# ---- stream_packer ----
## config.mk

```make
export PLATFORM = sky130hd
export DESIGN_NAME = stream_packer
export DESIGN_NICKNAME = d
export VERILOG_FILES = /design/src/rtl/stream_packer_pkg.sv /design/src/rtl/stream_packer.sv
export SDC_FILE = /design/constraint.sdc
export NUM_CORES = 1
export LEC_CHECK = 0
export CORE_MARGIN = 8
export CORE_UTILIZATION = 50
export DETAILED_ROUTE_END_ITERATION = 10
export PLACE_DENSITY_LB_ADDON = 0.2
export SLEW_MARGIN = 40
export SYNTH_ARGS = -nofsm -noshare
export SYNTH_HDL_FRONTEND = slang
export SYNTH_SLANG_ARGS = --single-unit
```

## constraint.sdc

```tcl
create_clock -name clk -period 1.6 [get_ports clk]
set_input_delay 0.24 -clock clk [delete_from_list [all_inputs] [get_ports clk]]
set_output_delay 0.24 -clock clk [all_outputs]
set_load 0.03 [all_outputs]
```

## src/rtl/stream_packer_pkg.sv

```systemverilog
// Shared helpers for the stream packer: lane-to-bit-offset mapping.
package stream_packer_pkg;

  function automatic int unsigned lane_lsb(input int unsigned lane, input int unsigned width);
    return lane * width;
  endfunction

endpackage

```

## src/rtl/stream_packer.sv

```systemverilog
// Valid/ready width up-converter: packs RATIO narrow beats (lane 0 first) into one
// wide registered word, with early flush on in_last_i and per-lane strobes.
module stream_packer
  import stream_packer_pkg::*;
#(
  parameter int IN_WIDTH = 32,
  parameter int RATIO    = 2
) (
  input  logic                      clk,
  input  logic                      rst,
  input  logic                      in_valid_i,
  output logic                      in_ready_o,
  input  logic [IN_WIDTH-1:0]       in_data_i,
  input  logic                      in_last_i,
  output logic                      out_valid_o,
  input  logic                      out_ready_i,
  output logic [IN_WIDTH*RATIO-1:0] out_data_o,
  output logic [RATIO-1:0]          out_strb_o,
  output logic                      out_last_o
);

  localparam int CNT_W = (RATIO > 1) ? $clog2(RATIO) : 1;
  localparam logic [CNT_W-1:0] CNT_MAX = CNT_W'(RATIO - 1);

  typedef logic [IN_WIDTH*RATIO-1:0] pack_word_t;

  if (RATIO < 2) begin : g_ratio_check
    $error("stream_packer: RATIO must be >= 2");
  end

  pack_word_t       acc_q, acc_d;
  logic [RATIO-1:0] acc_strb_q, acc_strb_d;
  logic [CNT_W-1:0] cnt_q;

  pack_word_t       out_data_q;
  logic [RATIO-1:0] out_strb_q;
  logic             out_last_q;
  logic             out_valid_q;

  logic accept;
  logic complete;

  assign in_ready_o = ~out_valid_q | out_ready_i;
  assign accept     = in_valid_i & in_ready_o;
  assign complete   = accept & ((cnt_q == CNT_MAX) | in_last_i);

  // Accumulator with the incoming beat merged into lane cnt_q.
  always_comb begin
    acc_d      = acc_q;
    acc_strb_d = acc_strb_q;
    for (int k = 0; k < RATIO; k++) begin
      if (cnt_q == CNT_W'(k)) begin
        acc_d[lane_lsb(k, IN_WIDTH) +: IN_WIDTH] = in_data_i;
        acc_strb_d[k] = 1'b1;
      end
    end
  end

  always_ff @(posedge clk) begin
    if (rst) begin
      acc_q       <= '0;
      acc_strb_q  <= '0;
      cnt_q       <= '0;
      out_data_q  <= '0;
      out_strb_q  <= '0;
      out_last_q  <= 1'b0;
      out_valid_q <= 1'b0;
    end else if (complete) begin
      // Drain and reload can coincide, so valid simply stays high.
      out_data_q  <= acc_d;
      out_strb_q  <= acc_strb_d;
      out_last_q  <= in_last_i;
      out_valid_q <= 1'b1;
      acc_q       <= '0;
      acc_strb_q  <= '0;
      cnt_q       <= '0;
    end else begin
      if (accept) begin
        acc_q      <= acc_d;
        acc_strb_q <= acc_strb_d;
        cnt_q      <= cnt_q + CNT_W'(1);
      end
      if (out_valid_q && out_ready_i) out_valid_q <= 1'b0;
    end
  end

  // Strobes are a thermometer code from lane 0; any gap is a design error.
  always_ff @(posedge clk) begin
    if (!rst && out_valid_q) begin
      assert ((out_strb_q & (out_strb_q + RATIO'(1))) == '0)
        else $error("stream_packer: non-contiguous strobe %b", out_strb_q);
    end
  end

  assign out_valid_o = out_valid_q;
  assign out_data_o  = out_data_q;
  assign out_strb_o  = out_strb_q;
  assign out_last_o  = out_last_q;

endmodule

```

==> stream_packer/density.png <==
Scale bar: 20 µm. The die is cut into 12 by 12 equal tiles; black is low, pale yellow is high, 0 to 100% covered.
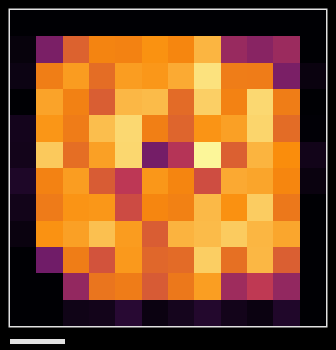
19% of the tiles are nearly empty. The mean over all tiles is 49%. The densest ninth of the die: centre.
floorplan core density: 0.513
utilization after layout: 0.700
area of the core: 9730 µm²

==> stream_packer/cell_classes.png <==
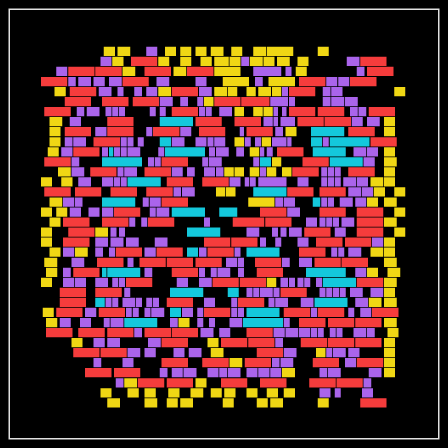
Key: yellow = other buffers and delay cells [cells 130]; purple = all other logic [cells 284]; cyan = clock drivers and dummy loads [cells 32]; red = flip-flops [cells 135]

==> results.yml <==
# implementation run metrics
status:
  run_status: "finished clean"
detailed_routing:
  m1WireLength_mm: 5.45
worst_setup_path:
  crit_type: "reg -> out"
  internal_reg_to_reg_setup_slack_ps: 90
synthesis:
  xor_share: 0
  synthDominantAreaCellType: "dfxtp_1"
  ys.warnings.count: 0
global_route:
  grt_max_degree: 64
  grtUsageMet3: 0.0516
  grt.met1_usage: 0.217
cts:
  cts-htree-levels: 4
  clock_sink_count: 135
  cts_tree: "yes"
  clk_pin_slew_ps: 60
power_and_ir_drop:
  vdd_drop_max_v: 0.000680
  power_density_nw_per_um2: 1280
  p_leak_nw: 2.75
layout:
  seq_share: 0.398
  final_cell_mix: "133 x dfxtp_1, 68 x dlygate4sd2_1, 64 x mux2i_1, 64 x o2bb2ai_1"
  regArea_um2: 2710
  final_common_cell: "dfxtp_1"
  final-clk-cell-share: 0.0937
placement:
  post_placement_cell_count: 680
  placedInstanceArea_um2: 6230
flow_run:
  drv_cap: 0
timing:
  post_route_setup_tns_ps: 0
  hold_ws_ps: 359
  slew_headroom: 0.769
die:
  die_area_um2: 13400
  die.size.x_um: 116

# ---- video_timing_gen ----
**src/rtl/video_timing_gen.sv**
```systemverilog
// Raster timing source for the HDMI transmit path.
// A free-running (h, v) position counter is decoded each enabled cycle into
// registered sync, blank, coordinate and start-of-line/frame outputs, so every
// output describes the pixel the counter held on the previous edge.
module video_timing_gen #(
    parameter int   H_ACTIVE = 1280,
    parameter int   H_FP     = 110,
    parameter int   H_SYNC   = 40,
    parameter int   H_BP     = 220,
    parameter int   V_ACTIVE = 720,
    parameter int   V_FP     = 5,
    parameter int   V_SYNC   = 5,
    parameter int   V_BP     = 20,
    parameter logic HS_POL   = 1'b1,
    parameter logic VS_POL   = 1'b1,
    parameter int   CW       = 12
) (
    input  logic          clk,
    input  logic          rst_n,
    input  logic          en,
    output logic          hsync,
    output logic          vsync,
    output logic          blank,
    output logic [CW-1:0] x,
    output logic [CW-1:0] y,
    output logic          line_start,
    output logic          frame_start,
    output logic [7:0]    frame_cnt
);

    localparam int H_TOTAL = H_ACTIVE + H_FP + H_SYNC + H_BP;
    localparam int V_TOTAL = V_ACTIVE + V_FP + V_SYNC + V_BP;

    // Boundaries cast to the counter width so every compare is width-matched.
    localparam logic [CW-1:0] H_ACT_END  = CW'(H_ACTIVE);
    localparam logic [CW-1:0] H_SYNC_BEG = CW'(H_ACTIVE + H_FP);
    localparam logic [CW-1:0] H_SYNC_END = CW'(H_ACTIVE + H_FP + H_SYNC);
    localparam logic [CW-1:0] H_LAST     = CW'(H_TOTAL - 1);
    localparam logic [CW-1:0] V_ACT_END  = CW'(V_ACTIVE);
    localparam logic [CW-1:0] V_SYNC_BEG = CW'(V_ACTIVE + V_FP);
    localparam logic [CW-1:0] V_SYNC_END = CW'(V_ACTIVE + V_FP + V_SYNC);
    localparam logic [CW-1:0] V_LAST     = CW'(V_TOTAL - 1);

    logic [CW-1:0] h_cnt_reg;
    logic [CW-1:0] v_cnt_reg;
    logic [CW-1:0] h_cnt_next;
    logic [CW-1:0] v_cnt_next;

    logic          active_next;
    logic          hsync_next;
    logic          vsync_next;
    logic [CW-1:0] x_next;
    logic [CW-1:0] y_next;
    logic          line_start_next;
    logic          frame_start_next;

    // Position advance: h wraps at end of line, v steps only on that wrap.
    always_comb begin
        h_cnt_next = h_cnt_reg + 1'b1;
        v_cnt_next = v_cnt_reg;
        if (h_cnt_reg == H_LAST) begin
            h_cnt_next = '0;
            if (v_cnt_reg == V_LAST) begin
                v_cnt_next = '0;
            end else begin
                v_cnt_next = v_cnt_reg + 1'b1;
            end
        end
    end

    // Decode of the current position into the values the outputs will load.
    // vsync depends on v only, so it naturally changes on h=0 pixels.
    always_comb begin
        active_next      = (h_cnt_reg < H_ACT_END) && (v_cnt_reg < V_ACT_END);
        hsync_next       = ((h_cnt_reg >= H_SYNC_BEG) && (h_cnt_reg < H_SYNC_END))
                           ? HS_POL : ~HS_POL;
        vsync_next       = ((v_cnt_reg >= V_SYNC_BEG) && (v_cnt_reg < V_SYNC_END))
                           ? VS_POL : ~VS_POL;
        x_next           = active_next ? h_cnt_reg : '0;
        y_next           = active_next ? v_cnt_reg : '0;
        line_start_next  = (h_cnt_reg == '0);
        frame_start_next = (h_cnt_reg == '0) && (v_cnt_reg == '0);
    end

    // Counters and registered outputs; reset wins over en, and a stalled
    // cycle holds levels while killing the pulses so each is one cycle wide.
    always_ff @(posedge clk) begin
        if (!rst_n) begin
            h_cnt_reg   <= '0;
            v_cnt_reg   <= '0;
            frame_cnt   <= '0;
            blank       <= 1'b1;
            hsync       <= ~HS_POL;
            vsync       <= ~VS_POL;
            x           <= '0;
            y           <= '0;
            line_start  <= 1'b0;
            frame_start <= 1'b0;
        end else if (en) begin
            h_cnt_reg   <= h_cnt_next;
            v_cnt_reg   <= v_cnt_next;
            blank       <= ~active_next;
            hsync       <= hsync_next;
            vsync       <= vsync_next;
            x           <= x_next;
            y           <= y_next;
            line_start  <= line_start_next;
            frame_start <= frame_start_next;
            if (frame_start_next) begin
                frame_cnt <= frame_cnt + 8'd1;
            end
        end else begin
            line_start  <= 1'b0;
            frame_start <= 1'b0;
        end
    end

endmodule

```
**config.mk**
```make
export PLATFORM = sky130hd
export DESIGN_NAME = video_timing_gen
export DESIGN_NICKNAME = d
export VERILOG_FILES = /design/src/rtl/video_timing_gen.sv
export SDC_FILE = /design/constraint.sdc
export NUM_CORES = 1
export LEC_CHECK = 0
export CAP_MARGIN = 10
export CELL_PAD_IN_SITES_DETAIL_PLACEMENT = 1
export CELL_PAD_IN_SITES_GLOBAL_PLACEMENT = 2
export CORE_UTILIZATION = 33
export DETAILED_ROUTE_END_ITERATION = 10
export PLACE_DENSITY = 0.82
export SLEW_MARGIN = 40
export SYNTH_ARGS = -nofsm -noshare
export SYNTH_HDL_FRONTEND = slang
export SYNTH_SLANG_ARGS = --single-unit
```
**constraint.sdc**
```tcl
create_clock -name clk -period 2.4 [get_ports clk]
set_clock_uncertainty 0.2 [all_clocks]
set_input_delay 0.6 -clock clk [delete_from_list [all_inputs] [get_ports clk]]
set_output_delay 0.6 -clock clk [all_outputs]
set_load 0.02 [all_outputs]
```
==> video_timing_gen/cell_classes.png <==
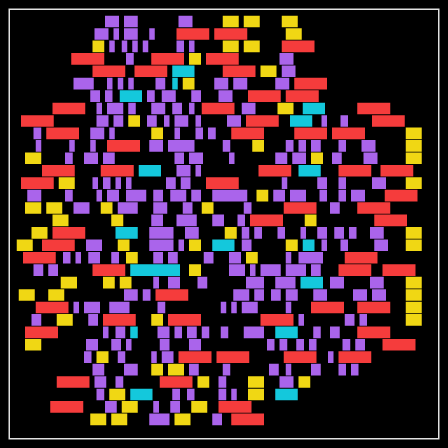
Key: cyan = clock drivers and dummy loads [cells 16]; red = flip-flops [cells 61]; yellow = other buffers and delay cells [cells 65]; purple = all other logic [cells 221]

==> results.yml <==
# implementation run metrics
min_path:
  holdCritStartpoint: "y[7]"
power_and_ir_drop:
  combinational_gate_power_uw: 124
  seq_power_mw: 1.03
  clockPowerShare: 0.456
layout:
  nets: 369
  buffer_area_frac: 0.161
  nNonClkInverters: 14
  fillerInstances: 962
  diodes: 0
placement:
  detailed_place_hpwl_mm: 5.42
worst_setup_path:
  timing.critical_path.buf_inv: 2
  crit_type: "in -> reg"
detailed_routing:
  route.detailed.drc: 0
synthesis:
  postSynth.topFlopCell: "dfxtp_1"
  synthesis.instances: 300
  post_synth_mux_area_share: 0.0108
  mappedNetlistNets: 311
  synthDominantAreaCellType: "dfxtp_1"
  edf_count: 0
timing:
  slew_violations: 0
cts:
  clock_tree.buffer_depth: 2
  clock_sink_count: 61
status:
  run_status: "finished clean"
global_route:
  grt.met1_usage: 0.237
die:
  rows: 33

# ---- sync_fifo_stream_reader ----
==> sync_fifo_stream_reader/port_nets.png <==
Scale bar: 20 µm.
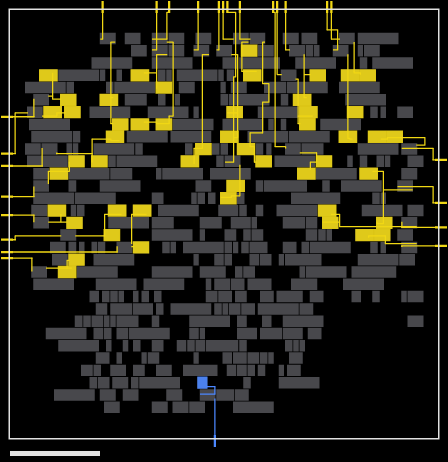
==> sync_fifo_stream_reader/pdn.png <==
Scale bar: 20 µm. Pins as bars on the die edge.
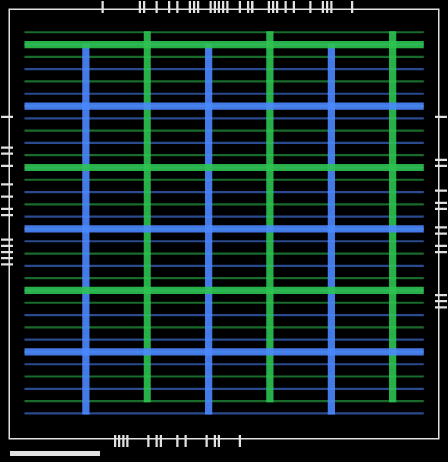
**config.mk**
```make
export PLATFORM = sky130hd
export DESIGN_NAME = sync_fifo_stream_reader
export DESIGN_NICKNAME = d
export VERILOG_FILES = /design/src/rtl/sync_fifo_stream_reader.sv
export SDC_FILE = /design/constraint.sdc
export NUM_CORES = 1
export LEC_CHECK = 0
export CAP_MARGIN = 20
export CORE_MARGIN = 3
export CORE_UTILIZATION = 40
export CTS_CLUSTER_SIZE = 24
export DETAILED_ROUTE_END_ITERATION = 12
export GPL_TIMING_DRIVEN = 0
export PLACE_DENSITY = 0.68
export SLEW_MARGIN = 30
export SYNTH_ARGS = -nofsm -noshare
export SYNTH_HDL_FRONTEND = slang
export SYNTH_SLANG_ARGS = --single-unit
```
**constraint.sdc**
```tcl
create_clock -name clk -period 2.79 [get_ports clk]
set_input_delay 0.558 -clock clk [delete_from_list [all_inputs] [get_ports clk]]
set_output_delay 0.558 -clock clk [all_outputs]
set_load 0.01 [all_outputs]
```
**src/rtl/sync_fifo_stream_reader.sv**
```systemverilog
// sync_fifo_stream_reader
//
// Read-side controller for a synchronous FIFO with a registered, one-cycle
// read latency. Read strobes are issued only when the returning word is
// guaranteed a place in a 2-entry skid buffer. The buffer is re-timed into a
// valid/ready stream. Rows of ROW_LEN words are tagged with m_last and counted
// in row_cnt.
//
// Ports
//   clk         clock, all logic on the rising edge
//   rst         asynchronous active-high reset
//   clear       synchronous flush of reader state (FIFO contents untouched)
//   fifo_empty  FIFO empty status; gates read issue
//   fifo_rd_en  FIFO read strobe; data arrives on fifo_data the next cycle
//   fifo_data   FIFO registered read data
//   m_valid     stream word valid
//   m_ready     downstream accept
//   m_data      stream word (always the oldest buffered word)
//   m_last      marks the last word of each row
//   row_cnt     completed rows, wraps modulo 2^CNT_WIDTH
module sync_fifo_stream_reader #(
   parameter int DATA_WIDTH = 25,
   parameter int ROW_LEN    = 61,
   parameter int CNT_WIDTH  = 8
) (
   input  logic                  clk,
   input  logic                  rst,
   input  logic                  clear,
   input  logic                  fifo_empty,
   output logic                  fifo_rd_en,
   input  logic [DATA_WIDTH-1:0] fifo_data,
   output logic                  m_valid,
   input  logic                  m_ready,
   output logic [DATA_WIDTH-1:0] m_data,
   output logic                  m_last,
   output logic [CNT_WIDTH-1:0]  row_cnt
);

   // Column counter needs at least one bit even when ROW_LEN is 1.
   localparam int COL_WIDTH = (ROW_LEN > 1) ? $clog2(ROW_LEN) : 1;
   localparam logic [COL_WIDTH-1:0] COL_MAX = COL_WIDTH'(ROW_LEN - 1);

   logic [DATA_WIDTH-1:0] slot0_reg, slot0_next;
   logic [DATA_WIDTH-1:0] slot1_reg, slot1_next;
   logic [1:0]            occ_reg, occ_next;
   logic                  inflight_reg;
   logic [COL_WIDTH-1:0]  col_reg, col_next;
   logic [CNT_WIDTH-1:0]  row_cnt_reg, row_cnt_next;

   logic                  pop;
   logic [1:0]            occ_after_pop;
   logic [2:0]            committed;

   assign m_valid = (occ_reg != 2'd0) & ~clear;
   assign pop     = m_valid & m_ready;

   // Slots that will still be claimed after this cycle's pop, counting the
   // word already in flight. A new read is issued only if one slot remains.
   assign committed  = {1'b0, occ_reg} + {2'b00, inflight_reg} - {2'b00, pop};
   assign fifo_rd_en = ~rst & ~clear & ~fifo_empty & (committed <= 3'd1);

   assign occ_after_pop = occ_reg - {1'b0, pop};

   assign m_data  = slot0_reg;
   assign m_last  = m_valid & (col_reg == COL_MAX);
   assign row_cnt = row_cnt_reg;

   always_comb begin
      slot0_next   = slot0_reg;
      slot1_next   = slot1_reg;
      occ_next     = occ_after_pop;
      col_next     = col_reg;
      row_cnt_next = row_cnt_reg;

      // Popping from a full buffer promotes the skid word to the output slot.
      if (pop && (occ_reg == 2'd2)) begin
         slot0_next = slot1_reg;
      end

      // The returning word lands in the lowest slot left free by the pop.
      if (inflight_reg) begin
         if (occ_after_pop == 2'd0) begin
            slot0_next = fifo_data;
         end else begin
            slot1_next = fifo_data;
         end
         occ_next = occ_after_pop + 2'd1;
      end

      if (pop) begin
         if (col_reg == COL_MAX) begin
            col_next     = '0;
            row_cnt_next = row_cnt_reg + CNT_WIDTH'(1);
         end else begin
            col_next = col_reg + COL_WIDTH'(1);
         end
      end
   end

   always_ff @(posedge clk or posedge rst) begin
      if (rst) begin
         slot0_reg    <= '0;
         slot1_reg    <= '0;
         occ_reg      <= 2'd0;
         inflight_reg <= 1'b0;
         col_reg      <= '0;
         row_cnt_reg  <= '0;
      end else if (clear) begin
         // Dropping inflight discards the word that returns next cycle.
         occ_reg      <= 2'd0;
         inflight_reg <= 1'b0;
         col_reg      <= '0;
         row_cnt_reg  <= '0;
      end else begin
         slot0_reg    <= slot0_next;
         slot1_reg    <= slot1_next;
         occ_reg      <= occ_next;
         inflight_reg <= fifo_rd_en;
         col_reg      <= col_next;
         row_cnt_reg  <= row_cnt_next;
      end
   end

endmodule

```
==> results.yml <==
# implementation run metrics
synthesis:
  post-synth-top-count-cell: "dfrtp_1"
  top_cells_by_count: "67 x dfrtp_1, 38 x a21oi_1, 28 x nor2_1, 25 x mux2_2, 25 x mux2i_1"
  ys_async_sr_fraction: 1.00
  edf_count: 0
global_route:
  grt_max_degree: 46
timing:
  fin_crit_ps: 2820
  finalSetupViolCount: 1
  final.setup.worst_slack_ps: -34.0
  fmax_mhz: 354
cts:
  cts_hold_repair.buffers: 0
min_path:
  holdCritStartpoint: "clear"
power_and_ir_drop:
  power.switching_fraction: 0.268
status:
  run_status: "finished, violations left"
  violations: "setup timing"
layout:
  flops: 67
  regArea_um2: 1680
worst_setup_path:
  internal_reg_to_reg_setup_slack_ps: 280
  type_of_destination_of_the_critical_path: "output pin"
Notes on sync_fifo_stream_reader/port_nets.png above:
Key: yellow = `fifo_data` [direction input, edge 13 north, 8 west, 4 east, end cells 50, wire 687 µm]; blue = `m_last` [direction output, edge south, end cells 1, wire 15.1 µm]
count of buffers from port buffering: 64
number of top-level design ports: 66

Notes on sync_fifo_stream_reader/pdn.png above:
Key: green = VDD; blue = VSS
6 straps on met5. 32 met1 rails follow the rows. 66 signal pins sit on the boundary. The core has 31 rows.
Die Span X: 94.7 µm
Peak supply drop: 0.000292 V


# ---- mux2_rr_arbiter ----
==> mux2_rr_arbiter/final_congestion.png <==
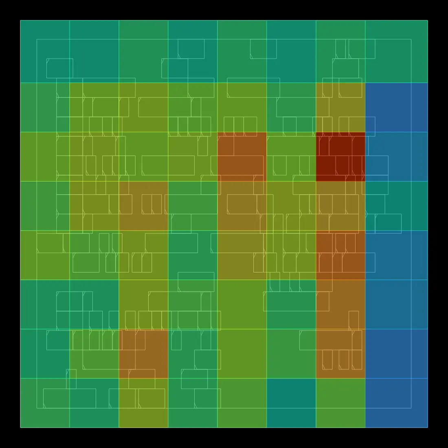
==> mux2_rr_arbiter/pdn.png <==
Scale bar: 20 µm. Pins as bars on the die edge.
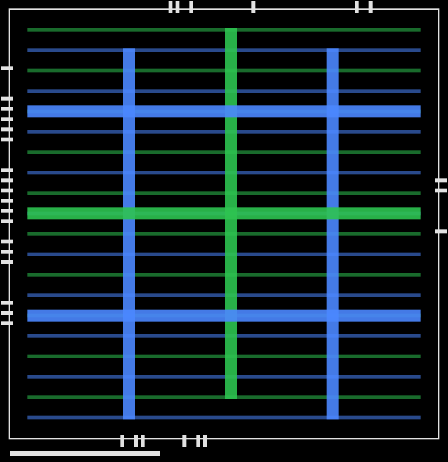
$ cat src/rtl/mux_arb_pkg.sv
// Shared encodings for the two-requester round-robin output arbiter.
package mux_arb_pkg;

  localparam int HOLD_W = 4;

  localparam logic [1:0] IDLE  = 2'd0;
  localparam logic [1:0] HOLD0 = 2'd1;
  localparam logic [1:0] HOLD1 = 2'd2;

endpackage

$ cat src/rtl/mux2to1_w.sv
// DATA_W-wide 2:1 multiplexer; sel = 1 picks b.
module mux2to1_w #(
  parameter int DATA_W = 8
) (
  input  logic              sel,
  input  logic [DATA_W-1:0] a,
  input  logic [DATA_W-1:0] b,
  output logic [DATA_W-1:0] y
);

  assign y = sel ? b : a;

endmodule

$ cat src/rtl/mux2_rr_arbiter.sv
// Two-requester arbiter with hold-limited round robin feeding one registered output word.
//   state | meaning
//   IDLE  | output register empty
//   HOLD0 | output holds a word from requester 0
//   HOLD1 | output holds a word from requester 1
module mux2_rr_arbiter
  import mux_arb_pkg::*;
#(
  parameter int DATA_W   = 8,
  parameter int MAX_HOLD = 4
) (
  input  logic              clk,
  input  logic              rst_n,
  input  logic              req0_valid,
  input  logic [DATA_W-1:0] req0_data,
  output logic              req0_ready,
  input  logic              req1_valid,
  input  logic [DATA_W-1:0] req1_data,
  output logic              req1_ready,
  output logic              out_valid,
  output logic [DATA_W-1:0] out_data,
  input  logic              out_ready,
  output logic              out_sel
);

  localparam logic [HOLD_W-1:0] max_hold_c = HOLD_W'(MAX_HOLD);
  localparam logic [HOLD_W-1:0] one_c      = HOLD_W'(1);

  logic [1:0]        state;
  logic [1:0]        state_nxt;
  logic [HOLD_W-1:0] hold_cnt;
  logic              last_win;
  logic              can_accept;
  logic              grant_any;
  logic              gnt;
  logic              keep;
  logic [DATA_W-1:0] mux_y;

  // hold_cnt == 0 means no grant since reset, so the first tie goes to ~last_win (requester 0).
  assign keep       = (hold_cnt != '0) && (hold_cnt < max_hold_c);
  assign can_accept = rst_n && ((state == IDLE) || out_ready);
  assign grant_any  = can_accept && (req0_valid || req1_valid);

  always_comb begin
    gnt = 1'b0;
    if (req0_valid && req1_valid) begin
      gnt = keep ? last_win : ~last_win;
    end else if (req1_valid) begin
      gnt = 1'b1;
    end
  end

  always_ff @(posedge clk) begin
    if (!rst_n) begin
      state <= IDLE;
    end else begin
      state <= state_nxt;
    end
  end

  always_comb begin
    state_nxt = state;
    if (grant_any) begin
      state_nxt = gnt ? HOLD1 : HOLD0;
    end else if ((state != IDLE) && out_ready) begin
      state_nxt = IDLE;
    end
  end

  always_comb begin
    out_valid  = (state != IDLE);
    req0_ready = grant_any && !gnt;
    req1_ready = grant_any && gnt;
  end

  mux2to1_w #(.DATA_W(DATA_W)) u_mux (
    .sel (gnt),
    .a   (req0_data),
    .b   (req1_data),
    .y   (mux_y)
  );

  always_ff @(posedge clk) begin
    if (!rst_n) begin
      out_data <= '0;
      out_sel  <= 1'b0;
      hold_cnt <= '0;
      last_win <= 1'b1;
    end else if (grant_any) begin
      out_data <= mux_y;
      out_sel  <= gnt;
      last_win <= gnt;
      if (gnt != last_win) begin
        hold_cnt <= one_c;
      end else if (hold_cnt < max_hold_c) begin
        hold_cnt <= hold_cnt + one_c;
      end
    end
  end

endmodule

$ cat config.mk
export PLATFORM = sky130hd
export DESIGN_NAME = mux2_rr_arbiter
export DESIGN_NICKNAME = d
export VERILOG_FILES = /design/src/rtl/mux_arb_pkg.sv /design/src/rtl/mux2to1_w.sv /design/src/rtl/mux2_rr_arbiter.sv
export SDC_FILE = /design/constraint.sdc
export NUM_CORES = 1
export LEC_CHECK = 0
export ABC_AREA = 1
export CAP_MARGIN = 20
export CORE_MARGIN = 2
export CORE_UTILIZATION = 29
export CTS_CLUSTER_DIAMETER = 100
export DETAILED_ROUTE_END_ITERATION = 12
export PLACE_DENSITY_LB_ADDON = 0.1
export SLEW_MARGIN = 20
export SYNTH_ARGS = -nofsm -noshare
export SYNTH_HDL_FRONTEND = slang
export SYNTH_SLANG_ARGS = --single-unit
$ cat constraint.sdc
create_clock -name clk -period 4.3 [get_ports clk]
set_input_delay 0.86 -clock clk [delete_from_list [all_inputs] [get_ports clk]]
set_output_delay 0.86 -clock clk [all_outputs]
set_load 0.02 [all_outputs]
==> results.yml <==
# implementation run metrics
status:
  run_status: "finished clean"
synthesis:
  xor_share: 0.0107
  post-synth-top-count-cell: "nand2_1"
  postSynth.topFlopCell: "dfxtp_1"
  ys.warnings.count: 0
power_and_ir_drop:
  share_comb_of_total_power: 0.293
  power_group_with_the_highest_consumption: "sequential cells"
detailed_routing:
  routed_wirelength_mm: 1.91
worst_setup_path:
  internal_reg_to_reg_setup_slack_ps: 2700
layout:
  regMostFlops: "out_data"
  combGateArea_um2: 414
  nets: 179
global_route:
  grt-busiest-layer: "met2"
  grt_antenna_before_repair: 0
  grt_max_degree: 14
cts:
  clk_pin_slew_ps: 90
  cts-htree-levels: 1
timing:
  slew_headroom: 0.603
  hold_ws_ps: 467
## Picture notes: mux2_rr_arbiter/final_congestion.png
met2 demand-to-capacity share in global routing: 0.200
Global Route Usage Sum: 0.130

## Picture notes: mux2_rr_arbiter/pdn.png
Key: blue = VSS; green = VDD
33 signal pins sit on the boundary. The core has 19 rows. 3 straps on met5. 3 straps on met4. 20 met1 rails follow the rows.


# ---- fill_fifo_drain ----
==> fill_fifo_drain/final_congestion.png <==
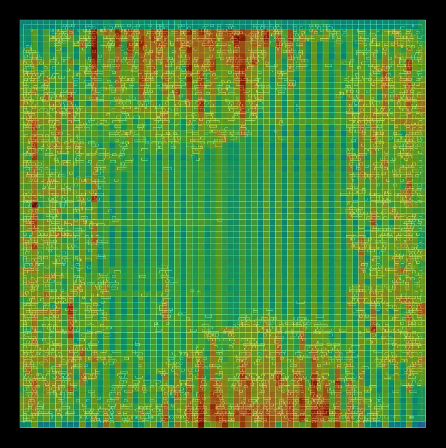
File: src/rtl/fill_fifo_drain_pkg.sv
// Shared definitions for the fill FIFO drain path.
// Holds the AXI width defaults (overridable by defining the AXI_* macros
// before compilation), AXI burst/response encodings, the drain FSM state
// type and the fill_entry_t packing shared with the arbiter side.
// No ports.
`ifndef AXI_ADDR_WIDTH
`define AXI_ADDR_WIDTH 32
`endif
`ifndef AXI_DATA_WIDTH
`define AXI_DATA_WIDTH 512
`endif
`ifndef AXI_ID_WIDTH
`define AXI_ID_WIDTH 4
`endif
`ifndef AXI_ID
`define AXI_ID 0
`endif

package fill_fifo_drain_pkg;

  localparam int unsigned AXI_ADDR_WIDTH_DFLT = `AXI_ADDR_WIDTH;
  localparam int unsigned AXI_DATA_WIDTH_DFLT = `AXI_DATA_WIDTH;
  localparam int unsigned AXI_ID_WIDTH_DFLT   = `AXI_ID_WIDTH;
  localparam int unsigned AXI_ID_DFLT         = `AXI_ID;

  localparam logic [1:0] AXI_BURST_INCR   = 2'b01;
  localparam logic [1:0] AXI_RESP_OKAY    = 2'b00;
  localparam logic [1:0] AXI_RESP_EXOKAY  = 2'b01;
  localparam logic [1:0] AXI_RESP_SLVERR  = 2'b10;
  localparam logic [1:0] AXI_RESP_DECERR  = 2'b11;

  typedef enum logic [1:0] {
    S_IDLE,
    S_LOAD,
    S_SEND,
    S_RESP
  } state_e;

  // FIFO word layout: address in the upper bits, line data in the lower bits.
  typedef struct packed {
    logic [AXI_ADDR_WIDTH_DFLT-1:0] addr;
    logic [AXI_DATA_WIDTH_DFLT-1:0] data;
  } fill_entry_t;

  // SLVERR and DECERR both have bit 1 set; OKAY/EXOKAY are successes.
  function automatic logic resp_is_err(input logic [1:0] resp);
    case (resp)
      AXI_RESP_OKAY, AXI_RESP_EXOKAY:  return 1'b0;
      AXI_RESP_SLVERR, AXI_RESP_DECERR: return 1'b1;
      default:                          return 1'b0;
    endcase
  endfunction

endpackage

File: src/rtl/fill_fifo_drain_axi_w.sv
// Independent AW/W valid tracker for a single-beat AXI write.
// start_i arms both channels; each valid drops the cycle after its own
// handshake. done_o is high in the cycle in which the last outstanding
// channel handshakes (or whenever both are already complete).
// Ports:
//   clk, rst            clock, synchronous active-high reset
//   start_i             arm AW and W for a new transfer
//   awready_i/wready_i  channel readies
//   awvalid_o/wvalid_o  channel valids
//   aw_hs_o/w_hs_o      handshake strobes this cycle
//   done_o              both channels complete by the end of this cycle
module fill_fifo_drain_axi_w (
  input  logic clk,
  input  logic rst,
  input  logic start_i,
  input  logic awready_i,
  input  logic wready_i,
  output logic awvalid_o,
  output logic wvalid_o,
  output logic aw_hs_o,
  output logic w_hs_o,
  output logic done_o
);

  logic aw_done_q, aw_done_d;
  logic w_done_q, w_done_d;

  // A ready seen while the matching valid is low never counts.
  assign awvalid_o = !aw_done_q;
  assign wvalid_o  = !w_done_q;
  assign aw_hs_o   = awvalid_o && awready_i;
  assign w_hs_o    = wvalid_o && wready_i;
  assign done_o    = (aw_done_q || aw_hs_o) && (w_done_q || w_hs_o);

  always_comb begin
    aw_done_d = aw_done_q;
    w_done_d  = w_done_q;
    if (start_i) begin
      aw_done_d = 1'b0;
      w_done_d  = 1'b0;
    end else begin
      if (aw_hs_o) aw_done_d = 1'b1;
      if (w_hs_o)  w_done_d  = 1'b1;
    end
  end

  // "Done" is the idle condition, so reset leaves both valids low.
  always_ff @(posedge clk) begin
    if (rst) begin
      aw_done_q <= 1'b1;
      w_done_q  <= 1'b1;
    end else begin
      aw_done_q <= aw_done_d;
      w_done_q  <= w_done_d;
    end
  end

endmodule

File: src/rtl/fill_fifo_drain.sv
// Fill FIFO drain: pops one {addr, line} entry at a time and writes it out
// as a single-beat AXI write (AW/W/B), one transaction in flight.
// Optional feature macro: FILL_DRAIN_PERF_EN adds drain_cnt_o (completed
// B handshakes, wrapping), stall_cnt_o (SEND/RESP cycles with no handshake,
// saturating) and a BID check.
// Ports:
//   clk, rst                     clock, synchronous active-high reset
//   fill_fifo_*                  FIFO read port (data valid the cycle after rden)
//   aw*/w*/b*                    AXI write master channels
//   busy_o                       not idle
//   err_o                        sticky error on SLVERR/DECERR response
module fill_fifo_drain
  import fill_fifo_drain_pkg::*;
#(
  parameter int unsigned ADDR_WIDTH = AXI_ADDR_WIDTH_DFLT,
  parameter int unsigned DATA_WIDTH = AXI_DATA_WIDTH_DFLT,
  parameter int unsigned ID_WIDTH   = AXI_ID_WIDTH_DFLT,
  parameter int unsigned ID         = AXI_ID_DFLT
) (
  input  logic                             clk,
  input  logic                             rst,
  input  logic                             fill_fifo_empty_i,
  output logic                             fill_fifo_rden_o,
  input  logic [ADDR_WIDTH+DATA_WIDTH-1:0] fill_fifo_rdata_i,
  output logic [ID_WIDTH-1:0]              awid_o,
  output logic [ADDR_WIDTH-1:0]            awaddr_o,
  output logic [7:0]                       awlen_o,
  output logic [2:0]                       awsize_o,
  output logic [1:0]                       awburst_o,
  output logic                             awvalid_o,
  input  logic                             awready_i,
  output logic [DATA_WIDTH-1:0]            wdata_o,
  output logic [DATA_WIDTH/8-1:0]          wstrb_o,
  output logic                             wlast_o,
  output logic                             wvalid_o,
  input  logic                             wready_i,
  input  logic [ID_WIDTH-1:0]              bid_i,
  input  logic [1:0]                       bresp_i,
  input  logic                             bvalid_i,
  output logic                             bready_o,
  output logic                             busy_o,
  output logic                             err_o
`ifdef FILL_DRAIN_PERF_EN
  ,
  output logic [31:0]                      drain_cnt_o,
  output logic [31:0]                      stall_cnt_o
`endif
);

  localparam int unsigned SIZE = $clog2(DATA_WIDTH / 8);
  localparam logic [ADDR_WIDTH-1:0] ADDR_MASK = ~ADDR_WIDTH'((64'd1 << SIZE) - 64'd1);

  state_e                  state_q, state_d;
  logic [ADDR_WIDTH-1:0]   addr_q, addr_d;
  logic [DATA_WIDTH-1:0]   data_q, data_d;
  logic                    err_q, err_d;
  logic                    aw_hs, w_hs, b_hs, send_done;
  logic                    unused_bid;

  assign unused_bid = ^bid_i;

  fill_fifo_drain_axi_w u_axi_w (
    .clk       (clk),
    .rst       (rst),
    .start_i   (state_q == S_LOAD),
    .awready_i (awready_i),
    .wready_i  (wready_i),
    .awvalid_o (awvalid_o),
    .wvalid_o  (wvalid_o),
    .aw_hs_o   (aw_hs),
    .w_hs_o    (w_hs),
    .done_o    (send_done)
  );

  always_comb begin
    state_d          = state_q;
    fill_fifo_rden_o = 1'b0;
    bready_o         = 1'b0;
    unique case (state_q)
      S_IDLE: begin
        fill_fifo_rden_o = !fill_fifo_empty_i;
        if (!fill_fifo_empty_i) state_d = S_LOAD;
      end
      S_LOAD: state_d = S_SEND;
      S_SEND: if (send_done) state_d = S_RESP;
      S_RESP: begin
        bready_o = 1'b1;
        if (bvalid_i) state_d = S_IDLE;
      end
      default: state_d = S_IDLE;
    endcase
  end

  assign b_hs = bready_o && bvalid_i;

  // Read data arrives the cycle after the pop, i.e. while in S_LOAD.
  always_comb begin
    addr_d = addr_q;
    data_d = data_q;
    err_d  = err_q | (b_hs && resp_is_err(bresp_i));
    if (state_q == S_LOAD) begin
      addr_d = fill_fifo_rdata_i[ADDR_WIDTH+DATA_WIDTH-1:DATA_WIDTH] & ADDR_MASK;
      data_d = fill_fifo_rdata_i[DATA_WIDTH-1:0];
    end
  end

  always_ff @(posedge clk) begin
    if (rst) begin
      state_q <= S_IDLE;
      addr_q  <= '0;
      data_q  <= '0;
      err_q   <= 1'b0;
    end else begin
      state_q <= state_d;
      addr_q  <= addr_d;
      data_q  <= data_d;
      err_q   <= err_d;
    end
  end

  assign awid_o    = ID_WIDTH'(ID);
  assign awaddr_o  = addr_q;
  assign awlen_o   = 8'd0;
  assign awsize_o  = 3'(SIZE);
  assign awburst_o = AXI_BURST_INCR;
  assign wdata_o   = data_q;
  assign wstrb_o   = '1;
  assign wlast_o   = wvalid_o;
  assign busy_o    = (state_q != S_IDLE);
  assign err_o     = err_q;

`ifdef FILL_DRAIN_PERF_EN
  function automatic logic [31:0] sat_inc32(input logic [31:0] v);
    return (v == 32'hFFFF_FFFF) ? v : v + 32'd1;
  endfunction

  logic [31:0] drain_cnt_q, drain_cnt_d;
  logic [31:0] stall_cnt_q, stall_cnt_d;
  logic        stall_cyc;

  assign stall_cyc = ((state_q == S_SEND) || (state_q == S_RESP)) && !(aw_hs || w_hs || b_hs);

  always_comb begin
    drain_cnt_d = b_hs ? drain_cnt_q + 32'd1 : drain_cnt_q;
    stall_cnt_d = stall_cyc ? sat_inc32(stall_cnt_q) : stall_cnt_q;
  end

  always_ff @(posedge clk) begin
    if (rst) begin
      drain_cnt_q <= '0;
      stall_cnt_q <= '0;
    end else begin
      drain_cnt_q <= drain_cnt_d;
      stall_cnt_q <= stall_cnt_d;
    end
  end

  assign drain_cnt_o = drain_cnt_q;
  assign stall_cnt_o = stall_cnt_q;

  // With one transaction in flight, every response must carry our own ID.
  assert property (@(posedge clk) disable iff (rst) b_hs |-> (bid_i == ID_WIDTH'(ID)));
`endif

endmodule

File: config.mk
export PLATFORM = sky130hd
export DESIGN_NAME = fill_fifo_drain
export DESIGN_NICKNAME = d
export VERILOG_FILES = /design/src/rtl/fill_fifo_drain_pkg.sv /design/src/rtl/fill_fifo_drain_axi_w.sv /design/src/rtl/fill_fifo_drain.sv
export SDC_FILE = /design/constraint.sdc
export NUM_CORES = 1
export LEC_CHECK = 0
export CORE_AREA = 4 4 467 469
export CTS_BUF_LIST = sky130_fd_sc_hd__clkbuf_2 sky130_fd_sc_hd__clkbuf_4 sky130_fd_sc_hd__clkbuf_8
export DETAILED_ROUTE_END_ITERATION = 10
export DIE_AREA = 0 0 471 473
export GPL_TIMING_DRIVEN = 1
export PLACE_DENSITY_LB_ADDON = 0.05
export SETUP_SLACK_MARGIN = 0.05
export SLEW_MARGIN = 20
export SYNTH_ARGS = -nofsm -noshare
export SYNTH_HDL_FRONTEND = slang
export SYNTH_SLANG_ARGS = --single-unit
File: constraint.sdc
create_clock -name clk -period 1.3 [get_ports clk]
set_input_delay 0.26 -clock clk [delete_from_list [all_inputs] [get_ports clk]]
set_output_delay 0.26 -clock clk [all_outputs]
set_load 0.01 [all_outputs]
==> results.yml <==
# implementation run metrics
status:
  run_status: "finished, violations left"
  violations: "setup timing"
power_and_ir_drop:
  power_group_with_the_highest_consumption: "combinational cells"
  pg_clk_mw: 21.6
  power.switching_fraction: 0.338
  p_int_mw: 60.9
  p_sw_mw: 31.1
worst_setup_path:
  worst-endpoint-arrival_ps: 1640
timing:
  final.setup.worst_slack_ps: -598
  unrepaired_setup_endpoints_after_global_routing: "true"
  finalSetupViolCount: 1087
  post_route_setup_tns_ps: -302630
synthesis:
  synthesis.instances: 1854
  yosys.area_share.simple: 0.101
cts:
  cts_setup_buffers: 51
  cts-buffers-inserted: 133
  clk_pin_slew_ps: 50
  cts_root_buf: "clkbuf_8"
layout:
  number_of_flip_flops_under_the_largest_register_name: 512
  regArea_um2: 11600
  nets: 4238
  drive_gt1_frac: 0.413
die:
  die_area_um2: 223000
  die.size.x_um: 471
detailed_routing:
  topRoutingLayerUsed: "met5"
placement:
  gp_routability_congestion: 0.758
Notes on fill_fifo_drain/final_congestion.png above:
Global Route Usage Sum: 0.108
utilization after layout: 0.217
most utilized layer in the global route result: met2


# ---- corr_event_fifo ----
File: config.mk
export PLATFORM = sky130hd
export DESIGN_NAME = corr_event_fifo
export DESIGN_NICKNAME = d
export VERILOG_FILES = /design/src/rtl/corr_pkg.sv /design/src/rtl/sync_fifo.sv /design/src/rtl/corr_event_fifo.sv
export SDC_FILE = /design/constraint.sdc
export NUM_CORES = 2
export LEC_CHECK = 0
export CAP_MARGIN = 10
export CORE_ASPECT_RATIO = 0.9
export CORE_MARGIN = 2
export CORE_UTILIZATION = 50
export CTS_CLUSTER_SIZE = 12
export DETAILED_ROUTE_END_ITERATION = 10
export PLACE_DENSITY = 0.67
export RECOVER_POWER = 25
export SYNTH_ARGS = -nofsm -noshare
export SYNTH_HDL_FRONTEND = slang
export SYNTH_SLANG_ARGS = --single-unit
File: constraint.sdc
create_clock -name clk -period 9.1 [get_ports clk]
set_clock_uncertainty 0.2 [all_clocks]
set_input_delay 0.91 -clock clk [delete_from_list [all_inputs] [get_ports clk]]
set_output_delay 0.91 -clock clk [all_outputs]
set_load 0.01 [all_outputs]
File: src/rtl/corr_pkg.sv
// Shared definitions for the correlator event FIFO: register map, CTRL bits,
// queued event layout and the magnitude helper.
package corr_pkg;

  localparam logic [7:0] OFF_CTRL     = 8'h00;
  localparam logic [7:0] OFF_STATUS   = 8'h04;
  localparam logic [7:0] OFF_THR_LO   = 8'h08;
  localparam logic [7:0] OFF_THR_HI   = 8'h0C;
  localparam logic [7:0] OFF_HEAD_CNT = 8'h10;
  localparam logic [7:0] OFF_HEAD_LO  = 8'h14;
  localparam logic [7:0] OFF_HEAD_HI  = 8'h18;
  localparam logic [7:0] OFF_PEAK_LO  = 8'h1C;
  localparam logic [7:0] OFF_PEAK_HI  = 8'h20;
  localparam logic [7:0] OFF_PEAK_CNT = 8'h24;
  localparam logic [7:0] OFF_DROPS    = 8'h28;

  localparam int CTRL_ENABLE = 0;
  localparam int CTRL_IRQ_EN = 1;
  localparam int CTRL_CLEAR  = 2;

  typedef struct packed {
    logic [31:0] cnt;
    logic [63:0] sum;
  } corr_event_t;

  // -2^63 wraps back to 2^63, which is exactly the unsigned magnitude we want.
  function automatic logic [63:0] abs64(input logic [63:0] v);
    return v[63] ? (~v + 64'd1) : v;
  endfunction

endpackage

File: src/rtl/sync_fifo.sv
// Single-clock FIFO with first-word-fall-through head and synchronous flush.
// Pop on empty is ignored; push while full is accepted only alongside a pop.
module sync_fifo #(
  parameter int WIDTH = 96,
  parameter int DEPTH = 16
) (
  input  logic                         clk,
  input  logic                         rst_n,
  input  logic                         i_flush,
  input  logic                         i_push,
  input  logic                         i_pop,
  input  logic [WIDTH-1:0]             i_data,
  output logic [WIDTH-1:0]             o_head,
  output logic                         o_full,
  output logic                         o_empty,
  output logic [$clog2(DEPTH+1)-1:0]   o_level
);

  localparam int AW = $clog2(DEPTH);
  localparam int LW = $clog2(DEPTH+1);

  logic [WIDTH-1:0] r_mem [DEPTH];
  logic [AW-1:0]    r_wr_ptr;
  logic [AW-1:0]    r_rd_ptr;
  logic [LW-1:0]    r_level;
  logic             w_pop;
  logic             w_push;

  assign o_empty = (r_level == '0);
  assign o_full  = (r_level == LW'(DEPTH));
  assign o_level = r_level;
  assign w_pop   = i_pop & ~o_empty;
  assign w_push  = i_push & (~o_full | w_pop);
  assign o_head  = o_empty ? '0 : r_mem[r_rd_ptr];

  always_ff @(posedge clk or negedge rst_n) begin
    if (!rst_n) begin
      r_wr_ptr <= '0;
      r_rd_ptr <= '0;
      r_level  <= '0;
    end else if (i_flush) begin
      r_wr_ptr <= '0;
      r_rd_ptr <= '0;
      r_level  <= '0;
    end else begin
      if (w_push) r_wr_ptr <= r_wr_ptr + AW'(1);
      if (w_pop)  r_rd_ptr <= r_rd_ptr + AW'(1);
      if (w_push && !w_pop)      r_level <= r_level + LW'(1);
      else if (w_pop && !w_push) r_level <= r_level - LW'(1);
    end
  end

  always_ff @(posedge clk) begin
    if (w_push && !i_flush) r_mem[r_wr_ptr] <= i_data;
  end

endmodule

File: src/rtl/corr_event_fifo.sv
// Correlator dump qualifier: 3-stage magnitude/threshold pipeline feeding an
// event FIFO, with peak tracking, drop counting and a bus register window.
module corr_event_fifo
  import corr_pkg::*;
#(
  parameter int          DEPTH = 16,
  parameter logic [31:0] BASE  = 32'hFE000800
) (
  input  logic        clk,
  input  logic        rst,
  input  logic [31:0] addr,
  input  logic [31:0] Wdata,
  input  logic        write,
  input  logic        read,
  output logic [31:0] Rdata,
  input  logic        CorrValid,
  input  logic [31:0] CorrLow,
  input  logic [31:0] CorrHigh,
  input  logic [31:0] CorrCnt,
  output logic        Irq
);

  localparam int LW = $clog2(DEPTH+1);

  logic        r_enable, r_irq_en, r_irq, r_ovf;
  logic [31:0] r_thr_lo, r_thr_hi, r_drops, r_peak_cnt;
  logic [63:0] r_peak;

  logic        r_s1_valid, r_s2_valid;
  logic [31:0] r_s1_cnt, r_s2_cnt;
  logic [63:0] r_s1_sum, r_s2_sum, r_s2_mag;

  logic [31:0]   w_off;
  logic [7:0]    w_off8;
  logic          w_in_win, w_wr, w_rd, w_clear, w_pop;
  logic          w_qual, w_push, w_drop;
  logic          w_full, w_empty;
  logic [LW-1:0] w_level;
  logic [31:0]   w_level32;
  corr_event_t   w_head, w_new;
  logic [31:0]   w_rdata;

  assign w_off    = addr - BASE;
  assign w_off8   = w_off[7:0];
  assign w_in_win = (w_off[31:8] == '0) && (w_off[1:0] == 2'b00);
  assign w_wr     = write & w_in_win;
  assign w_rd     = read & w_in_win;
  assign w_clear  = w_wr & (w_off8 == OFF_CTRL) & Wdata[CTRL_CLEAR];
  assign w_pop    = w_rd & (w_off8 == OFF_HEAD_HI);

  assign w_qual = r_s2_valid & (r_s2_mag >= {r_thr_hi, r_thr_lo});
  assign w_push = w_qual & ~w_clear;
  // A pop frees a slot in the same cycle, so only an unaccompanied full push drops.
  assign w_drop = w_push & w_full & ~w_pop;
  assign w_new  = '{cnt: r_s2_cnt, sum: r_s2_sum};

  sync_fifo #(.WIDTH($bits(corr_event_t)), .DEPTH(DEPTH)) u_fifo (
    .clk     (clk),
    .rst_n   (rst),
    .i_flush (w_clear),
    .i_push  (w_push),
    .i_pop   (w_pop),
    .i_data  (w_new),
    .o_head  (w_head),
    .o_full  (w_full),
    .o_empty (w_empty),
    .o_level (w_level)
  );

  always_ff @(posedge clk or negedge rst) begin
    if (!rst) begin
      r_enable <= 1'b0;
      r_irq_en <= 1'b0;
      r_thr_lo <= '0;
      r_thr_hi <= '0;
    end else if (w_wr) begin
      case (w_off8)
        OFF_CTRL: begin
          r_enable <= Wdata[CTRL_ENABLE];
          r_irq_en <= Wdata[CTRL_IRQ_EN];
        end
        OFF_THR_LO: r_thr_lo <= Wdata;
        OFF_THR_HI: r_thr_hi <= Wdata;
        default: ;
      endcase
    end
  end

  always_ff @(posedge clk or negedge rst) begin
    if (!rst) begin
      r_s1_valid <= 1'b0;
      r_s2_valid <= 1'b0;
      r_s1_cnt   <= '0;
      r_s1_sum   <= '0;
      r_s2_cnt   <= '0;
      r_s2_sum   <= '0;
      r_s2_mag   <= '0;
    end else begin
      r_s1_valid <= CorrValid & r_enable & ~w_clear;
      r_s2_valid <= r_s1_valid & ~w_clear;
      r_s1_cnt   <= CorrCnt;
      r_s1_sum   <= {CorrHigh, CorrLow};
      r_s2_cnt   <= r_s1_cnt;
      r_s2_sum   <= r_s1_sum;
      r_s2_mag   <= abs64(r_s1_sum);
    end
  end

  always_ff @(posedge clk or negedge rst) begin
    if (!rst) begin
      r_peak     <= '0;
      r_peak_cnt <= '0;
      r_drops    <= '0;
      r_ovf      <= 1'b0;
    end else if (w_clear) begin
      r_peak     <= '0;
      r_peak_cnt <= '0;
      r_drops    <= '0;
      r_ovf      <= 1'b0;
    end else begin
      if (r_s2_valid && (r_s2_mag > r_peak)) begin
        r_peak     <= r_s2_mag;
        r_peak_cnt <= r_s2_cnt;
      end
      if (w_drop) begin
        r_ovf <= 1'b1;
        if (r_drops != '1) r_drops <= r_drops + 32'd1;
      end
    end
  end

  always_ff @(posedge clk or negedge rst) begin
    if (!rst) r_irq <= 1'b0;
    else      r_irq <= r_irq_en & ~w_empty;
  end

  assign Irq       = r_irq;
  assign w_level32 = 32'(w_level);

  always_comb begin
    w_rdata = '0;
    if (rst && w_rd) begin
      case (w_off8)
        OFF_CTRL:     w_rdata = {30'd0, r_irq_en, r_enable};
        OFF_STATUS:   w_rdata = {20'd0, r_ovf, w_full, w_empty, w_level32[8:0]};
        OFF_THR_LO:   w_rdata = r_thr_lo;
        OFF_THR_HI:   w_rdata = r_thr_hi;
        OFF_HEAD_CNT: w_rdata = w_head.cnt;
        OFF_HEAD_LO:  w_rdata = w_head.sum[31:0];
        OFF_HEAD_HI:  w_rdata = w_head.sum[63:32];
        OFF_PEAK_LO:  w_rdata = r_peak[31:0];
        OFF_PEAK_HI:  w_rdata = r_peak[63:32];
        OFF_PEAK_CNT: w_rdata = r_peak_cnt;
        OFF_DROPS:    w_rdata = r_drops;
        default:      w_rdata = '0;
      endcase
    end
  end

  assign Rdata = w_rdata;

endmodule

==> corr_event_fifo/density.png <==
Scale bar: 100 µm. The die is cut into 21 by 19 equal tiles; black is low, pale yellow is high, 0 to 100% covered.
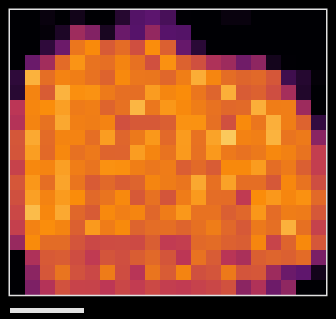
13% of the tiles are over 75% full. The fullest tile reaches 88%. 12% of the tiles are nearly empty. The mean over all tiles is 54%. The emptiest ninth of the die: north-east.
utilization after layout: 0.570
area of the core: 160000 µm²
floorplan core density: 0.504

==> results.yml <==
# implementation run metrics
status:
  run_status: "finished, violations left"
  violations: "capacitance limit, slew limit"
timing:
  slew_violations: 66
  slew_headroom: -1.59
  worst_pin_slew_ps: 3880
  finalHoldViolCount: 0
  post_route_setup_tns_ps: 0
worst_setup_path:
  critPathMaxStageDelay_ps: 2690
  internal_reg_to_reg_setup_slack_ps: 3210
power_and_ir_drop:
  seq_power_mw: 10.1
  power.switching_fraction: 0.206
synthesis:
  mappedNetlistNets: 5183
detailed_routing:
  met2_wirelength_mm: 104
  detail_route.vias_per_cell: 6.28
min_path:
  holdPathStages: 0
layout:
  nNonClkInverters: 149
  regArea_um2: 57800
  final-clk-cell-share: 0.0659
die:
  num_io_pins: 198
global_route:
  globalRoute.totalOverflow: 0
placement:
  placedInstanceArea_um2: 85000
  gp_routability_congestion: 0.940
flow_run:
  drv_cap: 1
cts:
  cts_root_buf: "clkbuf_16"
  cts_tree: "yes"
==> corr_event_fifo/pdn.png <==
Scale bar: 100 µm. Pins as bars on the die edge.
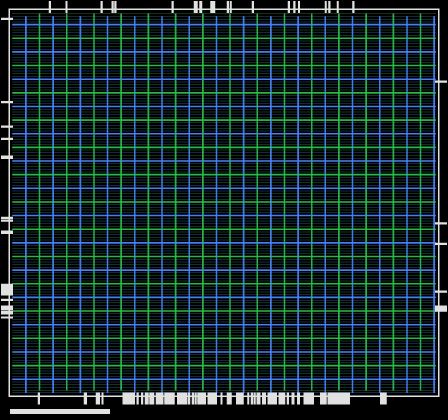
Key: blue = VSS; green = VDD
140 met1 rails follow the rows. 198 signal pins sit on the boundary. The core has 139 rows. 27 straps on met5.


# ---- sign_mag_accum_ctrl ----
File: src/rtl/sign_mag_accum_ctrl.sv
// sign_mag_accum_ctrl
//
// Accumulates a programmed number of N-bit sign-magnitude operands.
// Operands arrive one per cycle on a valid/ready stream. Each accepted
// operand passes through a single shared sign-magnitude add step. The
// final sum goes out on a second valid/ready handshake, together with a
// sticky saturation flag.
//
// Ports:
//   clk       in   1      rising-edge clock
//   reset     in   1      synchronous, active-high reset
//   start     in   1      begin a new accumulation (honoured only in IDLE)
//   len       in   CNT_W  number of terms, sampled with start
//   in_data   in   N      sign-magnitude operand (bit N-1 = sign)
//   in_valid  in   1      in_data is valid
//   in_ready  out  1      operand accepted this cycle (high in ACC)
//   out_sum   out  N      final sign-magnitude sum (valid in DONE)
//   out_ovf   out  1      at least one add in this run saturated
//   out_valid out  1      out_sum/out_ovf are valid (high in DONE)
//   out_ready in   1      consumer accepts the result
//   busy      out  1      high in ACC or DONE
module sign_mag_accum_ctrl #(
  parameter int N     = 8,
  parameter int CNT_W = 4
) (
  input  logic             clk,
  input  logic             reset,
  input  logic             start,
  input  logic [CNT_W-1:0] len,
  input  logic [N-1:0]     in_data,
  input  logic             in_valid,
  output logic             in_ready,
  output logic [N-1:0]     out_sum,
  output logic             out_ovf,
  output logic             out_valid,
  input  logic             out_ready,
  output logic             busy
);

  localparam int MW = N - 1;
  localparam logic [MW-1:0] MAG_MAX = '1;

  typedef enum logic [1:0] {
    IDLE = 2'd0,
    ACC  = 2'd1,
    DONE = 2'd2
  } state_e;

  state_e           state_q, state_d;
  logic [N-1:0]     acc_q, acc_d;
  logic [CNT_W-1:0] cnt_q, cnt_d;
  logic [CNT_W-1:0] len_q, len_d;
  logic             ovf_q, ovf_d;

  logic             signAcc, signIn, signRes;
  logic [MW-1:0]    magAcc, magIn, magRes;
  logic [N-1:0]     magSum;
  logic             addOvf;
  logic [CNT_W-1:0] lenLast;

  // Shared add step. Magnitudes are summed one bit wider than the
  // magnitude field so the carry out tells us the result no longer fits
  // and must saturate. Opposite signs subtract the smaller magnitude from
  // the larger one, which can never overflow. A zero result is always
  // forced to +0, which also makes a -0 operand behave exactly like +0.
  always_comb begin
    signAcc = acc_q[N-1];
    magAcc  = acc_q[MW-1:0];
    signIn  = in_data[N-1];
    magIn   = in_data[MW-1:0];
    magSum  = {1'b0, magAcc} + {1'b0, magIn};
    signRes = 1'b0;
    magRes  = '0;
    addOvf  = 1'b0;
    if (signAcc == signIn) begin
      signRes = signAcc;
      if (magSum[N-1]) begin
        magRes = MAG_MAX;
        addOvf = 1'b1;
      end else begin
        magRes = magSum[MW-1:0];
      end
    end else if (magAcc > magIn) begin
      signRes = signAcc;
      magRes  = magAcc - magIn;
    end else begin
      signRes = signIn;
      magRes  = magIn - magAcc;
    end
    if (magRes == '0) begin
      signRes = 1'b0;
    end
  end

  // Index of the final term; only consulted in ACC, where len_q >= 1.
  assign lenLast = len_q - 1'b1;

  // Next-state logic for the sequencer and the datapath registers.
  // Everything holds by default; each state only overrides what it owns.
  always_comb begin
    state_d = state_q;
    acc_d   = acc_q;
    cnt_d   = cnt_q;
    len_d   = len_q;
    ovf_d   = ovf_q;
    unique case (state_q)
      IDLE: begin
        if (start) begin
          len_d   = len;
          acc_d   = '0;
          cnt_d   = '0;
          ovf_d   = 1'b0;
          state_d = (len == '0) ? DONE : ACC;
        end
      end
      ACC: begin
        if (in_valid) begin
          acc_d = {signRes, magRes};
          ovf_d = ovf_q | addOvf;
          cnt_d = cnt_q + 1'b1;
          if (cnt_q == lenLast) begin
            state_d = DONE;
          end
        end
      end
      DONE: begin
        if (out_ready) begin
          state_d = IDLE;
        end
      end
      default: begin
        state_d = IDLE;
      end
    endcase
  end

  // State register; reset discards any partial sum.
  always_ff @(posedge clk) begin
    if (reset) begin
      state_q <= IDLE;
      acc_q   <= '0;
      cnt_q   <= '0;
      len_q   <= '0;
      ovf_q   <= 1'b0;
    end else begin
      state_q <= state_d;
      acc_q   <= acc_d;
      cnt_q   <= cnt_d;
      len_q   <= len_d;
      ovf_q   <= ovf_d;
    end
  end

  // Outputs depend on registered state only, so neither handshake input
  // has a combinational path to in_ready or out_valid. The result fields
  // read as zero outside DONE.
  always_comb begin
    in_ready  = (state_q == ACC);
    out_valid = (state_q == DONE);
    busy      = (state_q == ACC) || (state_q == DONE);
    out_sum   = (state_q == DONE) ? acc_q : '0;
    out_ovf   = (state_q == DONE) && ovf_q;
  end

endmodule

File: config.mk
export PLATFORM = sky130hd
export DESIGN_NAME = sign_mag_accum_ctrl
export DESIGN_NICKNAME = d
export VERILOG_FILES = /design/src/rtl/sign_mag_accum_ctrl.sv
export SDC_FILE = /design/constraint.sdc
export NUM_CORES = 1
export LEC_CHECK = 0
export CAP_MARGIN = 20
export CORE_MARGIN = 2
export CORE_UTILIZATION = 55
export DETAILED_ROUTE_END_ITERATION = 8
export PLACE_DENSITY = 0.81
export SLEW_MARGIN = 20
export SYNTH_ARGS = -nofsm -noshare
export SYNTH_HDL_FRONTEND = slang
export SYNTH_SLANG_ARGS = --single-unit
File: constraint.sdc
create_clock -name clk -period 3 [get_ports clk]
set_input_delay 0.45 -clock clk [delete_from_list [all_inputs] [get_ports clk]]
set_output_delay 0.45 -clock clk [all_outputs]
set_load 0.005 [all_outputs]
==> results.yml <==
# implementation run metrics
worst_setup_path:
  cpLargestDelayFamily: "AND-OR/OR-AND gates"
  r2r-end: "acc_q[6]"
  logic_depth_of_the_worst_path_buffers_included: 11
  endpoint: "acc_q[6]"
  cp.required_ps: 3230
power_and_ir_drop:
  pwr-share-seq: 0.287
  p_int_uw: 635
  share_comb_of_total_power: 0.597
  power_group_with_the_highest_consumption: "combinational cells"
layout:
  nNonClkBuffers: 49
  diodes: 0
  num-clock-buffers: 4
  buffer_area_frac: 0.178
  flops: 19
die:
  die.size.x_um: 64.2
min_path:
  worstHoldEndpoint: "len_q[1]"
  holdPathStages: 2
cts:
  cts-htree-levels: 1
global_route:
  grt_first_pass_wirelength_mm: 8.69
  grtUsageMet3: 0.0440
status:
  run_status: "finished clean"
synthesis:
  synthDominantAreaCellType: "dfxtp_1"
  top_cells_by_count: "28 x ha_1, 26 x inv_1, 26 x nor2_1, 25 x a21oi_1, 19 x dfxtp_1"
detailed_routing:
  route.detailed.drc: 0
  routed_wirelength_mm: 4.80
placement:
  detailed_place_hpwl_mm: 3.87
timing:
  finalHoldViolCount: 0
==> sign_mag_accum_ctrl/cell_classes.png <==
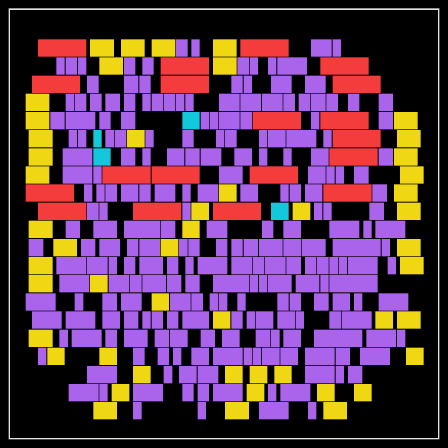
Key: red = flip-flops [cells 19]; cyan = clock drivers and dummy loads [cells 4]; yellow = other buffers and delay cells [cells 49]; purple = all other logic [cells 230]
area of all placed cells without fillers: 2460 µm²
number of rows in the core area: 21
fraction of area in registers: 0.155
area of the core: 3420 µm²

==> sign_mag_accum_ctrl/density.png <==
Scale bar: 20 µm. The die is cut into 6 by 6 equal tiles; black is low, pale yellow is high, 0 to 100% covered.
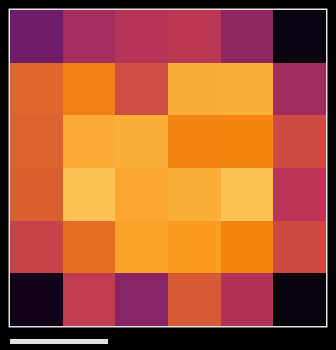
The mean over all tiles is 58%. The fullest tile reaches 87%. 28% of the tiles are over 75% full. 2.8% of the tiles are nearly empty. The densest ninth of the die: centre.
floorplan core density: 0.583
utilization after layout: 0.720


# ---- mux_scan_sel_flat ----
<file path="src/rtl/mux_scan_sel_pkg.sv">
// Shared types and helpers for the mux_scan_sel channel selector.
package mux_scan_pkg;

  typedef enum logic [1:0] {
    MODE_MANUAL = 2'b00,
    MODE_SCAN   = 2'b01,
    MODE_HOLD   = 2'b10,
    MODE_RSVD   = 2'b11
  } mode_t;

  typedef enum logic [1:0] {
    ST_MANUAL,
    ST_SCAN,
    ST_HOLD
  } state_t;

  // Select/index width for n channels (n >= 2).
  function automatic int unsigned sel_width(input int unsigned n);
    int unsigned w;
    w = 1;
    while ((32'd1 << w) < n) w++;
    return w;
  endfunction

endpackage

</file>
<file path="src/rtl/mux_scan_sel_if.sv">
// Bus bundle for mux_scan_sel: mode/select/data in, selection status out.
// Optional macro MUX_SCAN_MASK_EN adds the per-channel enable vector ch_en.
interface mux_scan_sel_if
  import mux_scan_pkg::*;
#(
  parameter int unsigned NCH   = 4,
  parameter int unsigned WIDTH = 1
);
  localparam int unsigned SEL_W = sel_width(NCH);

  logic [1:0]           mode;
  logic [SEL_W-1:0]     sel_in;
  logic [NCH*WIDTH-1:0] data_in;
  logic [WIDTH-1:0]     data_out;
  logic [SEL_W-1:0]     cur_sel;
  logic [NCH-1:0]       chan_onehot;
  logic                 switch_pulse;
`ifdef MUX_SCAN_MASK_EN
  logic [NCH-1:0]       ch_en;

  modport master (output mode, sel_in, data_in, ch_en,
                  input  data_out, cur_sel, chan_onehot, switch_pulse);
  modport slave  (input  mode, sel_in, data_in, ch_en,
                  output data_out, cur_sel, chan_onehot, switch_pulse);
`else
  modport master (output mode, sel_in, data_in,
                  input  data_out, cur_sel, chan_onehot, switch_pulse);
  modport slave  (input  mode, sel_in, data_in,
                  output data_out, cur_sel, chan_onehot, switch_pulse);
`endif
endinterface

</file>
<file path="src/rtl/mux_scan_sel_dwell_counter.sv">
// Dwell counter: counts 0..DWELL-1 while enabled, ticks on the last count.
module mux_dwell_counter #(
  parameter int unsigned DWELL = 4
) (
  input  logic clock,
  input  logic reset,
  input  logic clear,
  input  logic enable,
  output logic tick
);
  localparam int unsigned CW = (DWELL > 1) ? $clog2(DWELL) : 1;
  localparam logic [CW-1:0] LAST = CW'(DWELL - 1);

  logic [CW-1:0] count;

  assign tick = enable && !clear && (count == LAST);

  // Count register: clear wins over counting; wraps to 0 after the tick.
  always_ff @(posedge clock) begin
    if (reset || clear) begin
      count <= '0;
    end else if (enable) begin
      count <= (count == LAST) ? '0 : count + CW'(1);
    end
  end

endmodule

</file>
<file path="src/rtl/mux_scan_sel.sv">
// N-channel registered multiplexer with manual / round-robin scan / hold modes.
// Optional macro MUX_SCAN_MASK_EN enables per-channel masking via bus.ch_en.
module mux_scan_sel
  import mux_scan_pkg::*;
#(
  parameter int unsigned NCH   = 4,
  parameter int unsigned WIDTH = 1,
  parameter int unsigned DWELL = 4
) (
  input  logic           clock,
  input  logic           reset,
  mux_scan_sel_if.slave  bus
);
  localparam int unsigned SEL_W = sel_width(NCH);
  localparam logic [SEL_W-1:0] LAST = SEL_W'(NCH - 1);

  state_t           state, state_nxt;
  logic [NCH-1:0]   en;
  logic [WIDTH-1:0] ch [NCH];
  logic [SEL_W-1:0] cur_sel, sel_next, scan_nxt, cand;
  logic             found;
  logic [WIDTH-1:0] data_q, data_nxt;
  logic [NCH-1:0]   onehot_q;
  logic             pulse_q;
  logic             cnt_clear, cnt_en, tick;

`ifdef MUX_SCAN_MASK_EN
  assign en = bus.ch_en;
`else
  assign en = '1;
`endif

  assign bus.cur_sel      = cur_sel;
  assign bus.data_out     = data_q;
  assign bus.chan_onehot  = onehot_q;
  assign bus.switch_pulse = pulse_q;

  // Unpack the flat input bus into per-channel words.
  always_comb begin
    for (int unsigned k = 0; k < NCH; k++) begin
      ch[k] = bus.data_in[k*WIDTH +: WIDTH];
    end
  end

  // Decode the requested mode; reserved encoding behaves as hold.
  always_comb begin
    state_nxt = ST_HOLD;
    case (mode_t'(bus.mode))
      MODE_MANUAL: state_nxt = ST_MANUAL;
      MODE_SCAN:   state_nxt = ST_SCAN;
      default:     state_nxt = ST_HOLD;
    endcase
  end

  assign cnt_en    = (state_nxt == ST_SCAN);
  assign cnt_clear = (state_nxt == ST_SCAN) && (state != ST_SCAN);

  mux_dwell_counter #(.DWELL(DWELL)) u_dwell (
    .clock  (clock),
    .reset  (reset),
    .clear  (cnt_clear),
    .enable (cnt_en),
    .tick   (tick)
  );

  // Next enabled channel in circular order after cur_sel; cur_sel itself is
  // visited last so a single enabled channel keeps its own selection.
  always_comb begin
    cand     = cur_sel;
    scan_nxt = cur_sel;
    found    = 1'b0;
    for (int unsigned i = 0; i < NCH; i++) begin
      cand = (cand == LAST) ? '0 : cand + SEL_W'(1);
      if (!found && en[cand]) begin
        scan_nxt = cand;
        found    = 1'b1;
      end
    end
  end

  // Channel the selection moves to at the coming edge.
  always_comb begin
    sel_next = cur_sel;
    case (state_nxt)
      ST_MANUAL: if ((32'(bus.sel_in) < NCH) && en[bus.sel_in]) sel_next = bus.sel_in;
      ST_SCAN:   if (tick) sel_next = scan_nxt;
      default:   sel_next = cur_sel;
    endcase
    data_nxt = en[sel_next] ? ch[sel_next] : '0;
  end

  // Mode state and all registered outputs, updated together each cycle.
  always_ff @(posedge clock) begin
    if (reset) begin
      state    <= ST_MANUAL;
      cur_sel  <= '0;
      onehot_q <= NCH'(1);
      data_q   <= '0;
      pulse_q  <= 1'b0;
    end else begin
      state    <= state_nxt;
      cur_sel  <= sel_next;
      onehot_q <= NCH'(1) << sel_next;
      data_q   <= data_nxt;
      pulse_q  <= (sel_next != cur_sel);
    end
  end

endmodule

</file>
<file path="src/flat_wrapper.sv">
// flat-port wrapper written by rule: the top's interface ports become plain ports
module mux_scan_sel_flat import mux_scan_pkg::*;
#(
  parameter int unsigned NCH   = 4,
  parameter int unsigned WIDTH = 1,
  parameter int unsigned DWELL = 4
)
  (clock, reset, bus_mode, bus_sel_in, bus_data_in, bus_data_out, bus_cur_sel, bus_chan_onehot, bus_switch_pulse);
  mux_scan_sel_if #(.NCH(NCH), .WIDTH(WIDTH)) bus_i ();
  input  logic clock;
  input  logic reset;
  input wire logic [$bits(bus_i.mode)-1:0] bus_mode;
  input wire logic [$bits(bus_i.sel_in)-1:0] bus_sel_in;
  input wire logic [$bits(bus_i.data_in)-1:0] bus_data_in;
  output wire logic [$bits(bus_i.data_out)-1:0] bus_data_out;
  output wire logic [$bits(bus_i.cur_sel)-1:0] bus_cur_sel;
  output wire logic [$bits(bus_i.chan_onehot)-1:0] bus_chan_onehot;
  output wire logic [$bits(bus_i.switch_pulse)-1:0] bus_switch_pulse;
  assign bus_i.mode = bus_mode;
  assign bus_i.sel_in = bus_sel_in;
  assign bus_i.data_in = bus_data_in;
  assign bus_data_out = bus_i.data_out;
  assign bus_cur_sel = bus_i.cur_sel;
  assign bus_chan_onehot = bus_i.chan_onehot;
  assign bus_switch_pulse = bus_i.switch_pulse;
  mux_scan_sel #(.NCH(NCH), .WIDTH(WIDTH), .DWELL(DWELL)) u_core (.clock(clock), .reset(reset), .bus(bus_i));
endmodule
</file>
<file path="config.mk">
export PLATFORM = sky130hd
export DESIGN_NAME = mux_scan_sel_flat
export DESIGN_NICKNAME = d
export VERILOG_FILES = /design/src/rtl/mux_scan_sel_pkg.sv /design/src/rtl/mux_scan_sel_if.sv /design/src/rtl/mux_scan_sel_dwell_counter.sv /design/src/rtl/mux_scan_sel.sv /design/src/flat_wrapper.sv
export SDC_FILE = /design/constraint.sdc
export NUM_CORES = 1
export LEC_CHECK = 0
export CAP_MARGIN = 20
export CORE_AREA = 5 5 42 44
export CTS_CLUSTER_SIZE = 24
export DETAILED_ROUTE_END_ITERATION = 10
export DIE_AREA = 0 0 47 49
export PLACE_DENSITY = 0.75
export SLEW_MARGIN = 20
export SYNTH_ARGS = -nofsm -noshare
export SYNTH_HDL_FRONTEND = slang
export SYNTH_SLANG_ARGS = --single-unit
</file>
<file path="constraint.sdc">
create_clock -name clock -period 3.6 [get_ports clock]
set_input_delay 0.72 -clock clock [delete_from_list [all_inputs] [get_ports clock]]
set_output_delay 0.72 -clock clock [all_outputs]
set_load 0.1 [all_outputs]
</file>
==> results.yml <==
# implementation run metrics
status:
  run_status: "finished clean"
detailed_routing:
  drt-wirelength-per-cell_um: 11.7
  detail_route.vias_per_cell: 5.11
synthesis:
  post-synth-top-count-cell: "dfxtp_1"
  synth.top_cells.by_area: "dfxtp_1 42%, nor3b_4 6.5%, nor2_1 5.9%, mux2i_1 5.2%, nand2_1 4.6%"
layout:
  flops: 12
  buffer_area_frac: 0.218
  number_of_flip_flops_under_the_largest_register_name: 4
  seq_share: 0.308
  drive_gt1_frac: 0.113
  area_growth_syn_to_fin_pct: 35.4
  final_common_cell: "clkdlybuf4s50_1"
  fillerInstances: 132
power_and_ir_drop:
  p_sw_uw: 114
  p_int_uw: 212
worst_setup_path:
  cp.required_ps: 2880
  critical_path.startpoint: "u_core.bus.cur_sel[1]"
global_route:
  grt_pass1_vias: 444
timing:
  post_route_setup_tns_ps: 0
die:
  die_area_um2: 2300
placement:
  placedInstanceArea_um2: 757
flow_run:
  drv_cap: 0
cts:
  cts_tree: "yes"
==> mux_scan_sel_flat/density.png <==
Scale bar: 10 µm. The die is cut into 9 by 10 equal tiles; black is low, pale yellow is high, 0 to 100% covered.
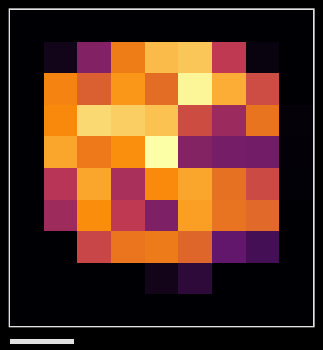
17% of the tiles are over 75% full. 44% of the tiles are nearly empty. The mean over all tiles is 33%.
area of the core: 1400 µm²
utilization after layout: 0.556

==> mux_scan_sel_flat/pdn.png <==
Scale bar: 10 µm. Pins as bars on the die edge.
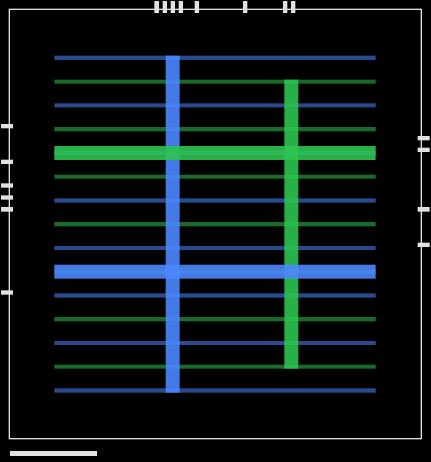
Key: blue = VSS; green = VDD
15 met1 rails follow the rows. The core has 14 rows. 18 signal pins sit on the boundary. 2 straps on met5.
overall die height: 49 µm
Peak supply drop: 0.000199 V
Die Span X: 47 µm


# ---- fixed_point_divider ----
<file path="config.mk">
export PLATFORM = sky130hd
export DESIGN_NAME = fixed_point_divider
export DESIGN_NICKNAME = d
export VERILOG_FILES = /design/src/rtl/fixed_point_divider.sv
export SDC_FILE = /design/constraint.sdc
export NUM_CORES = 1
export LEC_CHECK = 0
export ABC_AREA = 1
export CORE_ASPECT_RATIO = 1.5
export CORE_MARGIN = 5
export CORE_UTILIZATION = 55
export CTS_CLUSTER_DIAMETER = 50
export DETAILED_ROUTE_END_ITERATION = 7
export PLACE_DENSITY = 0.77
export SYNTH_ARGS = -nofsm -noshare
export SYNTH_HDL_FRONTEND = slang
export SYNTH_SLANG_ARGS = --single-unit
</file>
<file path="constraint.sdc">
create_clock -name clk_in -period 3.6 [get_ports clk_in]
set_clock_uncertainty 0.15 [all_clocks]
set_input_delay 1.08 -clock clk_in [delete_from_list [all_inputs] [get_ports clk_in]]
set_output_delay 1.08 -clock clk_in [all_outputs]
set_load 0.01 [all_outputs]
</file>
<file path="src/rtl/fixed_point_divider.sv">
// Sequential sign-magnitude fixed-point divider (restoring, radix-2, one quotient bit per cycle).
// Number format: SIGN | Q_M integer magnitude bits | Q_N fractional bits.
//
// Ports:
//   clk_in          - clock, all state on rising edge
//   rst_n_in        - asynchronous active-low reset
//   valid_in        - operands valid (ignored while ready_out = 0)
//   ready_out       - divider idle, can accept operands
//   a_in            - dividend, sign-magnitude
//   b_in            - divisor, sign-magnitude
//   valid_out       - result valid, held until taken
//   ready_in        - downstream accepts result
//   y_out           - quotient, sign-magnitude
//   div_by_zero_out - divisor magnitude was zero (qualified by valid_out)
//   saturated_out   - quotient magnitude clipped (qualified by valid_out)
module fixed_point_divider #(
  parameter int unsigned SIGN = 1,
  parameter int unsigned Q_M  = 15,
  parameter int unsigned Q_N  = 16
) (
  input  logic                      clk_in,
  input  logic                      rst_n_in,
  input  logic                      valid_in,
  output logic                      ready_out,
  input  logic [SIGN+Q_M+Q_N-1:0]   a_in,
  input  logic [SIGN+Q_M+Q_N-1:0]   b_in,
  output logic                      valid_out,
  input  logic                      ready_in,
  output logic [SIGN+Q_M+Q_N-1:0]   y_out,
  output logic                      div_by_zero_out,
  output logic                      saturated_out
);

  localparam int unsigned W      = SIGN + Q_M + Q_N;
  localparam int unsigned MW     = W - 1;
  localparam int unsigned N_ITER = MW + Q_N;
  localparam int unsigned CNT_W  = $clog2(N_ITER);

  typedef enum logic [1:0] {
    StIdle,
    StDivide,
    StDivZero,
    StDone
  } state_e;

  state_e state_q, state_d;

  logic              sign_q;
  logic [MW-1:0]     b_mag_q;
  logic [N_ITER-1:0] dvd_q;
  logic [MW:0]       rem_q;
  logic [N_ITER-1:0] quo_q;
  logic [CNT_W-1:0]  cnt_q;
  logic [W-1:0]      y_q;
  logic              dbz_q;
  logic              sat_q;

  // One restoring step. The shifted remainder is kept one bit wider than rem_q so the
  // trial subtraction can never lose a carry, and an extra top bit serves as the borrow.
  logic [MW+1:0]     rem_shift;
  logic [MW+2:0]     trial;
  logic              q_bit;
  logic [MW:0]       rem_next;
  logic [N_ITER-1:0] quo_next;
  logic              overflow;
  logic [MW-1:0]     mag_final;
  logic              sign_final;

  always_comb begin
    rem_shift  = {rem_q, dvd_q[N_ITER-1]};
    trial      = {1'b0, rem_shift} - {3'b000, b_mag_q};
    q_bit      = ~trial[MW+2];
    rem_next   = q_bit ? trial[MW:0] : rem_shift[MW:0];
    quo_next   = {quo_q[N_ITER-2:0], q_bit};
    // Any quotient bit at or above 2^MW means the magnitude does not fit.
    overflow   = |quo_next[N_ITER-1:MW];
    mag_final  = overflow ? {MW{1'b1}} : quo_next[MW-1:0];
    // Never emit negative zero.
    sign_final = sign_q & (|mag_final);
  end

  // Next-state and handshake outputs
  always_comb begin
    state_d   = state_q;
    ready_out = 1'b0;
    valid_out = 1'b0;
    unique case (state_q)
      StIdle: begin
        ready_out = 1'b1;
        if (valid_in) begin
          state_d = (b_in[MW-1:0] == '0) ? StDivZero : StDivide;
        end
      end
      StDivide: begin
        if (cnt_q == '0) begin
          state_d = StDone;
        end
      end
      StDivZero: begin
        state_d = StDone;
      end
      StDone: begin
        valid_out = 1'b1;
        if (ready_in) begin
          state_d = StIdle;
        end
      end
    endcase
  end

  always_ff @(posedge clk_in or negedge rst_n_in) begin
    if (!rst_n_in) begin
      state_q <= StIdle;
    end else begin
      state_q <= state_d;
    end
  end

  // Datapath registers
  always_ff @(posedge clk_in or negedge rst_n_in) begin
    if (!rst_n_in) begin
      sign_q  <= 1'b0;
      b_mag_q <= '0;
      dvd_q   <= '0;
      rem_q   <= '0;
      quo_q   <= '0;
      cnt_q   <= '0;
      y_q     <= '0;
      dbz_q   <= 1'b0;
      sat_q   <= 1'b0;
    end else begin
      case (state_q)
        StIdle: begin
          if (valid_in) begin
            sign_q  <= a_in[W-1] ^ b_in[W-1];
            b_mag_q <= b_in[MW-1:0];
            dvd_q   <= {a_in[MW-1:0], {Q_N{1'b0}}};
            rem_q   <= '0;
            quo_q   <= '0;
            cnt_q   <= CNT_W'(N_ITER - 1);
          end
        end
        StDivide: begin
          rem_q <= rem_next;
          quo_q <= quo_next;
          dvd_q <= dvd_q << 1;
          cnt_q <= cnt_q - CNT_W'(1);
          if (cnt_q == '0) begin
            y_q   <= {sign_final, mag_final};
            dbz_q <= 1'b0;
            sat_q <= overflow;
          end
        end
        StDivZero: begin
          y_q   <= {sign_q, {MW{1'b1}}};
          dbz_q <= 1'b1;
          sat_q <= 1'b0;
        end
        default: begin
        end
      endcase
    end
  end

  assign y_out           = y_q;
  assign div_by_zero_out = dbz_q;
  assign saturated_out   = sat_q;

endmodule

</file>
==> fixed_point_divider/pdn.png <==
Scale bar: 20 µm. Pins as bars on the die edge.
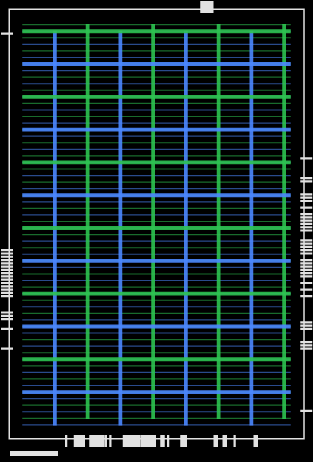
Key: blue = VSS; green = VDD
The core has 61 rows. 12 straps on met5.

==> fixed_point_divider/cell_classes.png <==
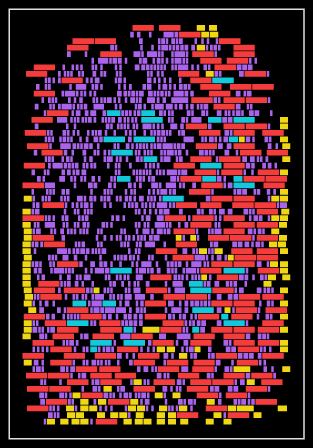
Key: cyan = clock drivers and dummy loads [cells 32]; yellow = other buffers and delay cells [cells 114]; red = flip-flops [cells 183]; purple = all other logic [cells 1164]
fraction of area in registers: 0.377
utilization after layout: 0.658
area of the core: 18500 µm²
number of rows in the core area: 61

==> results.yml <==
# implementation run metrics
status:
  run_status: "finished clean"
cts:
  clock_tree.buffer_depth: 2
synthesis:
  synth-adder-area-share: 0.0470
  mappedNetlistArea_um2: 10300
  mappedNetlistNets: 1503
  synth_stat.cells: 1397
layout:
  regArea_um2: 4580
  nNonClkBuffers: 114
detailed_routing:
  ant_nets: 0
  m1WireLength_mm: 10.1
worst_setup_path:
  timing.reg2reg.worst_path_depth: 16
  crit_type: "reg -> out"
power_and_ir_drop:
  p_sw_mw: 4.33
timing:
  finalSetupViolCount: 0
min_path:
  holdPathStages: 2
==> fixed_point_divider/density.png <==
Scale bar: 20 µm. The die is cut into 12 by 18 equal tiles; black is low, pale yellow is high, 0 to 100% covered.
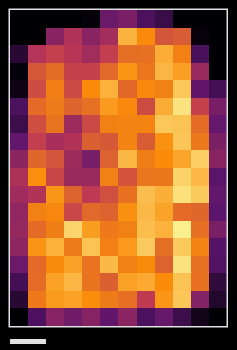
The mean over all tiles is 55%. 24% of the tiles are over 75% full. The fullest tile reaches 97%.
floorplan core density: 0.557



## Gallery

Routing congestion.
(a)
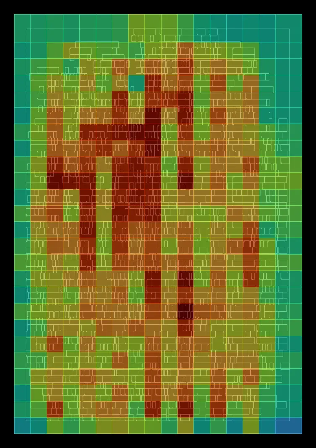
(b)
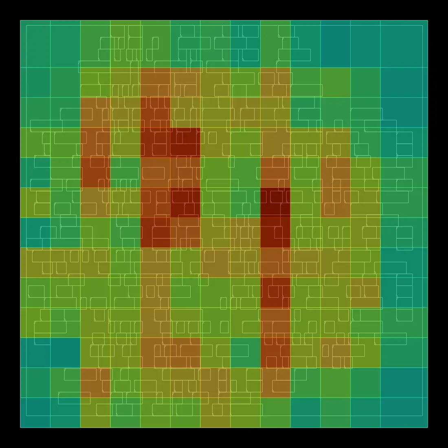
(c)
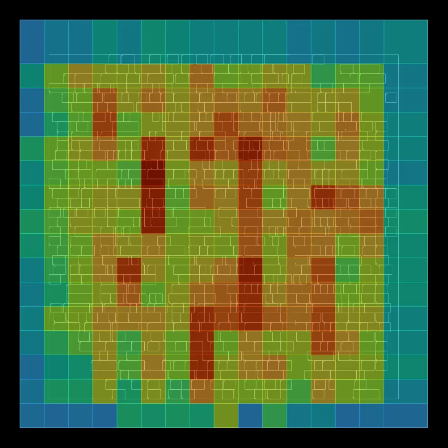
(d)
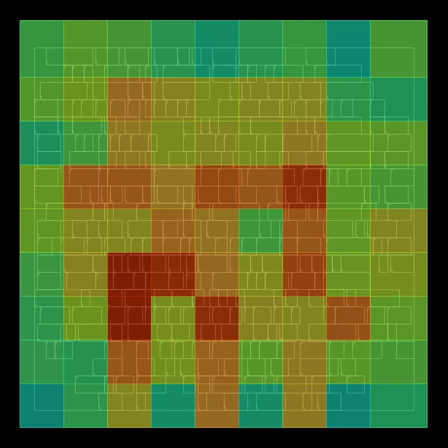
(e)
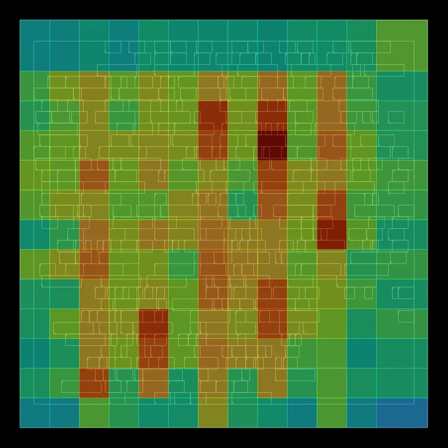
(f)
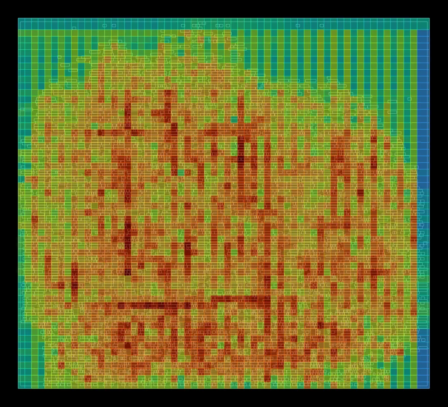
(f) comes from corr_event_fifo.
(b) comes from video_timing_gen.
(e) comes from sync_fifo_stream_reader.
(d) comes from sign_mag_accum_ctrl.
(a) comes from fixed_point_divider.
(c) comes from stream_packer.
- most wire per cell: (f)
- lowest utilization: (b)


## Gallery

Placement density heat map.
picture 1
Scale bar: 20 µm. The die is cut into 9 by 9 equal tiles; black is low, pale yellow is high, 0 to 100% covered.
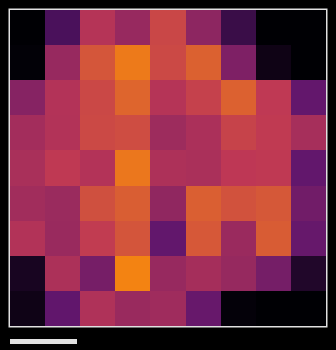
picture 2
Scale bar: 100 µm. The die is cut into 24 by 24 equal tiles; black is low, pale yellow is high, 0 to 100% covered.
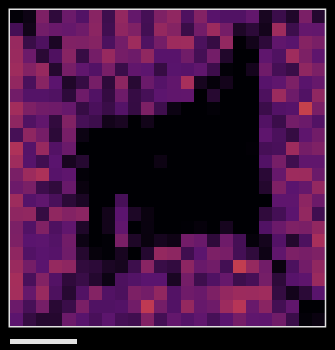
picture 3
Scale bar: 20 µm. The die is cut into 9 by 9 equal tiles; black is low, pale yellow is high, 0 to 100% covered.
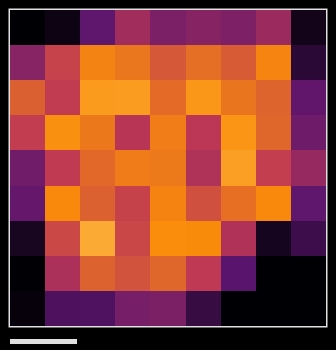
picture 4
Scale bar: 20 µm. The die is cut into 11 by 11 equal tiles; black is low, pale yellow is high, 0 to 100% covered.
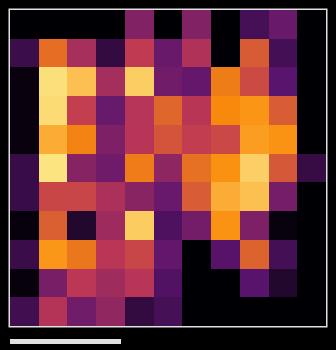
| from | picture |
|---|---|
| fill_fifo_drain | picture 2 |
| sync_fifo_stream_reader | picture 3 |
| video_timing_gen | picture 1 |
| mux2_rr_arbiter | picture 4 |
The one with the highest utilization is picture 3.

Key to picture 2:
The emptiest ninth of the die: centre. The mean over all tiles is 19%. 23% of the tiles are nearly empty. The fullest tile reaches 53%.

Power and IR drop assume default switching activity.
